==================== sim_finish_responder
Figure 1. Track usage over the die (sim_finish_responder).
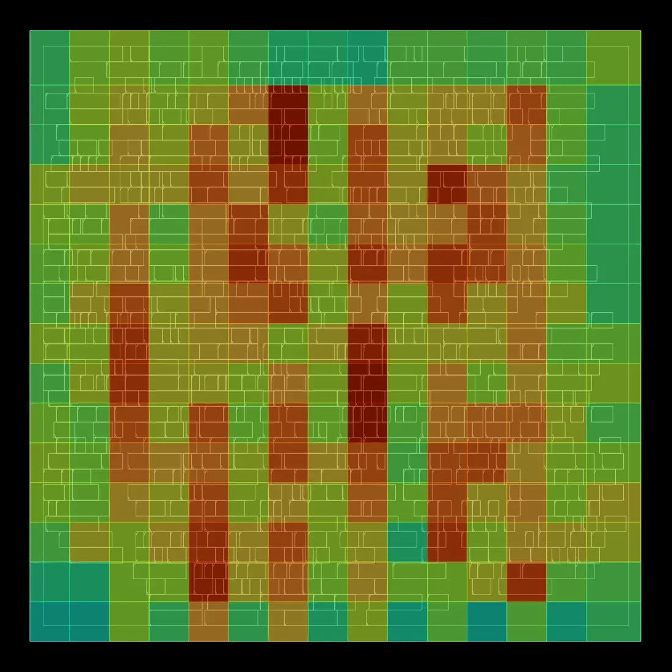

**src/rtl/sim_finish_responder.sv**
```systemverilog
// sim_finish_responder
// Design-side end of the simulation finish protocol. A finish request is
// accepted once the post-reset holdoff has elapsed; the block then drains
// outstanding transactions (bounded by DRAIN_TIMEOUT, 0 = unbounded), holds
// two flush cycles so in-flight indications reach the host, and finally
// raises a sticky finish with the latched exit code. It also provides the
// free-running cycle counter used by the simulation top.
//
// Optional build macro: SIM_FINISH_TRACE_EN
//   Defined   -> simulation-only trace of every state transition.
//   Undefined -> no display statements; logic and ports are identical.
//
// state    | meaning
// ---------+------------------------------------------------------------
// HOLDOFF  | reset window; requests are not accepted
// IDLE     | req_ready=1, waiting for a finish request
// DRAIN    | waiting for outstanding count to reach 0 (or timeout)
// FLUSH    | two cycles for in-flight indications to reach the host
// DONE     | finish=1; terminal until RST

module sim_finish_responder #(
    parameter int HOLDOFF_CYCLES = 20,
    parameter int DRAIN_TIMEOUT  = 1024,
    parameter int OUT_W          = 8,
    parameter int CNT_W          = 32
) (
    input  logic             CLK,
    input  logic             RST,
    input  logic             req_valid,
    input  logic [7:0]       req_code,
    output logic             req_ready,
    input  logic             txn_issue,
    input  logic             txn_done,
    output logic [OUT_W-1:0] outstanding,
    output logic             finish,
    output logic [7:0]       finish_code,
    output logic             timeout_flag,
    output logic             count_err,
    output logic [CNT_W-1:0] cycle_count,
    output logic             busy
);

    typedef enum logic [2:0] {
        S_HOLDOFF = 3'd0,
        S_IDLE    = 3'd1,
        S_DRAIN   = 3'd2,
        S_FLUSH   = 3'd3,
        S_DONE    = 3'd4
    } state_t;

    // HOLDOFF_CYCLES of 0 collapses to a last value of 0, so HOLDOFF is left
    // after the first cycle, same as HOLDOFF_CYCLES=1.
    localparam logic [CNT_W-1:0] HOLDOFF_LAST =
        (HOLDOFF_CYCLES > 0) ? CNT_W'(HOLDOFF_CYCLES - 1) : '0;
    localparam logic [CNT_W-1:0] DRAIN_LAST =
        (DRAIN_TIMEOUT > 0) ? CNT_W'(DRAIN_TIMEOUT - 1) : '0;
    localparam logic [OUT_W-1:0] OUT_MAX = '1;

    state_t           state;
    logic [CNT_W-1:0] holdoff_cnt;
    logic [CNT_W-1:0] drain_cnt;
    logic             flush_cnt;
    logic [OUT_W-1:0] out_next;
    logic             out_err;

    assign req_ready = (state == S_IDLE);

    // Next outstanding value; saturates at both ends and flags the attempt
    always_comb begin
        out_next = outstanding;
        out_err  = 1'b0;
        if (state != S_DONE) begin
            if (txn_issue && !txn_done) begin
                if (outstanding == OUT_MAX) begin
                    out_err = 1'b1;
                end else begin
                    out_next = outstanding + 1'b1;
                end
            end else if (txn_done && !txn_issue) begin
                if (outstanding == '0) begin
                    out_err = 1'b1;
                end else begin
                    out_next = outstanding - 1'b1;
                end
            end
        end
    end

    // Free-running cycle counter, outstanding counter and sticky error
    always_ff @(posedge CLK or posedge RST) begin
        if (RST) begin
            cycle_count <= '0;
            outstanding <= '0;
            count_err   <= 1'b0;
        end else begin
            cycle_count <= cycle_count + 1'b1;
            outstanding <= out_next;
            if (out_err) begin
                count_err <= 1'b1;
            end
        end
    end

    // Finish sequencing FSM with registered busy/finish/code/timeout outputs
    always_ff @(posedge CLK or posedge RST) begin
        if (RST) begin
            state        <= S_HOLDOFF;
            holdoff_cnt  <= '0;
            drain_cnt    <= '0;
            flush_cnt    <= 1'b0;
            busy         <= 1'b0;
            finish       <= 1'b0;
            finish_code  <= 8'h00;
            timeout_flag <= 1'b0;
        end else begin
            case (state)
                S_HOLDOFF: begin
                    if (holdoff_cnt == HOLDOFF_LAST) begin
                        state <= S_IDLE;
                    end else begin
                        holdoff_cnt <= holdoff_cnt + 1'b1;
                    end
                end
                S_IDLE: begin
                    if (req_valid) begin
                        finish_code <= req_code;
                        drain_cnt   <= '0;
                        busy        <= 1'b1;
                        state       <= S_DRAIN;
                    end
                end
                S_DRAIN: begin
                    // Drain completion takes priority over a coincident timeout
                    if (out_next == '0) begin
                        flush_cnt <= 1'b0;
                        state     <= S_FLUSH;
                    end else if ((DRAIN_TIMEOUT != 0) && (drain_cnt == DRAIN_LAST)) begin
                        timeout_flag <= 1'b1;
                        flush_cnt    <= 1'b0;
                        state        <= S_FLUSH;
                    end else begin
                        drain_cnt <= drain_cnt + 1'b1;
                    end
                end
                S_FLUSH: begin
                    if (flush_cnt) begin
                        busy   <= 1'b0;
                        finish <= 1'b1;
                        state  <= S_DONE;
                    end else begin
                        flush_cnt <= 1'b1;
                    end
                end
                S_DONE: begin
                    state <= S_DONE;
                end
                default: begin
                    state <= S_HOLDOFF;
                end
            endcase
        end
    end

`ifdef SIM_FINISH_TRACE_EN
    state_t trace_prev;

    // Report each state change; entry to DONE also reports the outcome
    always_ff @(posedge CLK or posedge RST) begin
        if (RST) begin
            trace_prev <= S_HOLDOFF;
        end else begin
            trace_prev <= state;
            if (state != trace_prev) begin
                if (state == S_DONE) begin
                    $display("sim_finish_responder: cycle %0d state %s outstanding %0d finish_code %02h timeout_flag %0d",
                             cycle_count, state.name(), outstanding, finish_code, timeout_flag);
                end else begin
                    $display("sim_finish_responder: cycle %0d state %s outstanding %0d",
                             cycle_count, state.name(), outstanding);
                end
            end
        end
    end
`endif

endmodule
```
**config.mk**
```make
export PLATFORM = sky130hd
export DESIGN_NAME = sim_finish_responder
export DESIGN_NICKNAME = d
export VERILOG_FILES = /design/src/rtl/sim_finish_responder.sv
export SDC_FILE = /design/constraint.sdc
export NUM_CORES = 1
export LEC_CHECK = 0
export CAP_MARGIN = 30
export CORE_MARGIN = 2
export CORE_UTILIZATION = 59
export CTS_BUF_LIST = sky130_fd_sc_hd__clkbuf_8
export CTS_CLUSTER_DIAMETER = 200
export DETAILED_ROUTE_END_ITERATION = 7
export PLACE_DENSITY = 0.84
export SLEW_MARGIN = 5
export SYNTH_ARGS = -nofsm -noshare
export SYNTH_HDL_FRONTEND = slang
export SYNTH_SLANG_ARGS = --single-unit
```
**constraint.sdc**
```tcl
create_clock -name CLK -period 5.3 [get_ports CLK]
set_input_delay 1.06 -clock CLK [delete_from_list [all_inputs] [get_ports CLK]]
set_output_delay 1.06 -clock CLK [all_outputs]
set_load 0.02 [all_outputs]
```
==================== osc_tick_gen
`config.mk`:
```
export PLATFORM = sky130hd
export DESIGN_NAME = osc_tick_gen
export DESIGN_NICKNAME = d
export VERILOG_FILES = /design/src/rtl/osc_tick_gen.sv
export SDC_FILE = /design/constraint.sdc
export NUM_CORES = 1
export LEC_CHECK = 0
export ABC_AREA = 1
export CORE_MARGIN = 5
export CORE_UTILIZATION = 58
export DETAILED_ROUTE_END_ITERATION = 8
export GPL_ROUTABILITY_DRIVEN = 0
export PLACE_DENSITY = 0.75
export SYNTH_ARGS = -nofsm -noshare
export SYNTH_HDL_FRONTEND = slang
export SYNTH_SLANG_ARGS = --single-unit
```
`constraint.sdc`:
```
create_clock -name clk -period 2.15 [get_ports clk]
set_input_delay 0.43 -clock clk [delete_from_list [all_inputs] [get_ports clk]]
set_output_delay 0.43 -clock clk [all_outputs]
set_load 0.005 [all_outputs]
```
`src/rtl/osc_tick_gen.sv`:
```
// osc_tick_gen: per-channel tick dividers with glitch-free divisor update; optional toggle outputs under OSC_TICK_GEN_TOGGLE_EN
module osc_tick_gen #(
  parameter int NCH = 2,
  parameter int DW = 16,
  parameter int DIV_INIT = 26
) (
  input  logic clk,
  input  logic reset,
  input  logic [NCH-1:0] ch_en,
  input  logic wr_req,
  input  logic [(NCH > 1 ? $clog2(NCH) : 1)-1:0] wr_sel,
  input  logic [DW-1:0] wr_div,
  output logic wr_ack,
  output logic [NCH-1:0] tick,
  output logic [NCH-1:0] toggle
);
  localparam int SW = NCH > 1 ? $clog2(NCH) : 1;
  typedef enum logic [1:0] {IDLE, WAIT, ACK} state_t;
  state_t state;
  logic [DW-1:0] cnt [NCH];
  logic [DW-1:0] divr [NCH];
  logic [NCH-1:0] term, hit, apply;
  logic done;
  // terminal count per channel; an update lands only on a period boundary or on an idle channel
  always_comb begin
    for (int i = 0; i < NCH; i++) begin
      term[i] = ch_en[i] && cnt[i] == divr[i];
      hit[i] = wr_sel == SW'(i);
      apply[i] = state == WAIT && hit[i] && (term[i] || !ch_en[i]);
    end
    done = state == WAIT && (|apply || !(|hit));
  end
  // counters, divisors, ticks and the update handshake FSM
  always_ff @(posedge clk) begin
    if (reset) begin
      state <= IDLE;
      wr_ack <= 1'b0;
      tick <= '0;
      for (int i = 0; i < NCH; i++) begin
        cnt[i] <= '0;
        divr[i] <= DW'(DIV_INIT);
      end
    end else begin
      state <= state == IDLE ? (wr_req ? WAIT : IDLE) : state == WAIT ? (done ? ACK : WAIT) : IDLE;
      wr_ack <= done;
      tick <= term;
      for (int i = 0; i < NCH; i++) begin
        cnt[i] <= term[i] || !ch_en[i] ? '0 : cnt[i] + DW'(1);
        if (apply[i]) divr[i] <= wr_div;
      end
    end
  end
`ifdef OSC_TICK_GEN_TOGGLE_EN
  logic [NCH-1:0] tog;
  // half-rate square wave, frozen while the channel is disabled
  always_ff @(posedge clk) tog <= reset ? '0 : tog ^ (tick & ch_en);
  assign toggle = tog;
`else
  assign toggle = '0;
`endif
endmodule

```
==================== demux_pair
`src/rtl/demux_pair_pkg.sv`:
```
// Shared types for the demux_pair block: the phase FSM states and the
// default pair layout used downstream of the alternating 2:1 mux.
package demux_pair_pkg;

    localparam int DEFAULT_WIDTH = 4;

    typedef enum logic {
        S_FIRST  = 1'b0,
        S_SECOND = 1'b1
    } phase_t;

    typedef struct packed {
        logic [DEFAULT_WIDTH-1:0] lane1;
        logic [DEFAULT_WIDTH-1:0] lane0;
    } pair_t;

endpackage

```
`src/rtl/demux_pair_pair_fifo.sv`:
```
// Generic synchronous FIFO with extra-MSB pointers; when empty the head
// output holds the most recently popped word (zero after reset).
module pair_fifo #(
    parameter int W     = 8,
    parameter int DEPTH = 2
) (
    input  logic         clk,
    input  logic         reset,
    input  logic         push,
    input  logic         pop,
    input  logic [W-1:0] push_data,
    output logic         full,
    output logic         empty,
    output logic [W-1:0] head
);

    localparam int AW = $clog2(DEPTH);

    logic [AW:0]  wr_ptr;
    logic [AW:0]  rd_ptr;
    logic [W-1:0] mem [DEPTH];
    logic [W-1:0] last_pop;
    logic         do_push;
    logic         do_pop;

    assign empty   = (wr_ptr == rd_ptr);
    assign full    = (wr_ptr[AW] != rd_ptr[AW]) && (wr_ptr[AW-1:0] == rd_ptr[AW-1:0]);
    assign do_pop  = pop && !empty;
    // A pop in the same cycle frees the slot the push needs, even when full.
    assign do_push = push && (!full || do_pop);
    assign head    = empty ? last_pop : mem[rd_ptr[AW-1:0]];

    always_ff @(posedge clk) begin
        if (reset) begin
            wr_ptr   <= '0;
            rd_ptr   <= '0;
            last_pop <= '0;
            for (int i = 0; i < DEPTH; i++) begin
                mem[i] <= '0;
            end
        end else begin
            if (do_push) begin
                mem[wr_ptr[AW-1:0]] <= push_data;
                wr_ptr              <= wr_ptr + 1'b1;
            end
            if (do_pop) begin
                last_pop <= mem[rd_ptr[AW-1:0]];
                rd_ptr   <= rd_ptr + 1'b1;
            end
        end
    end

endmodule

```
`src/rtl/demux_pair.sv`:
```
// Rebuilds two lanes from the mux's interleaved stream (first word -> lane 1)
// and queues completed pairs behind a valid/ready interface.
module demux_pair
    import demux_pair_pkg::*;
#(
    parameter int WIDTH = DEFAULT_WIDTH,
    parameter int DEPTH = 2,
    parameter int CNT_W = 8
) (
    input  logic             clk,
    input  logic             reset,
    input  logic             valid_in,
    input  logic [WIDTH-1:0] data_in,
    input  logic             ready_out,
    output logic             valid_out,
    output logic [WIDTH-1:0] data_out_1,
    output logic [WIDTH-1:0] data_out_0,
    output logic             overflow,
    output logic [CNT_W-1:0] pair_count
);

    typedef struct packed {
        logic [WIDTH-1:0] lane1;
        logic [WIDTH-1:0] lane0;
    } lane_pair_t;

    phase_t           phase;
    logic [WIDTH-1:0] hold_1;
    logic             pair_done;
    logic             pop;
    logic             push;
    logic             fifo_full;
    logic             fifo_empty;
    lane_pair_t       new_pair;
    lane_pair_t       head_pair;

    assign pair_done = (phase == S_SECOND) && valid_in;
    assign pop       = valid_out && ready_out;
    assign push      = pair_done && (!fifo_full || pop);
    assign new_pair  = '{lane1: hold_1, lane0: data_in};

    assign valid_out  = !fifo_empty;
    assign data_out_1 = head_pair.lane1;
    assign data_out_0 = head_pair.lane0;

    pair_fifo #(
        .W     (2 * WIDTH),
        .DEPTH (DEPTH)
    ) u_fifo (
        .clk       (clk),
        .reset     (reset),
        .push      (push),
        .pop       (pop),
        .push_data (new_pair),
        .full      (fifo_full),
        .empty     (fifo_empty),
        .head      (head_pair)
    );

    // A completed pair always returns the FSM to S_FIRST, dropped or not.
    always_ff @(posedge clk) begin
        if (reset) begin
            phase      <= S_FIRST;
            hold_1     <= '0;
            overflow   <= 1'b0;
            pair_count <= '0;
        end else begin
            case (phase)
                S_FIRST: begin
                    if (valid_in) begin
                        hold_1 <= data_in;
                        phase  <= S_SECOND;
                    end
                end
                S_SECOND: begin
                    if (valid_in) begin
                        phase <= S_FIRST;
                    end
                end
                default: phase <= S_FIRST;
            endcase
            if (push) begin
                pair_count <= pair_count + CNT_W'(1);
            end
            if (pair_done && !push) begin
                overflow <= 1'b1;
            end
        end
    end

endmodule
```
`config.mk`:
```
export PLATFORM = sky130hd
export DESIGN_NAME = demux_pair
export DESIGN_NICKNAME = d
export VERILOG_FILES = /design/src/rtl/demux_pair_pkg.sv /design/src/rtl/demux_pair_pair_fifo.sv /design/src/rtl/demux_pair.sv
export SDC_FILE = /design/constraint.sdc
export NUM_CORES = 1
export LEC_CHECK = 0
export CAP_MARGIN = 20
export CORE_MARGIN = 2
export CORE_UTILIZATION = 49
export CTS_CLUSTER_DIAMETER = 40
export DETAILED_ROUTE_END_ITERATION = 7
export GPL_TIMING_DRIVEN = 0
export PLACE_DENSITY_LB_ADDON = 0.3
export SLEW_MARGIN = 10
export SYNTH_ARGS = -nofsm -noshare
export SYNTH_HDL_FRONTEND = slang
export SYNTH_HIERARCHICAL = 1
export SYNTH_SLANG_ARGS = --single-unit
```
`constraint.sdc`:
```
create_clock -name clk -period 2.85 [get_ports clk]
set_input_delay 0.4275 -clock clk [delete_from_list [all_inputs] [get_ports clk]]
set_output_delay 0.4275 -clock clk [all_outputs]
set_load 0.005 [all_outputs]
```
==================== ps2_receiver
**src/rtl/ps2_pkg.sv**
```systemverilog
// ---------------------------------------------------------------------------
// ps2_pkg
//
// Purpose : Definitions shared by the PS/2 receive path and the downstream
//           key_processor. It holds the frame length, the two scan-code
//           prefixes the decoder keys on, the receive FSM state type and a
//           small parity helper.
//
// Contents:
//   PS2_FRAME_BITS  number of ps2_clk falling edges in one frame
//   PS2_BREAK_CODE  prefix byte that marks a key release
//   PS2_EXT_CODE    prefix byte that marks an extended key
//   rx_state_t      receive FSM states (idle / receiving)
//   oddParityOk()   true when a data+parity vector has an odd count of ones
// ---------------------------------------------------------------------------
package ps2_pkg;

  localparam int         PS2_FRAME_BITS = 11;
  localparam logic [7:0] PS2_BREAK_CODE = 8'hF0;
  localparam logic [7:0] PS2_EXT_CODE   = 8'hE0;

  // The FSM only has to know whether a start bit has been seen. The bit
  // counter tracks how far into the frame it is.
  typedef enum logic {
    RX_IDLE = 1'b0,
    RX_RECV = 1'b1
  } rx_state_t;

  // PS/2 uses odd parity over the 8 data bits plus the parity bit, so the
  // XOR of all nine bits is 1 for a good frame.
  function automatic logic oddParityOk(input logic [8:0] bits);
    return ^bits;
  endfunction

endpackage

```
**src/rtl/ps2_fifo.sv**
```systemverilog
// ---------------------------------------------------------------------------
// ps2_fifo
//
// Purpose : Small circular byte buffer between the PS/2 frame checker and
//           the output strobe stage. A push into a full buffer is refused
//           unless a pop happens in the same cycle, so queued bytes are
//           never overwritten.
//
// Parameters:
//   DEPTH   number of entries, power of two, at least 2
//   WIDTH   entry width in bits
//
// Ports:
//   clk       system clock, rising edge
//   rst       asynchronous reset, active low
//   i_push    write i_din this cycle (ignored when full and not popping)
//   i_pop     discard the head entry this cycle (ignored when empty)
//   i_din     write data
//   o_dout    head entry, valid whenever o_empty is low
//   o_full    buffer holds DEPTH entries
//   o_empty   buffer holds no entries
// ---------------------------------------------------------------------------
module ps2_fifo
  import ps2_pkg::*;
#(
  parameter int DEPTH = 8,
  parameter int WIDTH = 8
) (
  input  logic             clk,
  input  logic             rst,
  input  logic             i_push,
  input  logic             i_pop,
  input  logic [WIDTH-1:0] i_din,
  output logic [WIDTH-1:0] o_dout,
  output logic             o_full,
  output logic             o_empty
);

  localparam int PTR_W = (DEPTH > 1) ? $clog2(DEPTH) : 1;
  localparam int CNT_W = $clog2(DEPTH) + 1;
  localparam logic [CNT_W-1:0] FULL_CNT = CNT_W'(DEPTH);

  logic [WIDTH-1:0] r_mem [DEPTH];
  logic [PTR_W-1:0] r_wrPtr;
  logic [PTR_W-1:0] r_rdPtr;
  logic [CNT_W-1:0] r_count;
  logic             w_doPush;
  logic             w_doPop;

  assign o_full  = (r_count == FULL_CNT);
  assign o_empty = (r_count == '0);
  assign o_dout  = r_mem[r_rdPtr];

  // A pop frees a slot in the same cycle, so a push into a full buffer is
  // still accepted when it is paired with a real pop.
  assign w_doPop  = i_pop & ~o_empty;
  assign w_doPush = i_push & (~o_full | w_doPop);

  // Storage needs no reset: an entry is only ever read after it has been
  // written.
  always_ff @(posedge clk) begin
    if (w_doPush) begin
      r_mem[r_wrPtr] <= i_din;
    end
  end

  // Pointers wrap naturally because DEPTH is a power of two. The count is
  // one bit wider than the pointers so that full and empty can be told apart.
  always_ff @(posedge clk or negedge rst) begin
    if (!rst) begin
      r_wrPtr <= '0;
      r_rdPtr <= '0;
      r_count <= '0;
    end else begin
      if (w_doPush) begin
        r_wrPtr <= r_wrPtr + 1'b1;
      end
      if (w_doPop) begin
        r_rdPtr <= r_rdPtr + 1'b1;
      end
      case ({w_doPush, w_doPop})
        2'b10:   r_count <= r_count + 1'b1;
        2'b01:   r_count <= r_count - 1'b1;
        default: r_count <= r_count;
      endcase
    end
  end

endmodule

```
**src/rtl/ps2_receiver.sv**
```systemverilog
// ---------------------------------------------------------------------------
// ps2_receiver
//
// Purpose : Turns the raw PS/2 keyboard line into scan-code bytes. Both pins
//           are synchronised and ps2_clk falling edges are detected. The
//           receive FSM collects the 11-bit frame, and the checker validates
//           the stop and parity bits. Good bytes are queued in ps2_fifo and
//           handed out one at a time as a single-cycle ready strobe.
//
// Parameters:
//   FIFO_DEPTH      byte buffer entries, power of two, at least 2
//   TIMEOUT_CYCLES  clk cycles without a ps2_clk fall before a partial
//                   frame is abandoned
//
// Ports:
//   clk         system clock, rising edge
//   rst         asynchronous reset, active low
//   ps2_clk     raw PS/2 clock, asynchronous
//   ps2_data    raw PS/2 data, asynchronous
//   ready       one-cycle strobe: data holds a new byte
//   data        scan-code byte, held between strobes
//   overflow    one-cycle pulse: good byte dropped, buffer full
//   parity_err  one-cycle pulse: frame dropped for bad odd parity
//   frame_err   one-cycle pulse: frame dropped for bad stop bit or timeout
// ---------------------------------------------------------------------------
module ps2_receiver
  import ps2_pkg::*;
#(
  parameter int FIFO_DEPTH     = 8,
  parameter int TIMEOUT_CYCLES = 2000
) (
  input  logic       clk,
  input  logic       rst,
  input  logic       ps2_clk,
  input  logic       ps2_data,
  output logic       ready,
  output logic [7:0] data,
  output logic       overflow,
  output logic       parity_err,
  output logic       frame_err
);

  localparam int              TO_W     = $clog2(TIMEOUT_CYCLES + 1);
  localparam logic [TO_W-1:0] TO_LAST  = TO_W'(TIMEOUT_CYCLES - 1);
  localparam logic [3:0]      LAST_BIT = 4'(PS2_FRAME_BITS - 1);

  logic [1:0]      r_clkSync;
  logic [1:0]      r_dataSync;
  logic            r_clkHist;
  logic            w_fall;
  logic            w_dataBit;

  rx_state_t       r_state;
  rx_state_t       w_nextState;
  logic            w_startFrame;
  logic            w_shiftBit;
  logic            w_frameLast;
  logic            w_countEn;
  logic            w_abort;
  logic            w_timeoutExpired;

  logic [3:0]      r_bitCnt;
  logic [9:0]      r_shift;
  logic [TO_W-1:0] r_timeout;
  logic            r_frameDone;
  logic            r_timeoutErr;

  logic            w_stopOk;
  logic            w_parityOk;
  logic            w_push;
  logic            w_pop;
  logic            w_full;
  logic            w_empty;
  logic [7:0]      w_dout;

  logic            r_ready;
  logic [7:0]      r_data;

  // Two-flop synchronisers on both pins, plus one history flop on the
  // clock so that a falling edge can be seen. All flops reset high because
  // an idle PS/2 line is high. This keeps reset release from looking like
  // an edge.
  always_ff @(posedge clk or negedge rst) begin
    if (!rst) begin
      r_clkSync  <= 2'b11;
      r_dataSync <= 2'b11;
      r_clkHist  <= 1'b1;
    end else begin
      r_clkSync  <= {r_clkSync[0], ps2_clk};
      r_dataSync <= {r_dataSync[0], ps2_data};
      r_clkHist  <= r_clkSync[1];
    end
  end

  assign w_fall    = r_clkHist & ~r_clkSync[1];
  assign w_dataBit = r_dataSync[1];

  // The timeout compares against the last count value. The abort then lands
  // in the same edge where the count would have reached TIMEOUT_CYCLES.
  assign w_timeoutExpired = (r_timeout == TO_LAST);

  // Receive FSM: state register.
  always_ff @(posedge clk or negedge rst) begin
    if (!rst) begin
      r_state <= RX_IDLE;
    end else begin
      r_state <= w_nextState;
    end
  end

  // Receive FSM: next state. A high bit on a fall while idle is line noise
  // and is ignored. The 11th fall and a timeout both end the frame.
  always_comb begin
    w_nextState = r_state;
    case (r_state)
      RX_IDLE: begin
        if (w_fall && !w_dataBit) begin
          w_nextState = RX_RECV;
        end
      end
      RX_RECV: begin
        if (w_fall && (r_bitCnt == LAST_BIT)) begin
          w_nextState = RX_IDLE;
        end else if (!w_fall && w_timeoutExpired) begin
          w_nextState = RX_IDLE;
        end
      end
      default: w_nextState = RX_IDLE;
    endcase
  end

  // Receive FSM: control outputs that drive the datapath registers below.
  always_comb begin
    w_startFrame = 1'b0;
    w_shiftBit   = 1'b0;
    w_frameLast  = 1'b0;
    w_countEn    = 1'b0;
    w_abort      = 1'b0;
    case (r_state)
      RX_IDLE: begin
        w_startFrame = w_fall & ~w_dataBit;
      end
      RX_RECV: begin
        if (w_fall) begin
          w_shiftBit  = 1'b1;
          w_frameLast = (r_bitCnt == LAST_BIT);
        end else begin
          w_countEn = 1'b1;
          w_abort   = w_timeoutExpired;
        end
      end
      default: begin
        w_startFrame = 1'b0;
      end
    endcase
  end

  // Frame datapath. The start bit is only counted. The following ten bits
  // shift in from the top, so after the 11th fall the register holds
  // {stop, parity, d7..d0}. The partial contents left by an aborted frame
  // are fully overwritten by the next one. The two done flags make the
  // frame check and the timeout report happen one cycle after their cause.
  always_ff @(posedge clk or negedge rst) begin
    if (!rst) begin
      r_bitCnt     <= '0;
      r_shift      <= '0;
      r_timeout    <= '0;
      r_frameDone  <= 1'b0;
      r_timeoutErr <= 1'b0;
    end else begin
      r_frameDone  <= w_frameLast;
      r_timeoutErr <= w_abort;
      if (w_startFrame) begin
        r_bitCnt <= 4'd1;
      end else if (w_frameLast || w_abort) begin
        r_bitCnt <= '0;
      end else if (w_shiftBit) begin
        r_bitCnt <= r_bitCnt + 4'd1;
      end
      if (w_shiftBit) begin
        r_shift <= {w_dataBit, r_shift[9:1]};
      end
      if (w_countEn && !w_abort) begin
        r_timeout <= r_timeout + 1'b1;
      end else begin
        r_timeout <= '0;
      end
    end
  end

  // Frame check in the cycle after the last fall. A bad stop bit hides any
  // parity problem, so each frame reports at most one error.
  assign w_stopOk   = r_shift[9];
  assign w_parityOk = oddParityOk(r_shift[8:0]);
  assign w_push     = r_frameDone & w_stopOk & w_parityOk;
  assign parity_err = r_frameDone & w_stopOk & ~w_parityOk;
  assign frame_err  = (r_frameDone & ~w_stopOk) | r_timeoutErr;

  // The FIFO refuses this exact condition, so this is the byte being lost.
  assign overflow = w_push & w_full & ~w_pop;

  ps2_fifo #(
    .DEPTH (FIFO_DEPTH),
    .WIDTH (8)
  ) u_fifo (
    .clk     (clk),
    .rst     (rst),
    .i_push  (w_push),
    .i_pop   (w_pop),
    .i_din   (r_shift[7:0]),
    .o_dout  (w_dout),
    .o_full  (w_full),
    .o_empty (w_empty)
  );

  // Output stage. A pop is blocked while the strobe is high, so ready can
  // never be high in two consecutive cycles. There is no back-pressure from
  // the consumer.
  assign w_pop = ~w_empty & ~r_ready;

  // data keeps the last delivered byte between strobes.
  always_ff @(posedge clk or negedge rst) begin
    if (!rst) begin
      r_ready <= 1'b0;
      r_data  <= 8'h00;
    end else begin
      r_ready <= w_pop;
      if (w_pop) begin
        r_data <= w_dout;
      end
    end
  end

  assign ready = r_ready;
  assign data  = r_data;

endmodule

```
**config.mk**
```make
export PLATFORM = sky130hd
export DESIGN_NAME = ps2_receiver
export DESIGN_NICKNAME = d
export VERILOG_FILES = /design/src/rtl/ps2_pkg.sv /design/src/rtl/ps2_fifo.sv /design/src/rtl/ps2_receiver.sv
export SDC_FILE = /design/constraint.sdc
export NUM_CORES = 1
export LEC_CHECK = 0
export ABC_AREA = 1
export CAP_MARGIN = 20
export CORE_MARGIN = 2
export CORE_UTILIZATION = 48
export CTS_CLUSTER_DIAMETER = 120
export CTS_CLUSTER_SIZE = 24
export DETAILED_ROUTE_END_ITERATION = 8
export GPL_ROUTABILITY_DRIVEN = 1
export GPL_TIMING_DRIVEN = 0
export HOLD_SLACK_MARGIN = 0.06
export PLACE_DENSITY = 0.63
export REMOVE_ABC_BUFFERS = 1
export SYNTH_ARGS = -nofsm -noshare
export SYNTH_HDL_FRONTEND = slang
export SYNTH_SLANG_ARGS = --single-unit
```
**constraint.sdc**
```tcl
create_clock -name clk -period 2.81 [get_ports clk]
set_input_delay 0.4215 -clock clk [delete_from_list [all_inputs] [get_ports clk]]
set_output_delay 0.4215 -clock clk [all_outputs]
set_load 0.005 [all_outputs]
```
Figure 2. Track usage over the die (osc_tick_gen).
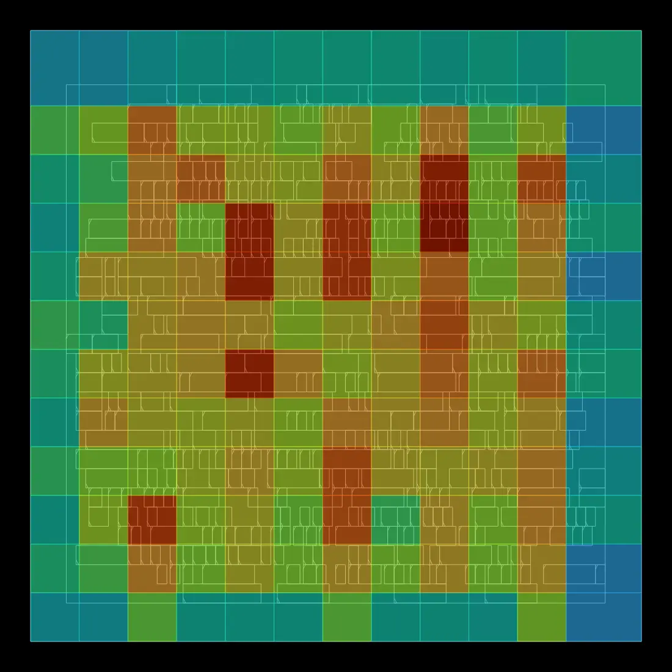
met3 usage: 3.61%
routing usage on met1: 26.0%
final cell utilization of the core: 71.1%
met2 layer usage reported by global route: 31.8%

==> notes.md, osc_tick_gen <==
Status of the implementation.

- The count of buffers from port buffering is 24, for reference.
- Ranked by instance count, the synthesized netlist is headed by sky130_fd_sc_hd__nand2_1, sky130_fd_sc_hd__inv_1, sky130_fd_sc_hd__nor2_1, sky130_fd_sc_hd__dfxtp_1, sky130_fd_sc_hd__edfxtp_1.
- The number of placed instances, taps included is between 500 and 600, for reference.
- The clock transition at the registers of the reported paths is around 0.070 ns, for reference.
- The final-report hold violation count is 0, for reference.
- The root cell of the clock tree is sky130_fd_sc_hd__clkbuf_8, for reference.
- The setup violation total in the final timing report is 0, for reference.
- Per the GRT log, the top usage layer is met2.
- The cell class contributing the biggest share of worst-path delay is simple AND/OR/NAND/NOR gates, for reference.
- The kind of start point of the critical path is a flip-flop, for reference.
- The post-synthesis cell count from yosys is around 440, for reference.
- Synthesis produced around 440 cells.
- Setup repair after global routing left no endpoint under its margin.
- The flow ran to the end, and the final reports show no timing, DRC or antenna violations.
- The synthesized-area fraction occupied by ao, oa, aoi and oai cells is 5.82%, for reference.
- STA classifies the critical path endpoint as a flip-flop.
- The post-CTS hold buffer count recorded in the log is 0.
- The final antenna diode tally reported by the flow is 0.
- The clock insertion delay at the later pin of the skew report is roughly 0.33 ns, for reference.
- The met2 wire length is between 3000 and 4000 µm, for reference.
- The clock network power consumption is 0.00125 W, for reference.
- The combined flip-flop and latch cell area is around 0.0017 mm², for reference.
- Of the post-synthesis cell area, the part taken by muxes is 0%.
==> osc_tick_gen: path summary, 6_finish.rpt <==
path,from,end,slack (ns),depth (start not counted)
max,cnt[0][10],divr[0][4],0.36,11
min,cnt[0][16],cnt[0][16],0.47,1
max reg2reg,cnt[0][10],divr[0][4],0.36,11
min reg2reg,cnt[0][16],cnt[0][16],0.47,1
==> osc_tick_gen: per-stage QoR <==
stage / instance area, µm² / setup WS (ns)
after floorplan: 3400 / 0.417
after global placement: 3740 / 0.299
after detailed placement: 3740 / 0.244
after CTS: 3990 / 0.376
after global routing: 3990 / 0.186
final: 3990 / 0.358
Figure 3. Layout detail (ps2_receiver).
Window x 40 to 65, y 19 to 44 µm. Cells in grey, sequential cells in the stronger grey; small squares are vias.
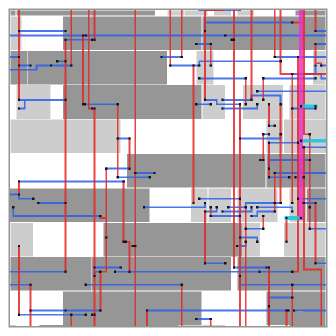
layer	colour
met4	magenta
met2	red
met3	cyan
met1	blue
netlist names of flops here include	u_fifo.r_mem (11)
cells with their middle in the window	25
sequential cells in the window	11
most frequent	edfxtp_1 (11), nor2_1 (6)

==> notes.md, ps2_receiver <==
Status of the implementation.

- Per the slew report, the remaining headroom to the max-slew limit stands at approximately a third.
- The Yosys step of the flow raised 0 warnings.
- By instance count, the leading cell after synthesis is sky130_fd_sc_hd__nand2_1.
- Between clock sinks in the finished design, the worst skew comes to between 0.007 and 0.008 ns.
- The wire-length estimate of the detail-placed layout is 5750 µm.
- The maximum vdd drop is about 0.58 mV, for reference.
- Yosys reported that registers with async set or reset make up between 40 and 50%.
- The critical path endpoint has a required time of about 2.4 ns.
- The chip occupies 0.0111 mm².
- The total CTS buffers is 17, for reference.
- The tally of max-capacitance violations is 0, for reference.
- Global routing put the most usage on met2.
- The internal power consumption is between 0.003 and 0.004 W, for reference.
- The via count of the routed design is 3193, for reference.
- The clock group share of total power is a little under a third, for reference.
- In this run the deepest clock path goes through 2 buffers.
- The clock insertion delay at the later pin of the skew report is 0.52 ns, for reference.
- In this run, the number of DRC markers left after iteration 0 of detailed routing was approximately 180.
- Leaving out fill and tap cells, the most frequent cell in the layout is sky130_fd_sc_hd__nand2_1.
- The run finished with clean final reports.
- The horizontal die dimension is 105 µm, for reference.
ps2_receiver: per-stage QoR:
stage,worst slack (ns),cells,hold slack [ns],area [µm²]
5_1_grt,0.000571,625,0.290,5870
6_report,0.143,625,0.310,5870
4_1_cts,0.000230,617,0.287,5780
3_3_place_gp,-0.289,579,0.346,5180
3_5_place_dp,0.167,582,0.347,5220
2_1_floorplan,0.560,431,0.126,4870
ps2_receiver: cell type report:
class	instances	area, µm²
fill	780	4000
timing repair buffer	29	270
tap	133	166
inverter	41	154
clock inverter	15	111
clock buffer	17	414
sequential	116	3240
multi-input combinational	274	1510
Figure 4. Register map, names as in the netlist (sim_finish_responder).
(2 px per µm) Other sequential cells in the stronger grey, the rest of the logic in the fainter grey.
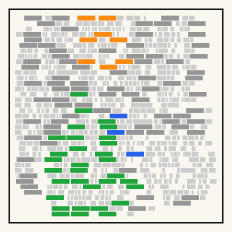
signal	colour	sequential cells
state	blue	3
holdoff_cnt	green	32
finish_code	orange	8
not coloured	77

## Picture notes: Figure 1
routing usage on met1: 33.2%
post-DR wirelength/cell: 16.3 µm
final cell utilization of the core: 71.2%
met2 layer usage reported by global route: 43.2%

==> notes.md, sim_finish_responder <==
Status of the implementation.

- The biggest slice of the area belongs to logic gates.
- In the finished design the tool counted flip-flops and latches totalling approximately 120.
- The main area contributors are sky130_fd_sc_hd__dfrtp_1, sky130_fd_sc_hd__xnor2_1, sky130_fd_sc_hd__nand2_1.
- The run finished with clean final reports.
- The required time at the worst-slack endpoint is 5.61 ns, for reference.
- The number of well taps is approximately 140, for reference.
- The average instance area after synthesis is roughly 10 µm², for reference.
- The number of buffers inserted for hold repair after clock tree synthesis is 0, for reference.
- Counting flops with a built-in enable in the synthesized netlist gives 0.
- In the final layout, non-clock buffers account for 9.25% of the cell area.
- The xor and xnor fraction of the mapped netlist area is under 10%, for reference.
- The combined flip-flop and latch cell area is roughly 0.0030 mm², for reference.
- Per the final report, the share of cell area in clock cells is between 5 and 6%.
- The total area inside the core boundary comes to a little over 0.01 mm².
- The synthesized design contains around 120 register bits.
- The horizontal die dimension is about 110 µm, for reference.
- The post-synthesis share of cell area spent on full adders, half adders and majority gates is approximately 1.2%, for reference.
- The number of logic stages on the critical path including buffering is 9, for reference.
- The min-delay analysis places its worst path in the category reg -> reg.
- Across the routed clock network, the largest skew measured is 0.00944 ns.
- The dominant non-sequential cell family after synthesis is simple AND/OR/NAND/NOR gates, for reference.
- The number of signal-net inverters in the final layout is 7, for reference.
- The sequential cell fraction of total power is between 40% and 50%, for reference.
- Per the post-synthesis report, the nets total between 600 and 700.
- Per the layout area report, the combinational gate area comes to around 0.0030 mm².
- The starting DRC count in detailed routing is around 320, for reference.
- The count of antenna diodes in the layout is 0, for reference.
- The fraction of cell area in sequential cells is reported as between 40% and 50%.
- The switching fraction of total power is around a third, for reference.
sim_finish_responder: stage by stage:
| stage | setup slack [ns] | std cells | total power, W | cell area [µm²] |
|---|---|---|---|---|
| finish | 1.31 | 825 | 0.00259 | 7280 |
| global route | 1.05 | 825 | 0.00273 | 7280 |
| CTS | 1.36 | 825 | 0.00260 | 7280 |
| detailed placement | 0.927 | 794 | 0.00180 | 6890 |
| global placement | 1.07 | 794 | 0.00177 | 6890 |
| floorplan | 1.05 | 609 | 0.00156 | 6150 |
Figure 5. Register map, names as in the netlist (demux_pair).
(4 px per µm) Other sequential cells in the stronger grey, the rest of the logic in the fainter grey.
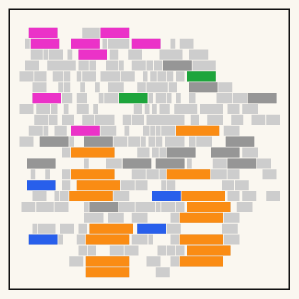
signal	colour	sequential cells
pair_count	magenta	8
hold_1	blue	4
u_fifo/wr_ptr	green	2
u_fifo/mem	orange	16
not coloured	13

==> notes.md, demux_pair <==
Status of the implementation.

- At the floorplan stage, the core utilization is reported as between 50 and 60%.
- The fraction of the yosys area taken by sequential cells is about half, for reference.
- Per the synthesis report, the dominant area consumer among library cells is sky130_fd_sc_hd__dfxtp_1.
- Of the total power, registers draw 57.2%.
- The flow ran to the end, and the final reports show no timing, DRC or antenna violations.
- For the worst reg-to-reg path, the startpoint reported by OpenROAD is u_fifo/rd_ptr[0].
- The overall die area is between 0.004 and 0.005 mm², for reference.
- The post-layout utilization of the core is 61.8%, for reference.
- In the final layout, flip-flops and latches occupy between 0.001 and 0.0015 mm².
- The power in sequential cells is around 0.00067 W, for reference.
- Summed over the clock group, the power is between 0.0003 and 0.0004 W.
- The part of the total power dissipated in combinational logic is between 10% and 20%, for reference.
- Across the run, the number of max-cap violations was 0.
- The number of cells on the worst hold path is listed as 2.
- The kind of path behind the tightest hold check is reg -> reg, for reference.
- The via count of the routed design is 1486, for reference.
- Looking at the clock tree report, the H-tree level count equals 2.
- For this run, the leading register cell type out of synthesis is sky130_fd_sc_hd__dfxtp_1.
- The busiest layer in global routing is met2, for reference.
- After filler insertion, the fill cell instance count of the layout stands at roughly 340.
- The number of antenna violations at the first check in global routing is 0, for reference.
- The most common cell in the synthesized netlist is sky130_fd_sc_hd__dfxtp_1.
- On the reported timing paths, the clock transition at the registers reads 0.08 ns.
- The synthesized netlist handed to floorplanning was reported with a cell count of ~190.
- The report shows a maximum critical-path fanout of 9.
- Per the final report, the share of cell area in clock cells is under 10%.
- The layout summary lists the proportion of cells stronger than drive strength 1 as between 10% and 20%.
- The layout buffering overhead excluding clock cells is between 10% and 20%, for reference.
- The count of state elements after synthesis is roughly 43, for reference.
- The combinational fraction of the cell area is roughly 40%, for reference.
-- demux_pair: metrics by stage --
step	instance area (µm²)	hold slack, ns	setup slack (ns)	instances	total power (W)
2_1_floorplan	2110	0.461	0.198	185	0.000760
3_3_place_gp	2420	0.459	-0.352	260	0.000806
3_5_place_dp	2430	0.469	-0.200	261	0.000814
4_1_cts	2520	0.490	0.176	269	0.00118
5_1_grt	2530	0.524	-0.0176	269	0.00122
6_report	2530	0.495	0.164	269	0.00117

==================== soc_mem_arbiter
Figure 6. Ports around the boundary (soc_mem_arbiter).
(4 px per µm) Pins as bars across the die edge, other pins in grey.
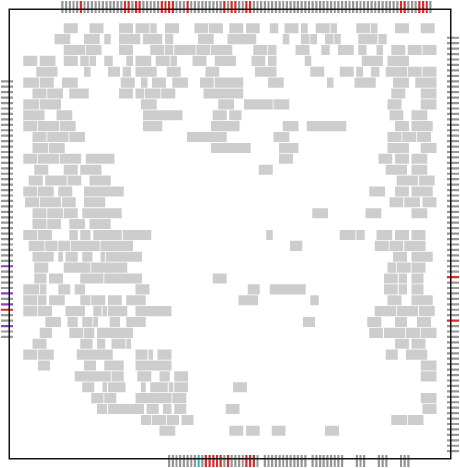

`src/rtl/soc_mem_arbiter.sv`:
```
`default_nettype none
// ============================================================================
// soc_mem_arbiter: round-robin share of one memory port between instr/data
// Revision: 1.0
// ============================================================================
module soc_mem_arbiter #(
  parameter int ADDR_W          = 32,
  parameter int DATA_W          = 32,
  parameter int MAX_OUTSTANDING = 2
) (
  input  logic                clk,
  input  logic                rst,
  input  logic                instr_req_i,
  input  logic [ADDR_W-1:0]   instr_addr_i,
  output logic                instr_gnt_o,
  output logic                instr_rvalid_o,
  output logic [DATA_W-1:0]   instr_rdata_o,
  output logic                instr_err_o,
  input  logic                data_req_i,
  input  logic                data_we_i,
  input  logic [DATA_W/8-1:0] data_be_i,
  input  logic [ADDR_W-1:0]   data_addr_i,
  input  logic [DATA_W-1:0]   data_wdata_i,
  output logic                data_gnt_o,
  output logic                data_rvalid_o,
  output logic [DATA_W-1:0]   data_rdata_o,
  output logic                data_err_o,
  output logic                mem_req_o,
  output logic                mem_we_o,
  output logic [DATA_W/8-1:0] mem_be_o,
  output logic [ADDR_W-1:0]   mem_addr_o,
  output logic [DATA_W-1:0]   mem_wdata_o,
  input  logic                mem_gnt_i,
  input  logic                mem_rvalid_i,
  input  logic [DATA_W-1:0]   mem_rdata_i,
  input  logic                mem_err_i,
  output logic                proto_err_o
);

  localparam int c_BE_W  = DATA_W / 8;
  localparam int c_PTR_W = (MAX_OUTSTANDING > 1) ? $clog2(MAX_OUTSTANDING) : 1;
  localparam int c_CNT_W = $clog2(MAX_OUTSTANDING + 1);

  localparam logic [c_CNT_W-1:0] c_MAX_CNT  = c_CNT_W'(MAX_OUTSTANDING);
  localparam logic [c_PTR_W-1:0] c_LAST_PTR = c_PTR_W'(MAX_OUTSTANDING - 1);

  typedef enum logic {
    OWNER_INSTR = 1'b0,
    OWNER_DATA  = 1'b1
  } owner_e;

  owner_e               r_fifo [MAX_OUTSTANDING];
  logic [c_PTR_W-1:0]   r_wptr;
  logic [c_PTR_W-1:0]   r_rptr;
  logic [c_CNT_W-1:0]   r_count;
  owner_e               r_last_grant;
  logic                 r_lock;
  owner_e               r_lock_sel;
  logic                 r_proto_err;

  logic   w_full;
  logic   w_empty;
  owner_e w_sel;
  logic   w_hs;
  logic   w_push;
  logic   w_pop;
  owner_e w_head;

  assign w_full  = (r_count == c_MAX_CNT);
  assign w_empty = (r_count == '0);

  // A stalled address phase keeps its owner until accepted, so the
  // address seen by memory never changes under a pending request.
  always_comb begin
    w_sel = OWNER_INSTR;
    if (r_lock) begin
      w_sel = r_lock_sel;
    end else if (instr_req_i && data_req_i) begin
      w_sel = (r_last_grant == OWNER_INSTR) ? OWNER_DATA : OWNER_INSTR;
    end else if (data_req_i) begin
      w_sel = OWNER_DATA;
    end
  end

  assign mem_req_o = ~rst & (instr_req_i | data_req_i) & ~w_full;
  assign w_hs      = mem_req_o & mem_gnt_i;
  assign w_push    = w_hs;
  assign w_pop     = mem_rvalid_i & ~w_empty;

  always_comb begin
    mem_we_o    = 1'b0;
    mem_be_o    = {c_BE_W{1'b1}};
    mem_addr_o  = instr_addr_i;
    mem_wdata_o = '0;
    if (w_sel == OWNER_DATA) begin
      mem_we_o    = data_we_i;
      mem_be_o    = data_be_i;
      mem_addr_o  = data_addr_i;
      mem_wdata_o = data_wdata_i;
    end
  end

  assign instr_gnt_o = w_hs & (w_sel == OWNER_INSTR);
  assign data_gnt_o  = w_hs & (w_sel == OWNER_DATA);

  always_comb begin
    w_head = OWNER_INSTR;
    for (int i = 0; i < MAX_OUTSTANDING; i++) begin
      if (r_rptr == c_PTR_W'(i)) begin
        w_head = r_fifo[i];
      end
    end
  end

  assign instr_rvalid_o = w_pop & (w_head == OWNER_INSTR);
  assign data_rvalid_o  = w_pop & (w_head == OWNER_DATA);
  assign instr_err_o    = instr_rvalid_o & mem_err_i;
  assign data_err_o     = data_rvalid_o & mem_err_i;
  assign instr_rdata_o  = mem_rdata_i;
  assign data_rdata_o   = mem_rdata_i;
  assign proto_err_o    = r_proto_err;

  always_ff @(posedge clk or posedge rst) begin
    if (rst) begin
      for (int i = 0; i < MAX_OUTSTANDING; i++) begin
        r_fifo[i] <= OWNER_INSTR;
      end
    end else if (w_push) begin
      for (int i = 0; i < MAX_OUTSTANDING; i++) begin
        if (r_wptr == c_PTR_W'(i)) begin
          r_fifo[i] <= w_sel;
        end
      end
    end
  end

  always_ff @(posedge clk or posedge rst) begin
    if (rst) begin
      r_wptr  <= '0;
      r_rptr  <= '0;
      r_count <= '0;
    end else begin
      if (w_push) begin
        r_wptr <= (r_wptr == c_LAST_PTR) ? '0 : r_wptr + 1'b1;
      end
      if (w_pop) begin
        r_rptr <= (r_rptr == c_LAST_PTR) ? '0 : r_rptr + 1'b1;
      end
      if (w_push && !w_pop) begin
        r_count <= r_count + 1'b1;
      end else if (w_pop && !w_push) begin
        r_count <= r_count - 1'b1;
      end
    end
  end

  // last_grant resets to data so the instruction side wins the first tie.
  always_ff @(posedge clk or posedge rst) begin
    if (rst) begin
      r_last_grant <= OWNER_DATA;
      r_lock       <= 1'b0;
      r_lock_sel   <= OWNER_INSTR;
      r_proto_err  <= 1'b0;
    end else begin
      if (w_hs) begin
        r_last_grant <= w_sel;
        r_lock       <= 1'b0;
      end else if (mem_req_o) begin
        r_lock     <= 1'b1;
        r_lock_sel <= w_sel;
      end
      if (mem_rvalid_i && w_empty) begin
        r_proto_err <= 1'b1;
      end
    end
  end

endmodule
`default_nettype wire
```
`config.mk`:
```
export PLATFORM = sky130hd
export DESIGN_NAME = soc_mem_arbiter
export DESIGN_NICKNAME = d
export VERILOG_FILES = /design/src/rtl/soc_mem_arbiter.sv
export SDC_FILE = /design/constraint.sdc
export NUM_CORES = 1
export LEC_CHECK = 0
export ABC_CLOCK_PERIOD_IN_PS = 2200
export CAP_MARGIN = 0
export CORE_AREA = 3 3 107 109
export DETAILED_ROUTE_END_ITERATION = 8
export DIE_AREA = 0 0 110 112
export PLACE_DENSITY = 0.66
export SYNTH_ARGS = -nofsm -noshare
export SYNTH_HDL_FRONTEND = slang
export SYNTH_SLANG_ARGS = --single-unit
```
`constraint.sdc`:
```
create_clock -name clk -period 2.2 [get_ports clk]
set_input_delay 0.55 -clock clk [delete_from_list [all_inputs] [get_ports clk]]
set_output_delay 0.55 -clock clk [all_outputs]
set_load 0.01 [all_outputs]
```
==================== mtimer_unit
**src/rtl/mtimer_pkg.sv**
```systemverilog
// Shared definitions for the machine timer: register offsets within the
// 16-byte window, the mtimecmp reset value and the 1 us tick helpers.
package mtimer_pkg;

  // Word offsets decoded from mem_addr[3:2]
  localparam logic [1:0] MTIMER_OFF_MTIME_LO    = 2'd0;
  localparam logic [1:0] MTIMER_OFF_MTIME_HI    = 2'd1;
  localparam logic [1:0] MTIMER_OFF_MTIMECMP_LO = 2'd2;
  localparam logic [1:0] MTIMER_OFF_MTIMECMP_HI = 2'd3;

  // mtimecmp starts at its maximum so no interrupt is pending out of reset
  localparam logic [63:0] MTIMER_MTIMECMP_RST = 64'hffff_ffff_ffff_ffff;

  // The 1 us tick fires when the prescaler holds this value
  function automatic int unsigned mtimer_tick_last(input int unsigned fmax_mhz);
    return fmax_mhz - 1;
  endfunction

  // Prescaler counter width; at least one bit even when FMAX_MHz == 1
  function automatic int unsigned mtimer_cnt_w(input int unsigned fmax_mhz);
    return (fmax_mhz > 1) ? $clog2(fmax_mhz) : 1;
  endfunction

endpackage

```
**src/rtl/mtimer_prescaler.sv**
```systemverilog
// Divides the core clock by FMAX_MHz to produce a one-cycle 1 us tick.
// With FMAX_MHz == 1 the counter stays at zero and tick is constantly high.
module mtimer_prescaler
  import mtimer_pkg::*;
#(
  parameter int unsigned FMAX_MHz = 27
) (
  input  logic clk,
  input  logic rst,
  output logic tick
);

  localparam int unsigned    CNT_W = mtimer_cnt_w(FMAX_MHz);
  localparam logic [CNT_W-1:0] LAST = CNT_W'(mtimer_tick_last(FMAX_MHz));

  logic [CNT_W-1:0] cnt_q;
  logic [CNT_W-1:0] cnt_d;

  assign tick = (cnt_q == LAST);

  // Count 0..FMAX_MHz-1, wrapping to zero on the tick cycle
  always_comb begin
    cnt_d = tick ? '0 : cnt_q + 1'b1;
  end

  // Prescaler state register
  always_ff @(posedge clk or posedge rst) begin
    if (rst) cnt_q <= '0;
    else     cnt_q <= cnt_d;
  end

endmodule

```
**src/rtl/mtimer_unit.sv**
```systemverilog
// Machine timer: cycle/time/mtime/mtimecmp counters for the CSR stage, a
// single-outstanding word port exposing mtime/mtimecmp, and a registered
// timer-pending flag.
// Optional build macro MTIMER_LATCH_HI_EN: a read of mtime[31:0] snapshots
// mtime[63:32] into a shadow that a following read of offset 1 returns,
// giving a torn-free 64-bit read.
module mtimer_unit
  import mtimer_pkg::*;
#(
  parameter int unsigned FMAX_MHz  = 27,
  parameter logic [31:0] BASE_ADDR = 32'hf000_0000
) (
  input  logic        clk,
  input  logic        rst,
  input  logic        mem_cmd_start,
  input  logic        mem_cmd_write,
  input  logic [31:0] mem_addr,
  input  logic [31:0] mem_wdata,
  output logic        mem_cmd_ready,
  output logic        mem_rvalid,
  output logic [31:0] mem_rdata,
  output logic [63:0] reg_cycle,
  output logic [63:0] reg_time,
  output logic [63:0] reg_mtime,
  output logic [63:0] reg_mtimecmp,
  output logic        timer_pending
);

  logic        tick;
  logic        accept;
  logic        wr_acc;
  logic        rd_acc;
  logic [1:0]  off;
  logic [63:0] mtime_inc;

  logic [63:0] cycle_q,    cycle_d;
  logic [63:0] time_q,     time_d;
  logic [63:0] mtime_q,    mtime_d;
  logic [63:0] mtimecmp_q, mtimecmp_d;
  logic        pending_q,  pending_d;
  logic        ready_q,    ready_d;
  logic        rvalid_q,   rvalid_d;
  logic [31:0] rdata_q,    rdata_d;
`ifdef MTIMER_LATCH_HI_EN
  logic [31:0] shadow_q,   shadow_d;
`endif

  // The upstream decoder already matched the window; the remaining address
  // bits and the base value are intentionally not decoded here.
  logic unused_addr_bits;
  assign unused_addr_bits = ^{mem_addr[31:4] ^ BASE_ADDR[31:4], mem_addr[1:0]};

  mtimer_prescaler #(
    .FMAX_MHz (FMAX_MHz)
  ) u_prescaler (
    .clk  (clk),
    .rst  (rst),
    .tick (tick)
  );

  assign off    = mem_addr[3:2];
  assign accept = mem_cmd_start && ready_q;
  assign wr_acc = accept && mem_cmd_write;
  assign rd_acc = accept && !mem_cmd_write;

  // Next-state for counters, software-visible registers and the bus port
  always_comb begin
    cycle_d    = cycle_q + 64'd1;
    time_d     = time_q + {63'd0, tick};
    mtime_inc  = mtime_q + {63'd0, tick};
    mtime_d    = mtime_inc;
    mtimecmp_d = mtimecmp_q;
    pending_d  = (mtime_q >= mtimecmp_q);
    ready_d    = !accept;
    rvalid_d   = rd_acc;
    rdata_d    = rdata_q;
`ifdef MTIMER_LATCH_HI_EN
    shadow_d   = shadow_q;
`endif

    // A write overrides only its own half; the other half keeps the carry
    if (wr_acc) begin
      case (off)
        MTIMER_OFF_MTIME_LO:    mtime_d[31:0]     = mem_wdata;
        MTIMER_OFF_MTIME_HI:    mtime_d[63:32]    = mem_wdata;
        MTIMER_OFF_MTIMECMP_LO: mtimecmp_d[31:0]  = mem_wdata;
        MTIMER_OFF_MTIMECMP_HI: mtimecmp_d[63:32] = mem_wdata;
        default:                mtimecmp_d        = mtimecmp_q;
      endcase
`ifdef MTIMER_LATCH_HI_EN
      if (off == MTIMER_OFF_MTIME_HI) shadow_d = mem_wdata;
`endif
    end

    // Reads return the value held before this edge's tick or write
    if (rd_acc) begin
      case (off)
        MTIMER_OFF_MTIME_LO:    rdata_d = mtime_q[31:0];
`ifdef MTIMER_LATCH_HI_EN
        MTIMER_OFF_MTIME_HI:    rdata_d = shadow_q;
`else
        MTIMER_OFF_MTIME_HI:    rdata_d = mtime_q[63:32];
`endif
        MTIMER_OFF_MTIMECMP_LO: rdata_d = mtimecmp_q[31:0];
        MTIMER_OFF_MTIMECMP_HI: rdata_d = mtimecmp_q[63:32];
        default:                rdata_d = rdata_q;
      endcase
`ifdef MTIMER_LATCH_HI_EN
      if (off == MTIMER_OFF_MTIME_LO) shadow_d = mtime_q[63:32];
`endif
    end
  end

  // State registers; reset cancels any pending read response
  always_ff @(posedge clk or posedge rst) begin
    if (rst) begin
      cycle_q    <= '0;
      time_q     <= '0;
      mtime_q    <= '0;
      mtimecmp_q <= MTIMER_MTIMECMP_RST;
      pending_q  <= 1'b0;
      ready_q    <= 1'b0;
      rvalid_q   <= 1'b0;
      rdata_q    <= '0;
`ifdef MTIMER_LATCH_HI_EN
      shadow_q   <= '0;
`endif
    end else begin
      cycle_q    <= cycle_d;
      time_q     <= time_d;
      mtime_q    <= mtime_d;
      mtimecmp_q <= mtimecmp_d;
      pending_q  <= pending_d;
      ready_q    <= ready_d;
      rvalid_q   <= rvalid_d;
      rdata_q    <= rdata_d;
`ifdef MTIMER_LATCH_HI_EN
      shadow_q   <= shadow_d;
`endif
    end
  end

  assign mem_cmd_ready = ready_q;
  assign mem_rvalid    = rvalid_q;
  assign mem_rdata     = rdata_q;
  assign reg_cycle     = cycle_q;
  assign reg_time      = time_q;
  assign reg_mtime     = mtime_q;
  assign reg_mtimecmp  = mtimecmp_q;
  assign timer_pending = pending_q;

endmodule
```
**config.mk**
```make
export PLATFORM = sky130hd
export DESIGN_NAME = mtimer_unit
export DESIGN_NICKNAME = d
export VERILOG_FILES = /design/src/rtl/mtimer_pkg.sv /design/src/rtl/mtimer_prescaler.sv /design/src/rtl/mtimer_unit.sv
export SDC_FILE = /design/constraint.sdc
export NUM_CORES = 1
export LEC_CHECK = 0
export CORE_MARGIN = 2
export CORE_UTILIZATION = 40
export CTS_CLUSTER_SIZE = 20
export DETAILED_ROUTE_END_ITERATION = 7
export GPL_TIMING_DRIVEN = 1
export PLACE_DENSITY = 0.72
export SLEW_MARGIN = 5
export SYNTH_ARGS = -nofsm -noshare
export SYNTH_HDL_FRONTEND = slang
export SYNTH_HIERARCHICAL = 1
export SYNTH_SLANG_ARGS = --single-unit
```
**constraint.sdc**
```tcl
create_clock -name clk -period 27 [get_ports clk]
set_input_delay 5.4 -clock clk [delete_from_list [all_inputs] [get_ports clk]]
set_output_delay 5.4 -clock clk [all_outputs]
set_load 0.05 [all_outputs]
```
==================== mem_fetch_unit
**src/rtl/mem_fetch_unit.sv**
```systemverilog
// Memory fetch/access unit: PC, IR, data address register, RAM strobes and
// memory-mapped LED/switch I/O with one-cycle read latency tracking.
module mem_fetch_unit #(
  parameter int unsigned       ADDR_W   = 9,
  parameter int unsigned       DATA_W   = 16,
  parameter logic [ADDR_W-1:0] LED_ADDR = 9'h100,
  parameter logic [ADDR_W-1:0] SW_ADDR  = 9'h140
) (
  input  logic              clk,
  input  logic              reset,
  input  logic              load_pc,
  input  logic              reset_pc,
  input  logic              load_ir,
  input  logic              addr_sel,
  input  logic              load_addr,
  input  logic [1:0]        mem_cmd,
  input  logic [DATA_W-1:0] datapath_out,
  input  logic [DATA_W-1:0] ram_rdata,
  input  logic [7:0]        switches,
  output logic [ADDR_W-2:0] ram_addr,
  output logic              ram_rd_en,
  output logic              ram_wr_en,
  output logic [DATA_W-1:0] ram_wdata,
  output logic [DATA_W-1:0] read_data,
  output logic [DATA_W-1:0] instr,
  output logic [ADDR_W-1:0] pc,
  output logic [7:0]        leds,
  output logic              mem_ready,
  output logic              cmd_err
);

  localparam logic [1:0] MNONE  = 2'b00;
  localparam logic [1:0] MREAD  = 2'b01;
  localparam logic [1:0] MWRITE = 2'b10;

  logic [ADDR_W-1:0] pc_q, pc_d;
  logic [ADDR_W-1:0] data_addr_q, data_addr_d;
  logic [ADDR_W-1:0] pend_addr_q, pend_addr_d;
  logic [DATA_W-1:0] instr_q, instr_d;
  logic [DATA_W-1:0] io_rdata_q, io_rdata_d;
  logic [7:0]        leds_q, leds_d;
  logic              pend_valid_q, pend_valid_d;
  logic              pend_ram_q, pend_ram_d;
  logic              cmd_err_q, cmd_err_d;

  logic [ADDR_W-1:0] mem_addr;
  logic              in_ram;
  logic              is_rd;
  logic              is_wr;

  assign mem_addr  = addr_sel ? pc_q : data_addr_q;
  assign in_ram    = ~mem_addr[ADDR_W-1];
  assign is_rd     = (mem_cmd == MREAD);
  assign is_wr     = (mem_cmd == MWRITE);

  assign ram_addr  = mem_addr[ADDR_W-2:0];
  assign ram_rd_en = ~reset & is_rd & in_ram;
  assign ram_wr_en = ~reset & is_wr & in_ram;
  assign ram_wdata = datapath_out;
  assign read_data = pend_ram_q ? ram_rdata : io_rdata_q;

  assign instr     = instr_q;
  assign pc        = pc_q;
  assign leds      = leds_q;
  assign cmd_err   = cmd_err_q;

  // A read completes on its second consecutive cycle at an unchanged address
  always_comb begin
    mem_ready = 1'b0;
    if (!reset) begin
      unique case (mem_cmd)
        MNONE:   mem_ready = 1'b1;
        MWRITE:  mem_ready = 1'b1;
        MREAD:   mem_ready = pend_valid_q && (pend_addr_q == mem_addr);
        default: mem_ready = 1'b0;
      endcase
    end
  end

  always_comb begin
    pc_d         = pc_q;
    data_addr_d  = data_addr_q;
    instr_d      = instr_q;
    leds_d       = leds_q;
    io_rdata_d   = io_rdata_q;
    pend_valid_d = is_rd;
    pend_addr_d  = pend_addr_q;
    pend_ram_d   = pend_ram_q;
    cmd_err_d    = cmd_err_q | (mem_cmd == 2'b11);

    if (reset_pc)     pc_d = '0;
    else if (load_pc) pc_d = pc_q + ADDR_W'(1);

    if (load_addr) data_addr_d = datapath_out[ADDR_W-1:0];
    if (load_ir)   instr_d     = read_data;

    if (is_wr && (mem_addr == LED_ADDR)) leds_d = datapath_out[7:0];

    // Region and address of each read are kept so read_data selects the right source
    if (is_rd) begin
      pend_addr_d = mem_addr;
      pend_ram_d  = in_ram;
      if (!in_ram) io_rdata_d = (mem_addr == SW_ADDR) ? DATA_W'(switches) : '0;
    end
  end

  always_ff @(posedge clk or posedge reset) begin
    if (reset) begin
      pc_q         <= '0;
      data_addr_q  <= '0;
      instr_q      <= '0;
      leds_q       <= '0;
      io_rdata_q   <= '0;
      pend_valid_q <= 1'b0;
      pend_addr_q  <= '0;
      pend_ram_q   <= 1'b0;
      cmd_err_q    <= 1'b0;
    end else begin
      pc_q         <= pc_d;
      data_addr_q  <= data_addr_d;
      instr_q      <= instr_d;
      leds_q       <= leds_d;
      io_rdata_q   <= io_rdata_d;
      pend_valid_q <= pend_valid_d;
      pend_addr_q  <= pend_addr_d;
      pend_ram_q   <= pend_ram_d;
      cmd_err_q    <= cmd_err_d;
    end
  end

endmodule

```
**config.mk**
```make
export PLATFORM = sky130hd
export DESIGN_NAME = mem_fetch_unit
export DESIGN_NICKNAME = d
export VERILOG_FILES = /design/src/rtl/mem_fetch_unit.sv
export SDC_FILE = /design/constraint.sdc
export NUM_CORES = 1
export LEC_CHECK = 0
export ABC_AREA = 1
export CORE_UTILIZATION = 48
export DETAILED_ROUTE_END_ITERATION = 6
export PLACE_DENSITY = 0.87
export RECOVER_POWER = 100
export SETUP_SLACK_MARGIN = 0.2
export SYNTH_ARGS = -nofsm -noshare
export SYNTH_HDL_FRONTEND = slang
export SYNTH_SLANG_ARGS = --single-unit
```
**constraint.sdc**
```tcl
create_clock -name clk -period 5.7 [get_ports clk]
set_input_delay 1.425 -clock clk [delete_from_list [all_inputs] [get_ports clk]]
set_output_delay 1.425 -clock clk [all_outputs]
set_load 0.03 [all_outputs]
```
==================== reflet_bus_fabric
--- config.mk ---
export PLATFORM = sky130hd
export DESIGN_NAME = reflet_bus_fabric
export DESIGN_NICKNAME = d
export VERILOG_FILES = /design/src/rtl/reflet_bus_pkg.sv /design/src/rtl/reflet_bus_decode.sv /design/src/rtl/reflet_bus_fabric.sv
export SDC_FILE = /design/constraint.sdc
export NUM_CORES = 1
export LEC_CHECK = 0
export CORE_MARGIN = 5
export CORE_UTILIZATION = 33
export DETAILED_ROUTE_END_ITERATION = 6
export PLACE_DENSITY = 0.78
export SLEW_MARGIN = 20
export SYNTH_ARGS = -nofsm -noshare
export SYNTH_HDL_FRONTEND = slang
export SYNTH_SLANG_ARGS = --single-unit
--- constraint.sdc ---
create_clock -name clk -period 1.3 [get_ports clk]
set_input_delay 0.26 -clock clk [delete_from_list [all_inputs] [get_ports clk]]
set_output_delay 0.26 -clock clk [all_outputs]
set_load 0.02 [all_outputs]
--- src/rtl/reflet_bus_pkg.sv ---
// reflet_bus_pkg: shared FSM states and sizing helpers for the reflet bus fabric
package reflet_bus_pkg;
  typedef enum logic [1:0] {IDLE, ACCESS, RESP, ERR} state_t;
  localparam int wait_w = 8;
  function automatic int cnt_width(input int max_wait);
    return (max_wait < 1) ? 1 : $clog2(max_wait + 1);
  endfunction
  function automatic int idx_width(input int n);
    return (n < 2) ? 1 : $clog2(n);
  endfunction
endpackage

--- src/rtl/reflet_bus_decode.sv ---
// reflet_bus_decode: combinational priority region matcher, lowest matching index wins
module reflet_bus_decode
  import reflet_bus_pkg::*;
#(
  parameter int wordsize = 16,
  parameter int region_count = 3,
  parameter int idx_w = idx_width(region_count)
) (
  input  logic [wordsize-1:0]              addr,
  input  logic [region_count*wordsize-1:0] region_base,
  input  logic [region_count*wordsize-1:0] region_mask,
  output logic                             hit,
  output logic [idx_w-1:0]                 index
);
  always_comb begin
    hit = 1'b0;
    index = '0;
    for (int i = region_count - 1; i >= 0; i--) begin
      if ((addr & region_mask[i*wordsize +: wordsize]) ==
          (region_base[i*wordsize +: wordsize] & region_mask[i*wordsize +: wordsize])) begin
        hit = 1'b1;
        index = idx_w'(i);
      end
    end
  end
endmodule

--- src/rtl/reflet_bus_fabric.sv ---
// reflet_bus_fabric: region-mapped CPU-to-slave bus with wait states and bus errors (REFLET_BUS_ERR_CAPTURE_EN adds err_addr/err_flag)
module reflet_bus_fabric
  import reflet_bus_pkg::*;
#(
  parameter int wordsize = 16,
  parameter int region_count = 3,
  parameter logic [region_count*wordsize-1:0] region_base = {16'h0000, 16'h8000, 16'hFF00},
  parameter logic [region_count*wordsize-1:0] region_mask = {16'h8000, 16'h8000, 16'hFF00},
  parameter logic [region_count*wait_w-1:0]   region_wait = {8'd2, 8'd0, 8'd1},
  parameter int max_wait = 3
) (
  input  logic                             clk,
  input  logic                             reset,
  input  logic                             cpu_req,
  input  logic [wordsize-1:0]              cpu_addr,
  input  logic [wordsize-1:0]              cpu_wdata,
  input  logic                             cpu_write_en,
  output logic                             cpu_ready,
  output logic [wordsize-1:0]              cpu_rdata,
  output logic                             bus_err,
  output logic [region_count-1:0]          slv_en,
  output logic [wordsize-1:0]              slv_addr,
  output logic [wordsize-1:0]              slv_wdata,
  output logic                             slv_write_en,
  input  logic [region_count*wordsize-1:0] slv_rdata
`ifdef REFLET_BUS_ERR_CAPTURE_EN
  ,
  output logic [wordsize-1:0]              err_addr,
  output logic                             err_flag
`endif
);
  localparam int cw = cnt_width(max_wait);
  localparam int iw = idx_width(region_count);
  state_t state_q, state_d;
  logic [wordsize-1:0] addr_q, addr_d, wdata_q, wdata_d;
  logic we_q, we_d, hit;
  logic [iw-1:0] sel_q, sel_d, idx;
  logic [cw-1:0] cnt_q, cnt_d;
  logic [wait_w-1:0] wait_sel;
  reflet_bus_decode #(.wordsize(wordsize), .region_count(region_count), .idx_w(iw)) u_decode (
    .addr(cpu_addr),
    .region_base(region_base),
    .region_mask(region_mask),
    .hit(hit),
    .index(idx)
  );
  assign wait_sel = region_wait[sel_q*wait_w +: wait_w];
  always_comb begin
    state_d = state_q;
    addr_d = addr_q;
    wdata_d = wdata_q;
    we_d = we_q;
    sel_d = sel_q;
    cnt_d = cnt_q;
    case (state_q)
      IDLE: if (cpu_req) begin
        addr_d = cpu_addr;
        if (hit) begin
          wdata_d = cpu_wdata;
          we_d = cpu_write_en;
          sel_d = idx;
          cnt_d = '0;
          state_d = ACCESS;
        end else state_d = ERR;
      end
      ACCESS: begin
        cnt_d = cnt_q + 1'b1;
        state_d = (wait_w'(cnt_q) == wait_sel) ? RESP : ACCESS;
      end
      default: state_d = IDLE;
    endcase
  end
  always_ff @(posedge clk) begin
    if (!reset) begin
      state_q <= IDLE;
      addr_q <= '0;
      wdata_q <= '0;
      we_q <= 1'b0;
      sel_q <= '0;
      cnt_q <= '0;
    end else begin
      state_q <= state_d;
      addr_q <= addr_d;
      wdata_q <= wdata_d;
      we_q <= we_d;
      sel_q <= sel_d;
      cnt_q <= cnt_d;
    end
  end
  assign slv_en = (state_q == ACCESS || state_q == RESP) ? (region_count'(1) << sel_q) : '0;
  assign slv_addr = addr_q;
  assign slv_wdata = wdata_q;
  assign slv_write_en = state_q == ACCESS && cnt_q == '0 && we_q;
  assign cpu_ready = state_q == RESP || state_q == ERR;
  assign bus_err = state_q == ERR;
  assign cpu_rdata = (state_q == RESP && !we_q) ? slv_rdata[sel_q*wordsize +: wordsize] : '0;
`ifdef REFLET_BUS_ERR_CAPTURE_EN
  logic [wordsize-1:0] err_addr_q;
  logic err_flag_q;
  always_ff @(posedge clk) begin
    if (!reset) begin
      err_addr_q <= '0;
      err_flag_q <= 1'b0;
    end else if (state_q == ERR) begin
      err_addr_q <= addr_q;
      err_flag_q <= 1'b1;
    end
  end
  assign err_addr = err_addr_q;
  assign err_flag = err_flag_q;
`endif
endmodule

Figure 7. Nets reached from selected ports (soc_mem_arbiter).
(4 px per µm)
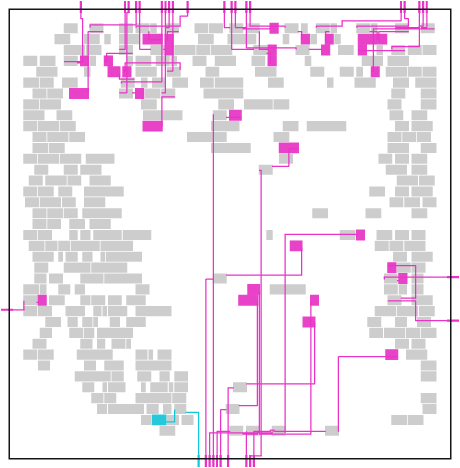
port	colour	bits	direction	edge	end cells	wire
data_wdata_i	magenta	32	input	20 top, 9 bottom, 2 right, 1 left	32	1110 µm
instr_err_o	cyan	1	output	bottom	1	19.6 µm

## Picture notes: Figure 6
port	colour	pins	direction	edge
data_wdata_i	red	32	input	20 top, 9 bottom, 2 right, 1 left
instr_err_o	cyan	1	output	bottom
mem_be_o	purple	4	output	left

==> notes.md, soc_mem_arbiter <==
Status of the implementation.

- Per the final report, the share of cell area in non-clock buffers is between 60% and 70%.
- Pin placement for this block handled ~280 I/O pins.
- For the worst setup path, the data arrival time is around 1.9 ns.
- The number of gates resized after CTS was around 370.
- The design has 10 sequential cells.
- The checks that failed: setup timing.
- The clock tree skew after final layout is between 0.004 and 0.005 ns, for reference.
- TritonCTS built the clock tree.
- The number of sinks driven by the clock tree is 10, for reference.
- The net count of the mapped netlist is between 300 and 400, for reference.
- The average instance area after synthesis is 9.12 µm², for reference.
- The root cell of the clock tree is sky130_fd_sc_hd__clkbuf_8, for reference.
- According to the floorplan report, the total die area is between 0.01 and 0.015 mm².
- The unique cell type count in the Yosys netlist is 29, for reference.
- The power per cell area is 1180 mW/mm², for reference.
- In this run switching power makes up a little over a third of total power.
- The maximum clock frequency is 0.414 GHz, for reference.
- The first global-routing pass estimated 11400 µm of wire.
- The setup violation total in the final timing report is 62, for reference.
- Entering global routing, the biggest net connects 13 pins.
- sky130_fd_sc_hd__buf_4 is the most common cell in the netlist.
- In the final layout, the registers with the most flip-flops are r_count (2), r_fifo (2).
- The layout report lists the multi-input gate area as approximately 0.0011 mm².
- The flow ran to the end, but the final reports show violations.
- The share of final-layout standard cells stronger than drive strength 1 is between 40% and 50%, for reference.
- The worst path setup slack after routing is -0.214 ns, for reference.
- The count of pins over their slew limit is 0, for reference.
- The number of logic stages on the critical path including buffering is 7, for reference.
==> soc_mem_arbiter: power by group through the flow <==
stage / clock, W / combinational (W) / sequential (W)
final: 0.000225 / 0.00410 / 0.000360
after global placement: 0 / 0.00267 / 0.000354
after detailed placement: 0 / 0.00272 / 0.000356
after CTS: 0.000230 / 0.00402 / 0.000362
after global routing: 0.000240 / 0.00437 / 0.000371
after floorplan: 0 / 0.00142 / 0.000335
==> soc_mem_arbiter: routing by layer <==
layer	up-vias	GRT usage [%]	wire, µm
li1	850	-	-
met1	846	14.7	3130
met2	135	21.6	3940
met3	7	3.59	879
met4	0	1.50	51
met5	-	0	0
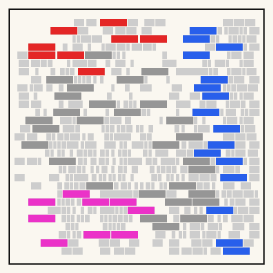
Figure 8: mem_fetch_unit, register map, names as in the netlist.
(3 px per µm) Other sequential cells in the stronger grey, the rest of the logic in the fainter grey.
signal	colour	sequential cells
instr	blue	16
leds	red	8
pc	magenta	9
not coloured	29

==> notes.md, mem_fetch_unit <==
Status of the implementation.

- The flow ran to the end, but the final reports show violations.
- The checks that failed: DRC, capacitance limit, slew limit.
- Per the run summary, max-cap violations total 1.
- The transition time recorded at the tightest slew-check pin is 1.93 ns.
- For this run, design rule violations remaining after detail routing come to 16.
- The buffer depth of the longest clock path is 2, for reference.
- The most frequently used library cell after synthesis is sky130_fd_sc_hd__nand2_1.
- In this run the tools logged warnings totalling 26.
- The area share of and/or/nand/nor cells after synthesis is a little under a quarter, for reference.
- In the hold timing report, the worst path depth is 2.
- The via count of the routed design is 2828, for reference.
- The worst setup path is of the in -> out kind.
- Counting every net in the synthesized netlist gives ~440.
- The count of antenna diodes in the layout is 0, for reference.
- STA classifies the critical path startpoint as an input pin.
- After clock tree synthesis, the flow added hold-fix buffers numbering 0.
- Per the placement log, port buffering inserted 111 buffers.
- The power dissipated in combinational cells is approximately 0.00034 W, for reference.
- The share of the clock period used by the worst path after layout is between 90% and 100%, for reference.
- The internal power consumption is roughly 0.00086 W, for reference.
- For reference, the critical path cell chain is dlygate4sd3_1 -> nor2_1 -> clkbuf_1 -> inv_1 -> nor3_1 -> clkdlybuf4s50_1.
- The clock group share of total power is around a third, for reference.
- Hold is met by between 0.4 and 0.5 ns.
- Per the finish-stage timing summary, setup violations number 0.
- For reference, the final report shows the max-slew violation count at 37.
==> mem_fetch_unit: metal layers <==
| layer | vias up | global-route usage [%] | routed length, µm |
|---|---|---|---|
| met5 | - | 0 | 0 |
| met4 | 0 | 6.78 | 132 |
| met3 | 14 | 6.00 | 591 |
| met2 | 113 | 37.3 | 3640 |
| met1 | 1318 | 27.6 | 3180 |
| li1 | 1383 | - | - |
==> mem_fetch_unit: worst min-delay path, stage by stage (launching register included) <==
cell                      delay (ns)
sky130_fd_sc_hd__dfrtp_1        0.34
sky130_fd_sc_hd__nand2_1        0.06
sky130_fd_sc_hd__o21ai_2        0.05
Figure 9. Gate families picked out (reflet_bus_fabric).
(3 px per µm)
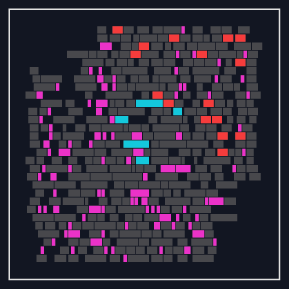
family	colour	cells
NAND gates	magenta	94
NOR gates	cyan	5
multiplexers	red	16

==> notes.md, reflet_bus_fabric <==
Status of the implementation.

- Of the post-synthesis cell area, the dominant cell type holds 37.3%.
- The starting utilization of the core area is between 30 and 40%, for reference.
- The startpoint of the most critical register-to-register path is state_q[0], for reference.
- The power in sequential cells is 0.00133 W, for reference.
- The net switching power of the design is 0.00111 W, for reference.
- In this run, synthesis inferred 0 flip-flops with an integrated enable.
- For this run, the slowest stage of the critical path takes 0.38 ns.
- The setup violation total in the final timing report is 58, for reference.
- The post-synthesis share of cell area spent on full adders, half adders and majority gates is between 2 and 3%, for reference.
- The kind of path behind the tightest hold check is reg -> reg, for reference.
- The filler cells instantiated in the layout total ~460.
- The root cell of the clock tree is sky130_fd_sc_hd__clkbuf_8, for reference.
- The post-detailed-route wirelength per cell is between 15 and 20 µm, for reference.
- The checks that failed: setup timing.
- The post-route cell area is 0.00449 mm², for reference.
- The internal power consumption is approximately 0.0024 W, for reference.
- Looking at the clock tree report, the maximum root-to-sink buffer count equals 2.
- The worst path setup slack after routing is -0.403 ns, for reference.
- The clock transition at the registers of the reported paths is 0.08 ns, for reference.
- The final timing summary puts the cycle share of the worst path at 131%.
- The worst setup slack after placement is -0.768 ns, for reference.
- After routing, the total negative slack on setup checks comes to -10.85 ns.
- The run finished, with violations left.
- The busiest layer in global routing is met2, for reference.
- The share of flip-flops with an asynchronous set or reset is 0%, for reference.
- The static leakage is between 1.5 and 2 nW, for reference.
- The tool warning count is 32, for reference.
- The total design power is around 0.0035 W, for reference.
- The combinational power reported by the tool is 0.00140 W.
==> reflet_bus_fabric: registers in the layout, indices dropped and copies added, names as in the netlist <==
| register | flops |
|---|---|
| cnt_q | 2 |
| sel_q | 2 |
| state_q | 2 |
| slv_wdata | 16 |
| slv_addr | 16 |
| we_q | 1 |
==> reflet_bus_fabric: final cells by class <==
type                    instances  area share (%)
flip-flops and latches         39            17.6
multi-input cells             201            35.9
clock buffers                   7            1.70
inverters                       4           0.335
clock inverters                 1           0.112
well taps                      77            2.15
repair buffers                179            42.1
Figure 10. Gate families picked out (mtimer_unit).
(1.5 px per µm)
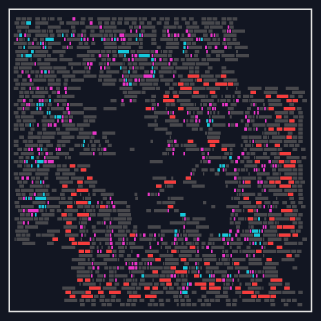
family	colour	cells	where
NOR gates	cyan	90	spread over the die
NAND gates	magenta	301	spread over the die
multiplexers	red	131	spread over the die

==> notes.md, mtimer_unit <==
Status of the implementation.

- The synthesized instance count is approximately 1.4k.
- According to the floorplan report, the die width is approximately 200 µm.
- The iteration count of the initial detailed-routing pass is 5, for reference.
- Timing would allow up to 0.136 GHz.
- The flow ran to the end, and the final reports show no timing, DRC or antenna violations.
- The worst path setup slack after routing is slightly below 20 ns, for reference.
- Per the final timing report, the hold violations number 0.
- The count of state elements after synthesis is around 300, for reference.
- The average vias per placed instance is ~5.3, for reference.
- The starting DRC count in detailed routing is 586, for reference.
- For reference, the critical path is captured by reg_mtimecmp[30].
- The kind of path behind the tightest hold check is reg -> reg, for reference.
- The number of maximum-capacitance violations recorded for the run is 0.
- Per the OpenROAD floorplan log, the height of the die is roughly 200 µm.
- The total DRC errors in the routed layout is 0, for reference.
==> mtimer_unit: final cells by class <==
type                            instances  area, µm²
Antenna cell                            1       2.50
Fill cell                            3323      17400
Clock inverter                          7       87.6
Tap cell                              511        639
Sequential cell                       296       7490
Inverter                               84        323
Timing Repair Buffer                  337       3350
Clock buffer                           56       1080
Multi-Input combinational cell        961       7500
==> mtimer_unit: routing by layer <==
metal	vias up	GRT usage, %
li1	5532	-
met1	5936	28.2
met2	329	34.8
met3	77	4.72
met4	0	6.72
met5	-	0

==> gallery <==
Track usage over the die.
Plate I
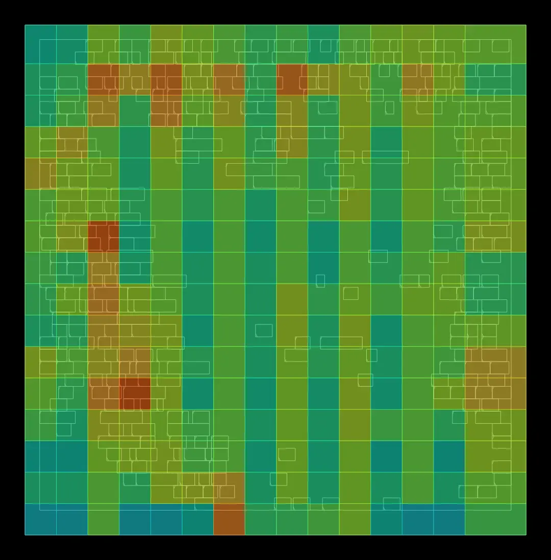
Plate II
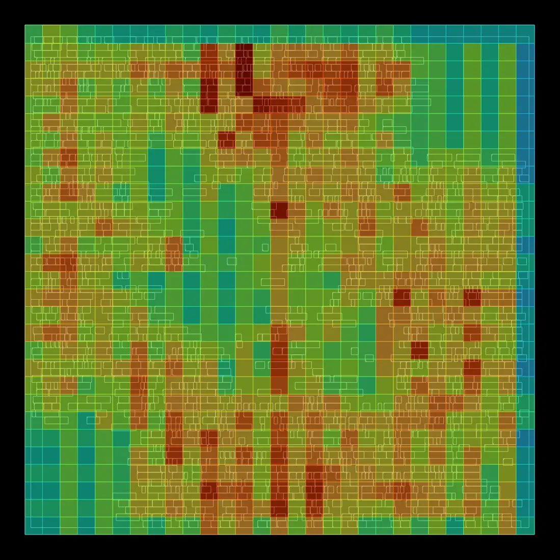
Plate III
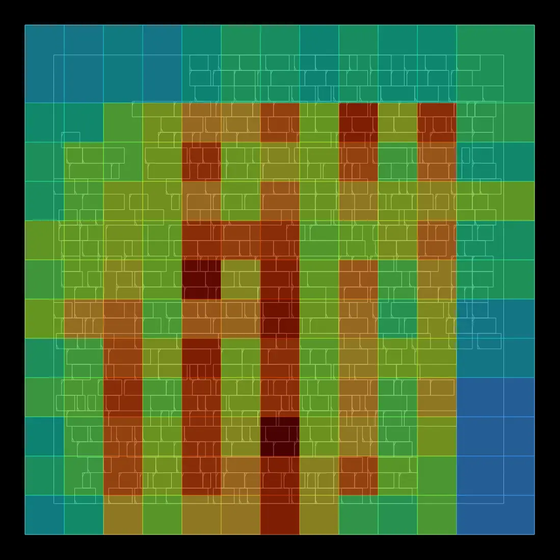
Plate IV
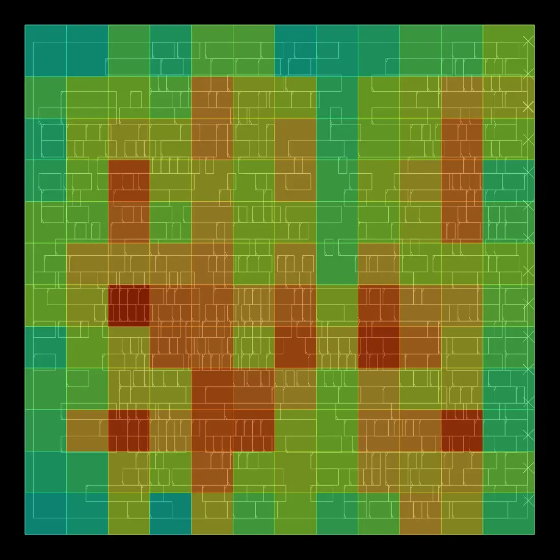
mem_fetch_unit -> Plate IV
soc_mem_arbiter -> Plate I
reflet_bus_fabric -> Plate III
mtimer_unit -> Plate II
- least wire per cell: Plate IV
- lowest track usage: Plate I


==================== vga_stream_sequencer
Figure 11. Gate families picked out (vga_stream_sequencer).
(3 px per µm)
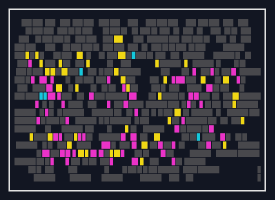

==> src/rtl/vga_stream_sequencer.sv <==
// vga_stream_sequencer: wraps raw pixels into Avalon-ST video control + data packets per frame
module vga_stream_sequencer #(
  parameter int H_ACTIVE = 640,
  parameter int V_ACTIVE = 480,
  parameter int DATA_W   = 30
) (
  input  logic              clk,
  input  logic              rst,
  input  logic              enable,
  input  logic [DATA_W-1:0] s_data,
  input  logic              s_valid,
  output logic              s_ready,
  output logic [DATA_W-1:0] m_data,
  output logic              m_startofpacket,
  output logic              m_endofpacket,
  output logic [1:0]        m_empty,
  output logic              m_valid,
  input  logic              m_ready,
  output logic              busy,
  output logic              frame_done
);
  typedef enum logic [2:0] {IDLE, CTRL_HDR, CTRL_BODY, VID_HDR, VID_BODY} state_t;
  localparam logic [15:0] W  = 16'(H_ACTIVE);
  localparam logic [15:0] H  = 16'(V_ACTIVE);
  localparam logic [29:0] C0 = {6'd0, W[7:4], 6'd0, W[11:8], 6'd0, W[15:12]};
  localparam logic [29:0] C1 = {6'd0, H[11:8], 6'd0, H[15:12], 6'd0, W[3:0]};
  localparam logic [29:0] C2 = {6'd0, 4'h3, 6'd0, H[3:0], 6'd0, H[7:4]};
  state_t      r_state, w_next;
  logic [15:0] r_x, r_y;
  logic [1:0]  r_b;
  logic        r_frame_done;
  logic        w_last_x, w_last_y, w_xfer;
  assign w_last_x   = r_x == 16'(H_ACTIVE - 1);
  assign w_last_y   = r_y == 16'(V_ACTIVE - 1);
  assign w_xfer     = m_valid && m_ready;
  assign m_empty    = 2'd0;
  assign busy       = r_state != IDLE;
  assign frame_done = r_frame_done;
  // Beat selection and next state; header beats come from state, pixel beats pass straight through
  always_comb begin
    w_next          = r_state;
    m_valid         = 1'b0;
    s_ready         = 1'b0;
    m_data          = '0;
    m_startofpacket = 1'b0;
    m_endofpacket   = 1'b0;
    case (r_state)
      IDLE: w_next = enable ? CTRL_HDR : IDLE;
      CTRL_HDR: begin
        m_valid         = 1'b1;
        m_startofpacket = 1'b1;
        m_data          = DATA_W'(30'hF);
        w_next          = m_ready ? CTRL_BODY : CTRL_HDR;
      end
      CTRL_BODY: begin
        m_valid       = 1'b1;
        m_data        = DATA_W'(r_b == 2'd0 ? C0 : r_b == 2'd1 ? C1 : C2);
        m_endofpacket = r_b == 2'd2;
        w_next        = (m_ready && r_b == 2'd2) ? VID_HDR : CTRL_BODY;
      end
      VID_HDR: begin
        m_valid         = 1'b1;
        m_startofpacket = 1'b1;
        w_next          = m_ready ? VID_BODY : VID_HDR;
      end
      VID_BODY: begin
        m_valid       = s_valid;
        s_ready       = m_ready;
        m_data        = s_data;
        m_endofpacket = w_last_x && w_last_y;
        w_next        = (w_xfer && w_last_x && w_last_y) ? (enable ? CTRL_HDR : IDLE) : VID_BODY;
      end
      default: w_next = IDLE;
    endcase
  end
  // State, beat/pixel counters and the end-of-frame pulse
  always_ff @(posedge clk) begin
    if (rst) begin
      r_state      <= IDLE;
      r_x          <= '0;
      r_y          <= '0;
      r_b          <= '0;
      r_frame_done <= 1'b0;
    end else begin
      r_state      <= w_next;
      r_frame_done <= r_state == VID_BODY && w_xfer && w_last_x && w_last_y;
      if (r_state == CTRL_HDR) r_b <= '0;
      if (r_state == CTRL_BODY && w_xfer) r_b <= r_b + 2'd1;
      if (r_state == VID_HDR) begin
        r_x <= '0;
        r_y <= '0;
      end
      if (r_state == VID_BODY && w_xfer) begin
        r_x <= w_last_x ? '0 : r_x + 16'd1;
        r_y <= w_last_x ? (w_last_y ? '0 : r_y + 16'd1) : r_y;
      end
    end
  end
endmodule

==> config.mk <==
export PLATFORM = sky130hd
export DESIGN_NAME = vga_stream_sequencer
export DESIGN_NICKNAME = d
export VERILOG_FILES = /design/src/rtl/vga_stream_sequencer.sv
export SDC_FILE = /design/constraint.sdc
export NUM_CORES = 1
export LEC_CHECK = 0
export CAP_MARGIN = 20
export CORE_ASPECT_RATIO = 0.7
export CORE_UTILIZATION = 50
export DETAILED_ROUTE_END_ITERATION = 16
export PLACE_DENSITY = 0.84
export SLEW_MARGIN = 20
export SYNTH_ARGS = -nofsm -noshare
export SYNTH_HDL_FRONTEND = slang
export SYNTH_SLANG_ARGS = --single-unit
export TNS_END_PERCENT = 100
==> constraint.sdc <==
create_clock -name clk -period 5.9 [get_ports clk]
set_input_delay 1.475 -clock clk [delete_from_list [all_inputs] [get_ports clk]]
set_output_delay 1.475 -clock clk [all_outputs]
set_load 0.05 [all_outputs]
==================== dmem_arbiter
===== config.mk =====
export PLATFORM = sky130hd
export DESIGN_NAME = dmem_arbiter
export DESIGN_NICKNAME = d
export VERILOG_FILES = /design/src/rtl/mem_bus_pkg.sv /design/src/rtl/rd_tag_pipe.sv /design/src/rtl/dmem_arbiter.sv
export SDC_FILE = /design/constraint.sdc
export NUM_CORES = 1
export LEC_CHECK = 0
export ABC_CLOCK_PERIOD_IN_PS = 1500
export CORE_AREA = 2 2 120 122
export DETAILED_ROUTE_END_ITERATION = 7
export DIE_AREA = 0 0 122 124
export PLACE_DENSITY = 0.68
export SYNTH_ARGS = -nofsm -noshare
export SYNTH_HDL_FRONTEND = slang
export SYNTH_HIERARCHICAL = 1
export SYNTH_SLANG_ARGS = --single-unit

===== constraint.sdc =====
create_clock -name clock -period 1.5 [get_ports clock]
set_input_delay 0.3 -clock clock [delete_from_list [all_inputs] [get_ports clock]]
set_output_delay 0.3 -clock clock [all_outputs]
set_load 0.01 [all_outputs]

===== src/rtl/mem_bus_pkg.sv =====
// Shared definitions for the data-memory bus: RAM access-type encoding,
// requester ids and the read-response tag carried down the latency pipe.
package mem_bus_pkg;

  localparam logic [2:0] LB  = 3'b000;
  localparam logic [2:0] LH  = 3'b001;
  localparam logic [2:0] LW  = 3'b010;
  localparam logic [2:0] LBU = 3'b100;
  localparam logic [2:0] LHU = 3'b101;

  localparam logic REQ_CPU = 1'b0;
  localparam logic REQ_DMA = 1'b1;

  typedef struct packed {
    logic valid;
    logic id;
  } rd_tag_t;

endpackage


===== src/rtl/rd_tag_pipe.sv =====
// Fixed-depth shift register of read tags; the tag leaving the last stage
// lines up with the RAM read data for that access.
module rd_tag_pipe
  import mem_bus_pkg::*;
#(
  parameter int unsigned DEPTH = 1
) (
  input  logic    clock,
  input  logic    flush_n,
  input  rd_tag_t tag_in,
  output rd_tag_t tag_out
);

  rd_tag_t stage [DEPTH];

  always_ff @(posedge clock) begin
    if (!flush_n) begin
      for (int i = 0; i < DEPTH; i++) begin
        stage[i] <= '0;
      end
    end else begin
      stage[0] <= tag_in;
      for (int i = 1; i < DEPTH; i++) begin
        stage[i] <= stage[i-1];
      end
    end
  end

  assign tag_out = stage[DEPTH-1];

endmodule


===== src/rtl/dmem_arbiter.sv =====
// Round-robin arbiter with bounded locking in front of the single data RAM
// port; read responses are steered back to the issuing requester.
module dmem_arbiter
  import mem_bus_pkg::*;
#(
  parameter int unsigned ADDR_WIDTH   = 32,
  parameter int unsigned DATA_WIDTH   = 32,
  parameter int unsigned READ_LATENCY = 1,
  parameter int unsigned MAX_LOCK     = 8
) (
  input  logic                  clock,
  input  logic                  reset,
  input  logic                  req0,
  input  logic                  req1,
  input  logic                  lock0,
  input  logic                  lock1,
  input  logic [ADDR_WIDTH-1:0] addr0,
  input  logic [ADDR_WIDTH-1:0] addr1,
  input  logic                  we0,
  input  logic                  we1,
  input  logic [DATA_WIDTH-1:0] wdata0,
  input  logic [DATA_WIDTH-1:0] wdata1,
  input  logic [2:0]            type0,
  input  logic [2:0]            type1,
  output logic                  gnt0,
  output logic                  gnt1,
  output logic                  rvalid0,
  output logic                  rvalid1,
  output logic [DATA_WIDTH-1:0] rdata0,
  output logic [DATA_WIDTH-1:0] rdata1,
  output logic [ADDR_WIDTH-1:0] mem_addr,
  output logic                  mem_write_en,
  output logic [DATA_WIDTH-1:0] mem_write_data,
  output logic [2:0]            mem_access_type,
  input  logic [DATA_WIDTH-1:0] mem_read_data
);

  logic       last_owner;
  logic       lock_valid;
  logic       lock_owner;
  logic [7:0] lock_cnt;

  logic [1:0] req_vec;
  logic       grant_any;
  logic       grant_id;
  logic       grant_lock;
  logic       grant_we;
  logic       lock_limit;
  rd_tag_t    tag_in;
  rd_tag_t    tag_out;

  assign req_vec = {req1, req0};

  always_comb begin
    grant_any = 1'b0;
    grant_id  = REQ_CPU;
    if (reset) begin
      if (lock_valid && req_vec[lock_owner]) begin
        grant_any = 1'b1;
        grant_id  = lock_owner;
      end else if (req0 && req1) begin
        grant_any = 1'b1;
        grant_id  = ~last_owner;
      end else if (req0) begin
        grant_any = 1'b1;
        grant_id  = REQ_CPU;
      end else if (req1) begin
        grant_any = 1'b1;
        grant_id  = REQ_DMA;
      end
    end
  end

  assign gnt0 = grant_any && (grant_id == REQ_CPU);
  assign gnt1 = grant_any && (grant_id == REQ_DMA);

  // Requester 0 drives the port whenever requester 1 is not granted.
  assign mem_addr        = gnt1 ? addr1  : addr0;
  assign mem_write_data  = gnt1 ? wdata1 : wdata0;
  assign mem_access_type = gnt1 ? type1  : type0;
  assign grant_we        = gnt1 ? we1    : we0;
  assign grant_lock      = gnt1 ? lock1  : lock0;
  assign mem_write_en    = grant_any && grant_we;

  // Grant at count MAX_LOCK-1 is the last one the current lock may take.
  assign lock_limit = lock_valid && (lock_owner == grant_id) &&
                      (lock_cnt == 8'(MAX_LOCK - 1));

  always_ff @(posedge clock) begin
    if (!reset) begin
      last_owner <= REQ_DMA;
      lock_valid <= 1'b0;
      lock_owner <= REQ_CPU;
      lock_cnt   <= 8'd0;
    end else if (grant_any) begin
      last_owner <= grant_id;
      if (grant_lock && !lock_limit) begin
        lock_valid <= 1'b1;
        lock_owner <= grant_id;
        lock_cnt   <= (lock_valid && lock_owner == grant_id) ? lock_cnt + 8'd1 : 8'd1;
      end else begin
        lock_valid <= 1'b0;
        lock_cnt   <= 8'd0;
      end
    end else begin
      // No grant means the locked owner (if any) dropped its request.
      lock_valid <= 1'b0;
      lock_cnt   <= 8'd0;
    end
  end

  assign tag_in = '{valid: grant_any && !grant_we, id: grant_id};

  rd_tag_pipe #(
    .DEPTH(READ_LATENCY)
  ) u_rd_tag_pipe (
    .clock  (clock),
    .flush_n(reset),
    .tag_in (tag_in),
    .tag_out(tag_out)
  );

  assign rvalid0 = tag_out.valid && (tag_out.id == REQ_CPU);
  assign rvalid1 = tag_out.valid && (tag_out.id == REQ_DMA);
  assign rdata0  = mem_read_data;
  assign rdata1  = mem_read_data;

endmodule


==================== sync_fifo_flat
[src/rtl/sync_fifo_if.sv]
// Handshake and status bundle between a producer/consumer and sync_fifo.
// The master modport is the client side; the slave modport is the FIFO itself.
interface sync_fifo_if #(
    parameter int DATA_BITS = 8,
    parameter int ADDR_BITS = 4
);
    logic                 w_en;
    logic [DATA_BITS-1:0] w_data;
    logic                 r_en;
    logic [DATA_BITS-1:0] r_data;
    logic                 r_valid;
    logic                 full;
    logic                 empty;
    logic                 almost_full;
    logic                 almost_empty;
    logic [ADDR_BITS:0]   count;
    logic                 overflow;
    logic                 underflow;

    modport master (
        output w_en, w_data, r_en,
        input  r_data, r_valid, full, empty, almost_full, almost_empty,
               count, overflow, underflow
    );

    modport slave (
        input  w_en, w_data, r_en,
        output r_data, r_valid, full, empty, almost_full, almost_empty,
               count, overflow, underflow
    );
endinterface

[src/rtl/sync_fifo.sv]
// Single-clock FIFO with registered read port, occupancy counter,
// programmable almost-full/almost-empty thresholds and sticky error flags.
// Full/empty are derived from the occupancy count, never from pointer compare.
module sync_fifo #(
    parameter int DATA_BITS = 8,
    parameter int ADDR_BITS = 4,
    parameter int AF_LVL    = 14,
    parameter int AE_LVL    = 2
) (
    input  logic        clk,
    input  logic        rst,
    sync_fifo_if.slave  bus
);
    localparam int DEPTH = 2 ** ADDR_BITS;
    localparam logic [ADDR_BITS:0] DEPTH_CNT = (ADDR_BITS + 1)'(DEPTH);
    localparam logic [ADDR_BITS:0] AF_CNT    = (ADDR_BITS + 1)'(AF_LVL);
    localparam logic [ADDR_BITS:0] AE_CNT    = (ADDR_BITS + 1)'(AE_LVL);

    logic [DATA_BITS-1:0] mem [DEPTH];

    logic [ADDR_BITS:0]   wp;
    logic [ADDR_BITS:0]   rp;
    logic [ADDR_BITS:0]   count_q;
    logic [ADDR_BITS:0]   count_nxt;
    logic [DATA_BITS-1:0] r_data_q;
    logic                 r_valid_q;
    logic                 full_q;
    logic                 empty_q;
    logic                 af_q;
    logic                 ae_q;
    logic                 ov_q;
    logic                 un_q;
    logic                 wa;
    logic                 ra;

    // Accept decisions and next occupancy; a read on a full FIFO frees the slot
    // the same edge, so the write is accepted too. No write-to-read bypass.
    always_comb begin
        ra        = bus.r_en && !empty_q;
        wa        = bus.w_en && (!full_q || ra);
        count_nxt = count_q;
        case ({wa, ra})
            2'b10:   count_nxt = count_q + 1'b1;
            2'b01:   count_nxt = count_q - 1'b1;
            default: count_nxt = count_q;
        endcase
    end

    // Storage array: not reset, and reset blocks any write in the same cycle.
    always_ff @(posedge clk) begin
        if (!rst && wa) begin
            mem[wp[ADDR_BITS-1:0]] <= bus.w_data;
        end
    end

    // Pointers, count, read port, and flags registered from next-state count.
    always_ff @(posedge clk) begin
        if (rst) begin
            wp        <= '0;
            rp        <= '0;
            count_q   <= '0;
            r_data_q  <= '0;
            r_valid_q <= 1'b0;
            full_q    <= 1'b0;
            empty_q   <= 1'b1;
            af_q      <= 1'b0;
            ae_q      <= 1'b1;
            ov_q      <= 1'b0;
            un_q      <= 1'b0;
        end else begin
            if (wa) begin
                wp <= wp + 1'b1;
            end
            if (ra) begin
                rp       <= rp + 1'b1;
                r_data_q <= mem[rp[ADDR_BITS-1:0]];
            end
            r_valid_q <= ra;
            count_q   <= count_nxt;
            full_q    <= (count_nxt == DEPTH_CNT);
            empty_q   <= (count_nxt == '0);
            af_q      <= (count_nxt >= AF_CNT);
            ae_q      <= (count_nxt <= AE_CNT);
            if (bus.w_en && !wa) begin
                ov_q <= 1'b1;
            end
            if (bus.r_en && empty_q) begin
                un_q <= 1'b1;
            end
        end
    end

    assign bus.r_data       = r_data_q;
    assign bus.r_valid      = r_valid_q;
    assign bus.full         = full_q;
    assign bus.empty        = empty_q;
    assign bus.almost_full  = af_q;
    assign bus.almost_empty = ae_q;
    assign bus.count        = count_q;
    assign bus.overflow     = ov_q;
    assign bus.underflow    = un_q;
endmodule
[src/flat_wrapper.sv]
// flat-port wrapper written by rule: the top's interface ports become plain ports
module sync_fifo_flat 
#(
    parameter int DATA_BITS = 8,
    parameter int ADDR_BITS = 4,
    parameter int AF_LVL    = 14,
    parameter int AE_LVL    = 2
)
  (clk, rst, bus_w_en, bus_w_data, bus_r_en, bus_r_data, bus_r_valid, bus_full, bus_empty, bus_almost_full, bus_almost_empty, bus_count, bus_overflow, bus_underflow);
  sync_fifo_if #(.DATA_BITS(DATA_BITS), .ADDR_BITS(ADDR_BITS)) bus_i ();
  input  logic clk;
  input  logic rst;
  input wire logic [$bits(bus_i.w_en)-1:0] bus_w_en;
  input wire logic [$bits(bus_i.w_data)-1:0] bus_w_data;
  input wire logic [$bits(bus_i.r_en)-1:0] bus_r_en;
  output wire logic [$bits(bus_i.r_data)-1:0] bus_r_data;
  output wire logic [$bits(bus_i.r_valid)-1:0] bus_r_valid;
  output wire logic [$bits(bus_i.full)-1:0] bus_full;
  output wire logic [$bits(bus_i.empty)-1:0] bus_empty;
  output wire logic [$bits(bus_i.almost_full)-1:0] bus_almost_full;
  output wire logic [$bits(bus_i.almost_empty)-1:0] bus_almost_empty;
  output wire logic [$bits(bus_i.count)-1:0] bus_count;
  output wire logic [$bits(bus_i.overflow)-1:0] bus_overflow;
  output wire logic [$bits(bus_i.underflow)-1:0] bus_underflow;
  assign bus_i.w_en = bus_w_en;
  assign bus_i.w_data = bus_w_data;
  assign bus_i.r_en = bus_r_en;
  assign bus_r_data = bus_i.r_data;
  assign bus_r_valid = bus_i.r_valid;
  assign bus_full = bus_i.full;
  assign bus_empty = bus_i.empty;
  assign bus_almost_full = bus_i.almost_full;
  assign bus_almost_empty = bus_i.almost_empty;
  assign bus_count = bus_i.count;
  assign bus_overflow = bus_i.overflow;
  assign bus_underflow = bus_i.underflow;
  sync_fifo #(.DATA_BITS(DATA_BITS), .ADDR_BITS(ADDR_BITS), .AF_LVL(AF_LVL), .AE_LVL(AE_LVL)) u_core (.clk(clk), .rst(rst), .bus(bus_i));
endmodule
[config.mk]
export PLATFORM = sky130hd
export DESIGN_NAME = sync_fifo_flat
export DESIGN_NICKNAME = d
export VERILOG_FILES = /design/src/rtl/sync_fifo_if.sv /design/src/rtl/sync_fifo.sv /design/src/flat_wrapper.sv
export SDC_FILE = /design/constraint.sdc
export NUM_CORES = 1
export LEC_CHECK = 0
export CAP_MARGIN = 20
export CORE_MARGIN = 3
export CORE_UTILIZATION = 51
export CTS_BUF_LIST = sky130_fd_sc_hd__clkbuf_4 sky130_fd_sc_hd__clkbuf_8 sky130_fd_sc_hd__clkbuf_16
export CTS_CLUSTER_SIZE = 20
export DETAILED_ROUTE_END_ITERATION = 8
export PLACE_DENSITY_LB_ADDON = 0.3
export SYNTH_ARGS = -nofsm -noshare
export SYNTH_HDL_FRONTEND = slang
export SYNTH_SLANG_ARGS = --single-unit
[constraint.sdc]
create_clock -name clk -period 2.95 [get_ports clk]
set_input_delay 0.295 -clock clk [delete_from_list [all_inputs] [get_ports clk]]
set_output_delay 0.295 -clock clk [all_outputs]
set_load 0.05 [all_outputs]
==================== hazard_sequencer
===== src/rtl/pipe_ctrl_pkg.sv =====
// Shared pipeline-control definitions: sequencer state encoding and the
// RISC-V opcodes the decoder and hazard logic agree on.
package pipe_ctrl_pkg;

    typedef enum logic [1:0] {
        RUN     = 2'd0,
        MISS    = 2'd1,
        RECOVER = 2'd2
    } state_e;

    localparam logic [6:0] OPC_RTYPE = 7'b0110011;
    localparam logic [6:0] OPC_IARITH = 7'b0010011;
    localparam logic [6:0] OPC_LOAD = 7'b0000011;
    localparam logic [6:0] OPC_STORE = 7'b0100011;
    localparam logic [6:0] OPC_BEQ = 7'b1100011;

endpackage


===== src/rtl/sat_counter.sv =====
// Synchronous-clear up-counter that sticks at all-ones instead of wrapping.
module sat_counter #(
    parameter int unsigned W = 32
) (
    input  logic         clk_i,
    input  logic         inc_i,
    input  logic         clr_i,
    output logic [W-1:0] cnt_o
);

    logic [W-1:0] cnt_q;
    logic [W-1:0] cnt_d;

    always_comb begin
        cnt_d = cnt_q;
        if (clr_i) begin
            cnt_d = '0;
        end else if (inc_i && (cnt_q != '1)) begin
            cnt_d = cnt_q + W'(1);
        end
    end

    always_ff @(posedge clk_i) begin
        cnt_q <= cnt_d;
    end

    assign cnt_o = cnt_q;

endmodule


===== src/rtl/hazard_sequencer.sv =====
// Load-use, data-cache-miss and taken-branch sequencing for the 5-stage core,
// with saturating performance counters and a miss-stall watchdog.
module hazard_sequencer
    import pipe_ctrl_pkg::*;
#(
    parameter int unsigned CNT_W   = 32,
    parameter int unsigned TIMEOUT = 1024
) (
    input  logic             clk_i,
    input  logic             rst_i,
    input  logic [4:0]       ID_rs1_i,
    input  logic [4:0]       ID_rs2_i,
    input  logic [4:0]       EX_rd_i,
    input  logic             EX_MemRead_i,
    input  logic             branch_taken_i,
    input  logic             mem_stall_i,
    output logic             NoOp_o,
    output logic             PCWrite_o,
    output logic             IFID_Write_o,
    output logic             IFID_Flush_o,
    output logic             pipe_stall_o,
    output logic [CNT_W-1:0] stall_cycles_o,
    output logic [CNT_W-1:0] flush_count_o,
    output logic [CNT_W-1:0] miss_count_o,
    output logic             timeout_o
);

    localparam int unsigned MR_W = $clog2(TIMEOUT + 1);
    localparam logic [MR_W-1:0] TIMEOUT_MR = MR_W'(TIMEOUT);

    state_e          state_q, state_d;
    logic            flush_pending_q, flush_pending_d;
    logic [MR_W-1:0] miss_run_q, miss_run_d;
    logic            timeout_q, timeout_d;
    logic            load_use;
    logic            miss_entry;

    always_comb begin
        load_use = EX_MemRead_i && (EX_rd_i != '0) &&
                   ((EX_rd_i == ID_rs1_i) || (EX_rd_i == ID_rs2_i));

        NoOp_o          = 1'b0;
        PCWrite_o       = 1'b1;
        IFID_Write_o    = 1'b1;
        IFID_Flush_o    = 1'b0;
        pipe_stall_o    = 1'b0;
        state_d         = RUN;
        flush_pending_d = flush_pending_q;

        if (rst_i) begin
            NoOp_o          = 1'b1;
            PCWrite_o       = 1'b0;
            IFID_Write_o    = 1'b0;
            flush_pending_d = 1'b0;
        end else if (mem_stall_i) begin
            pipe_stall_o    = 1'b1;
            PCWrite_o       = 1'b0;
            IFID_Write_o    = 1'b0;
            state_d         = MISS;
            flush_pending_d = flush_pending_q | branch_taken_i;
        end else begin
            if (load_use) begin
                NoOp_o       = 1'b1;
                PCWrite_o    = 1'b0;
                IFID_Write_o = 1'b0;
            end
            // The first cycle after a miss defers any taken branch so that
            // the single flush lands in RECOVER.
            case (state_q)
                RUN: IFID_Flush_o = branch_taken_i & ~load_use;
                MISS: begin
                    state_d         = RECOVER;
                    flush_pending_d = flush_pending_q | (branch_taken_i & ~load_use);
                end
                RECOVER: begin
                    IFID_Flush_o    = (flush_pending_q | branch_taken_i) & ~load_use;
                    flush_pending_d = 1'b0;
                end
                default: state_d = RUN;
            endcase
        end
    end

    always_comb begin
        miss_run_d = '0;
        timeout_d  = 1'b0;
        if (!rst_i) begin
            if (mem_stall_i) begin
                miss_run_d = (miss_run_q == TIMEOUT_MR) ? miss_run_q : miss_run_q + MR_W'(1);
            end
            timeout_d = timeout_q | (miss_run_d == TIMEOUT_MR);
        end
    end

    always_ff @(posedge clk_i) begin
        if (rst_i) begin
            state_q         <= RUN;
            flush_pending_q <= 1'b0;
            miss_run_q      <= '0;
            timeout_q       <= 1'b0;
        end else begin
            state_q         <= state_d;
            flush_pending_q <= flush_pending_d;
            miss_run_q      <= miss_run_d;
            timeout_q       <= timeout_d;
        end
    end

    assign timeout_o  = timeout_q;
    assign miss_entry = mem_stall_i & ~rst_i & (state_q != MISS);

    sat_counter #(.W(CNT_W)) u_stall_cnt (
        .clk_i (clk_i),
        .inc_i (~PCWrite_o & ~rst_i),
        .clr_i (rst_i),
        .cnt_o (stall_cycles_o)
    );

    sat_counter #(.W(CNT_W)) u_flush_cnt (
        .clk_i (clk_i),
        .inc_i (IFID_Flush_o),
        .clr_i (rst_i),
        .cnt_o (flush_count_o)
    );

    sat_counter #(.W(CNT_W)) u_miss_cnt (
        .clk_i (clk_i),
        .inc_i (miss_entry),
        .clr_i (rst_i),
        .cnt_o (miss_count_o)
    );

endmodule

===== config.mk =====
export PLATFORM = sky130hd
export DESIGN_NAME = hazard_sequencer
export DESIGN_NICKNAME = d
export VERILOG_FILES = /design/src/rtl/pipe_ctrl_pkg.sv /design/src/rtl/sat_counter.sv /design/src/rtl/hazard_sequencer.sv
export SDC_FILE = /design/constraint.sdc
export NUM_CORES = 1
export LEC_CHECK = 0
export ABC_AREA = 1
export CORE_AREA = 5 5 179 112
export DETAILED_ROUTE_END_ITERATION = 7
export DIE_AREA = 0 0 184 117
export SLEW_MARGIN = 0
export SYNTH_ARGS = -nofsm -noshare
export SYNTH_HDL_FRONTEND = slang
export SYNTH_SLANG_ARGS = --single-unit

===== constraint.sdc =====
create_clock -name clk_i -period 5.33 [get_ports clk_i]
set_input_delay 1.599 -clock clk_i [delete_from_list [all_inputs] [get_ports clk_i]]
set_output_delay 1.599 -clock clk_i [all_outputs]
set_load 0.01 [all_outputs]

Figure 12. Layout detail (hazard_sequencer).
Window x 80 to 105, y 23 to 48 µm. Cells in grey, sequential cells in the stronger grey; small squares are vias.
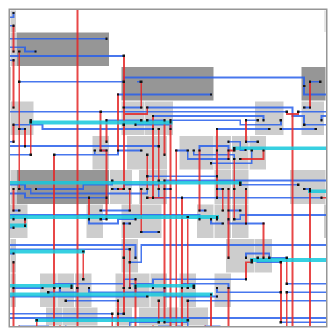
layer	colour
met3	cyan
met2	red
met1	blue
netlist names of flops here include	u_flush_cnt.cnt_o (3)
sequential cells in the window	3
most frequent	nand2_1 (12), nor2_1 (8), nand4_1 (5)
cells with their middle in the window	40

==> notes.md, hazard_sequencer <==
Status of the implementation.

- The flow ran to the end, and the final reports show no timing, DRC or antenna violations.
- The count of state elements after synthesis is approximately 110, for reference.
- The largest net degree at the start of global routing is about 49, for reference.
- Of the total synthesized cell area, the portion taken by AND, OR, NAND and NOR gates is a little under half.
- In this run, the synthesized area fraction spent on adder and majority cells is recorded as 0.879%.
- The number of nets with antenna violations after routing is 0, for reference.
- The post-layout utilization of the core is 47.8%, for reference.
- The area taken by sequential standard cells is reported as 0.00222 mm².
- Of the cells placed in the final design, the portion with a size suffix greater than 1 is under 10%.
- Across the placement rows, the number of tap cells is roughly 250.
- The clock tree from TritonCTS is built, for reference.
- The kind of start point of the critical path is an input pin, for reference.
- Hold analysis lists the worst path endpoint as timeout_o.
- Setup repair after global routing left no endpoint under its margin.
- Combinational logic burns 7.6% of the power.
- The signal on the critical path passes through clkdlybuf4s50_1 -> inv_1 -> nand2_1 -> nand2_1 -> nor2_1 -> nand3_1 -> nand2_1 -> nand2_1 -> o21ai_0 -> clkdlybuf4s50_1.
- The post-synthesis cell type with the largest instance count is sky130_fd_sc_hd__nand2_1, for reference.
- The cell type that accounts for the most area after synthesis is sky130_fd_sc_hd__dfxtp_1.
- The clock transition at the registers of the reported paths is 0.08 ns, for reference.
- Ranked by total cell area, the synthesized netlist is headed by sky130_fd_sc_hd__dfxtp_1, sky130_fd_sc_hd__nand2_1, sky130_fd_sc_hd__nor2_1.
- The synthesized-area fraction occupied by ao, oa, aoi and oai cells is between 7 and 8%, for reference.
- The global routing report lists combined usage of all routing layers as between 20% and 30%.
- For this design, the CTS-stage hold fixing added 0 buffers.
- Counting instances in the post-synthesis netlist gives the leading cell types as sky130_fd_sc_hd__nand2_1, sky130_fd_sc_hd__nor2_1, sky130_fd_sc_hd__dfxtp_1, sky130_fd_sc_hd__a21oi_1, sky130_fd_sc_hd__inv_1.
- The horizontal die dimension is around 180 µm, for reference.
- The DRC violation total left in the routed layout is recorded as 0.
- Post-synthesis, Yosys gives the total cell area as a little over 0.007 mm².
- Post-synth the commonest register cell is sky130_fd_sc_hd__dfxtp_1.
-- hazard_sequencer: power by group through the flow --
| stage | combinational, W | clock, W | sequential (W) |
|---|---|---|---|
| after global placement | 0.000124 | 0 | 0.000861 |
| after global routing | 0.000138 | 0.000720 | 0.000842 |
| final | 0.000125 | 0.000668 | 0.000841 |
| after floorplan | 0.0000729 | 0 | 0.000860 |
| after detailed placement | 0.000125 | 0 | 0.000861 |
| after CTS | 0.000126 | 0.000691 | 0.000841 |
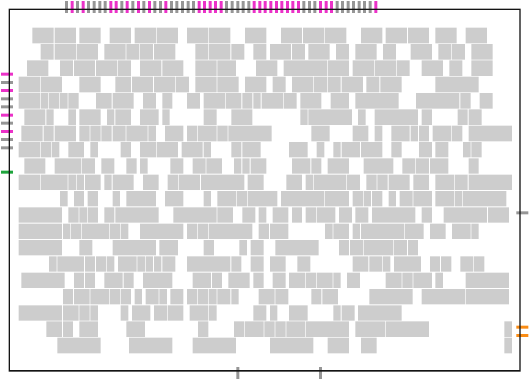
Figure 13: vga_stream_sequencer, ports around the boundary.
(6 px per µm) Pins as bars across the die edge, other pins in grey.
port	colour	pins	direction	edge
m_data	magenta	30	output	26 top, 4 left
m_valid	green	1	output	left
m_empty	orange	2	output	right

Figure 14. Track usage over the die (vga_stream_sequencer).
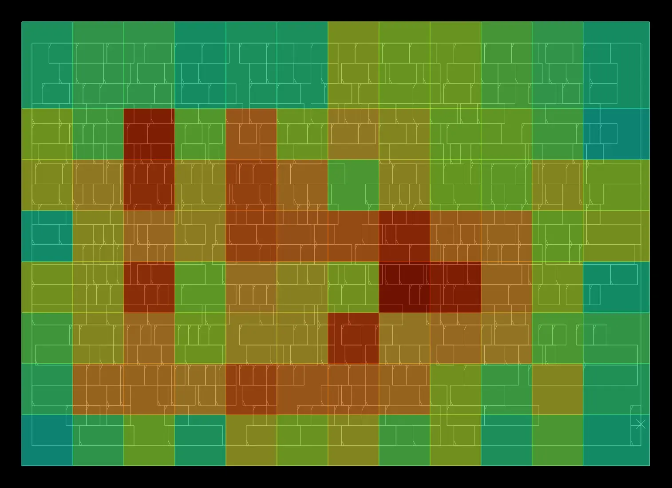
GRT Overall Usage: 25.9%
final cell utilization of the core: 71.7%
met2 layer usage reported by global route: 37.0%

About Figure 11:
family	colour	cells
inverters	cyan	5
NAND gates	magenta	58
NOR gates	yellow	40

==> notes.md, vga_stream_sequencer <==
Status of the implementation.

- After synthesis the netlist holds a flip-flop and latch count of 38.
- The tool warning count is 28, for reference.
- In the routed layout, each cell is associated on average with a via count of ~6.
- The non-clock inverters instantiated in the layout total 5.
- The routed wire length is roughly 6600 µm, for reference.
- The required time at the worst-slack endpoint is 4.43 ns, for reference.
- According to the cell report, flip-flops and latches in the layout number 38.
- The final reports fail on DRC.
- The gate count of the mapped netlist is 317, for reference.
- The number of buffer and inverter instances along the worst setup path is 2, for reference.
- The post-synthesis cell count from yosys is roughly 320, for reference.
- The sequential cell fraction of total power is between 40% and 50%, for reference.
- The H-tree depth is 2, for reference.
- The maximum net fanout on the critical path is 4, for reference.
- In this run the tightest slew margin relative to its limit is a little over half.
- The number of antenna violations at the first check in global routing is 0.
- Entering global routing, the biggest net connects 29 pins.
- For reference, the critical path cell chain is clkdlybuf4s50_1 -> or3b_2 -> a22oi_1 -> clkdlybuf4s50_1.
- Counting the buffers created by CTS gives 5.
- Global routing consumed, on the met1 layer, between 30% and 40% of the routing resources.
- The net switching power of the design is around 0.00017 W, for reference.
- The total DRC errors in the routed layout is 1, for reference.
- On the critical path, the stage with the largest delay is an instance of sky130_fd_sc_hd__clkdlybuf4s50_1.
- The tree is rooted in a sky130_fd_sc_hd__clkbuf_8.
- The maximum clock frequency is approximately 0.20 GHz, for reference.
- Per the GRT congestion report, total overflow comes to 0.
- The final critical-path required period is between 5 and 6 ns, for reference.
- The run finished, with violations left.
## vga_stream_sequencer: logic make-up (layout without fill, tap and decap cells)
logic type / Yosys count / count (layout) / share of synthesized area, %
xor+xnor: 8 / 8 / 2.92
fa+ha+maj: 5 / 5 / 2.60
other cells: 1 / 2 / 0.156
compound gates: 87 / 87 / 23.5
simple gates: 150 / 150 / 34.4
flops: 38 / 38 / 31.7
buf+inv: 28 / 87 / 4.79
## vga_stream_sequencer: flip-flops by register name (all words and copies together), names as in the netlist
| register | cells |
|---|---|
| r_b | 2 |
| r_x | 16 |
| r_state | 3 |
| frame_done | 1 |
| r_y | 16 |
Figure 15. Gate families picked out (dmem_arbiter).
(2 px per µm)
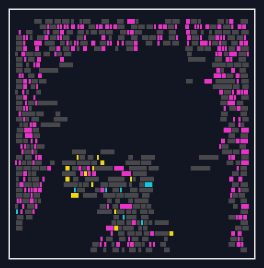
family	colour	cells
NAND gates	magenta	212
NOR gates	yellow	13
inverters	cyan	7

Figure 16. Track usage over the die (dmem_arbiter).
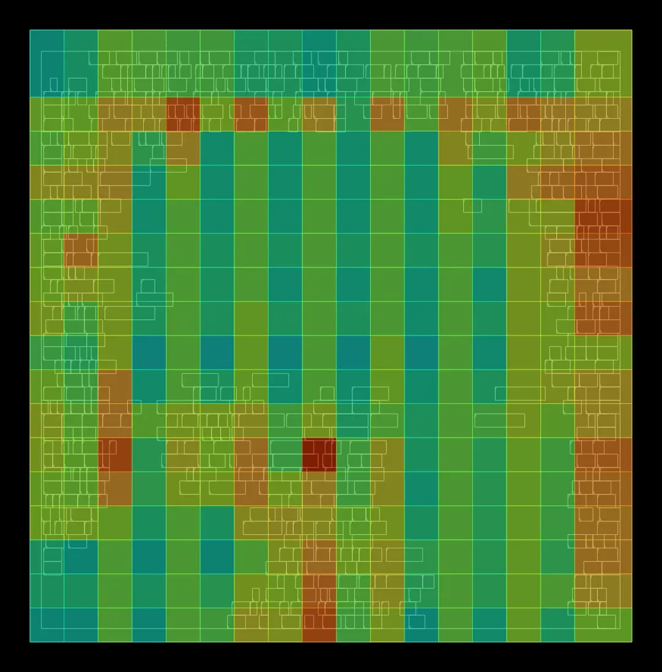
busiest metal layer after global routing: met2
routing usage on met1: 13.0%
final cell utilization of the core: 36.4%
met2 layer usage reported by global route: 23.1%

==> notes.md, dmem_arbiter <==
Status of the implementation.

- The pin closest to its max-slew limit shows a slew of 0.219 ns.
- The synthesis report names the predominant flop master as sky130_fd_sc_hd__dfxtp_1.
- The final reports fail on setup timing.
- The biggest area consumer among synthesized cells is sky130_fd_sc_hd__nand2_1, for reference.
- The H-tree depth is 1, for reference.
- The average instance area after synthesis is 5.73 µm², for reference.
- For this design, the slowest cell found on the critical path is sky130_fd_sc_hd__dfxtp_4.
- Clock tree buffers and inverters occupy ~1.6% of the routed design's cell area.
- The synthesized-area fraction occupied by ao, oa, aoi and oai cells is 5.12%, for reference.
- The run finished, with violations left.
- The vertical die dimension reported for this design is about 120 µm.
- The share of final-layout standard cells stronger than drive strength 1 is around 46%, for reference.
- The synthesized netlist was found by Yosys to have about 350 cells.
- For reference, the critical path cell chain is nand2b_4 -> a21o_4 -> nand3_4 -> buf_6 -> inv_8 -> buf_12 -> buf_16 -> buf_4 -> nand2_2 -> nand2_1 -> buf_2.
- The leading cell category by total area is non-clock buffers, for reference.
- Per the TritonCTS log, the buffer count is 3.
- Yosys instantiated no cell more often than sky130_fd_sc_hd__nand2_1.
- The script reports the combined buffer and inverter count of the critical path as 6.
- The global routing met3 resource utilization is ~2.6%, for reference.
- The worst path setup slack after routing is -0.610 ns, for reference.
- Summing the areas of all xor and xnor instances in the mapped netlist gives roughly 2.6% of the synthesized area.
- The count of multi-input combinational gates is between 200 and 300, for reference.
- The final timing report counts setup violations totalling about 81.
- OpenSTA lists the critical path endpoint as mem_write_data[25].
- The routed wire length is just over 10000 µm, for reference.
- The count of pins over their slew limit is 0, for reference.
dmem_arbiter: report_power, final:
group	internal [W]	switching [W]	leakage [nW]
combinational	0.000911	0.000571	2.29
clock	0.000356	0.000158	0.0409
sequential	0.000355	0.00000743	0.107
total	0.00162	0.000736	2.44
dmem_arbiter: worst min-delay path by stage:
stage                                           end  cells past startpoint
final                                   lock_cnt[0]                      1
after global routing                    lock_cnt[0]                      1
after CTS                               lock_cnt[0]                      1
after detailed placement                lock_cnt[0]                      1
after global placement                  lock_cnt[0]                      1
after floorplan           u_rd_tag_pipe/stage[0][1]                      1
Figure 17. Gate families picked out (sync_fifo_flat).
(2 px per µm)
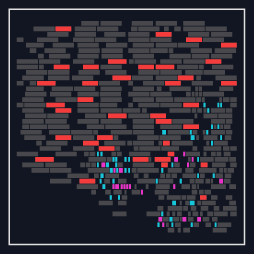
family	colour	cells
NAND gates	magenta	20
NOR gates	cyan	46
multiplexers	red	37

==> notes.md, sync_fifo_flat <==
Status of the implementation.

- The dominant non-sequential cell family after synthesis is multiplexers, for reference.
- The static leakage is 2.48 nW, for reference.
- Once synthesis finished, the tally of register bits stood at ~160.
- The class of the most critical setup path is reg -> reg, for reference.
- The chip height is roughly 120 µm, for reference.
- After global routing the overflow that remains totals 0.
- The beginning of the critical path is u_core.bus.empty, for reference.
- In this run the most used layer during global routing was met2.
- The met1 layer usage reported by global route is ~29%, for reference.
- Using the TritonRoute via totals, the vias-per-cell ratio works out to 5.79.
- The flow ran to the end, and the final reports show no timing, DRC or antenna violations.
- Per the layout area report, the sequential fraction of cell area is approximately three fifths.
- Hold analysis lists the worst path endpoint as u_core.bus.overflow.
- The count of cells in the finished layout, fillers not included, comes to roughly 570.
- In this build the clock could be raised as far as 0.399 GHz.
## sync_fifo_flat: layout by cell type (no fill, tap or decap), drive strengths merged, types with 4 or more instances in the layout
cell	synthesis	routed
edfxtp	128	128
nor2	37	37
mux4	32	32
clkdlybuf4s50	0	31
dfxtp	28	28
buf	17	26
a21oi	21	21
clkbuf	7	17
a22oi	14	14
nand2	12	12
xor2	8	8
ha	8	8
nand2b	6	6
bufinv	0	6
inv	5	6
nor3	5	5
mux2i	5	5
clkinvlp	0	5
xnor2	4	4
clkinv	1	4


==> notes/layouts.md <==
Pictures saved along the way, in no particular order.

Register map, names as in the netlist.
shot_01.png
(3 px per µm) Other sequential cells in the stronger grey, the rest of the logic in the fainter grey.
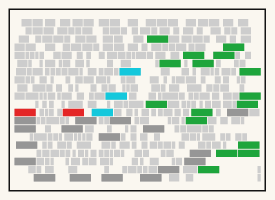
shot_02.png
(1.5 px per µm) Other sequential cells in the stronger grey, the rest of the logic in the fainter grey.
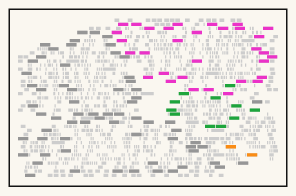
shot_03.png
(3 px per µm) Other sequential cells in the stronger grey, the rest of the logic in the fainter grey.
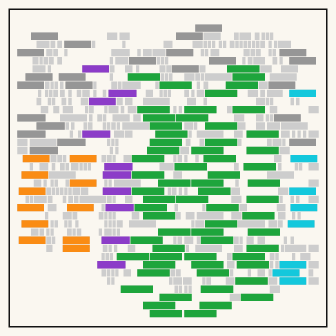
shot_04.png
(2 px per µm) Other sequential cells in the stronger grey, the rest of the logic in the fainter grey.
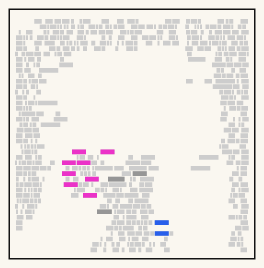
shot_05.png
(3 px per µm) Other sequential cells in the stronger grey, the rest of the logic in the fainter grey.
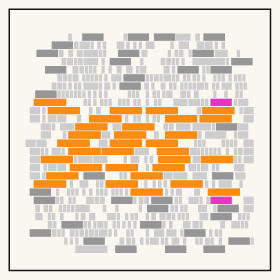
shot_06.png
(3 px per µm) Other sequential cells in the stronger grey, the rest of the logic in the fainter grey.
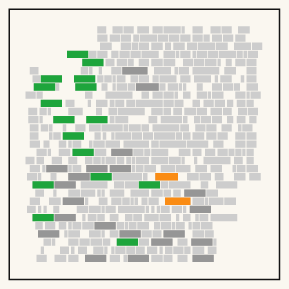
dmem_arbiter: shot_04.png
ps2_receiver: shot_03.png
osc_tick_gen: shot_05.png
hazard_sequencer: shot_02.png
reflet_bus_fabric: shot_06.png
vga_stream_sequencer: shot_01.png

Key to shot_05.png:
signal	colour	sequential cells
divr	orange	32
tick	magenta	2


==> screenshots <==
Layout detail.
(a)
Window x 22 to 47, y 8 to 33 µm. Cells in grey, sequential cells in the stronger grey; small squares are vias.
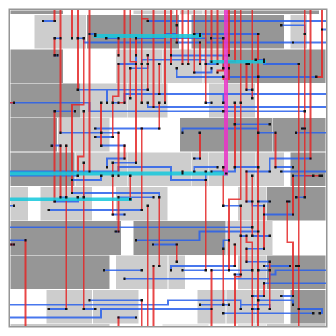
(b)
Window x 88 to 113, y 48 to 73 µm. Cells in grey, sequential cells in the stronger grey; small squares are vias.
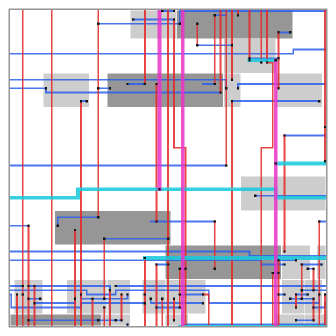
(c)
Window x 46 to 71, y 23 to 48 µm. Cells in grey, sequential cells in the stronger grey; small squares are vias.
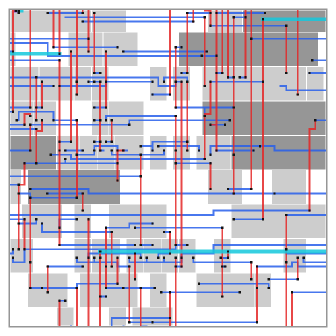
(d)
Window x 30 to 55, y 6 to 31 µm. Cells in grey, sequential cells in the stronger grey; small squares are vias.
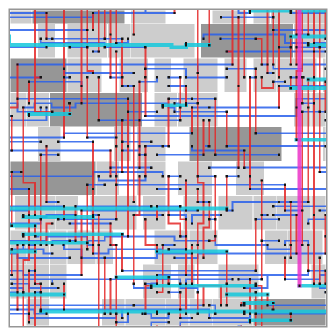
(e)
Window x 32 to 57, y 14 to 39 µm. Cells in grey, sequential cells in the stronger grey; small squares are vias.
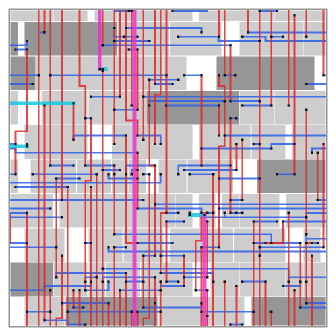
(f)
Window x 30 to 55, y 13 to 38 µm. Cells in grey, sequential cells in the stronger grey; small squares are vias.
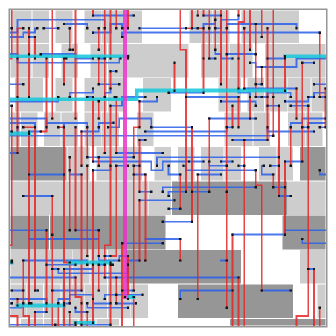
(e): reflet_bus_fabric
(d): vga_stream_sequencer
(a): demux_pair
(f): mem_fetch_unit
(c): sync_fifo_flat
(b): mtimer_unit

Power and IR drop assume default switching activity.
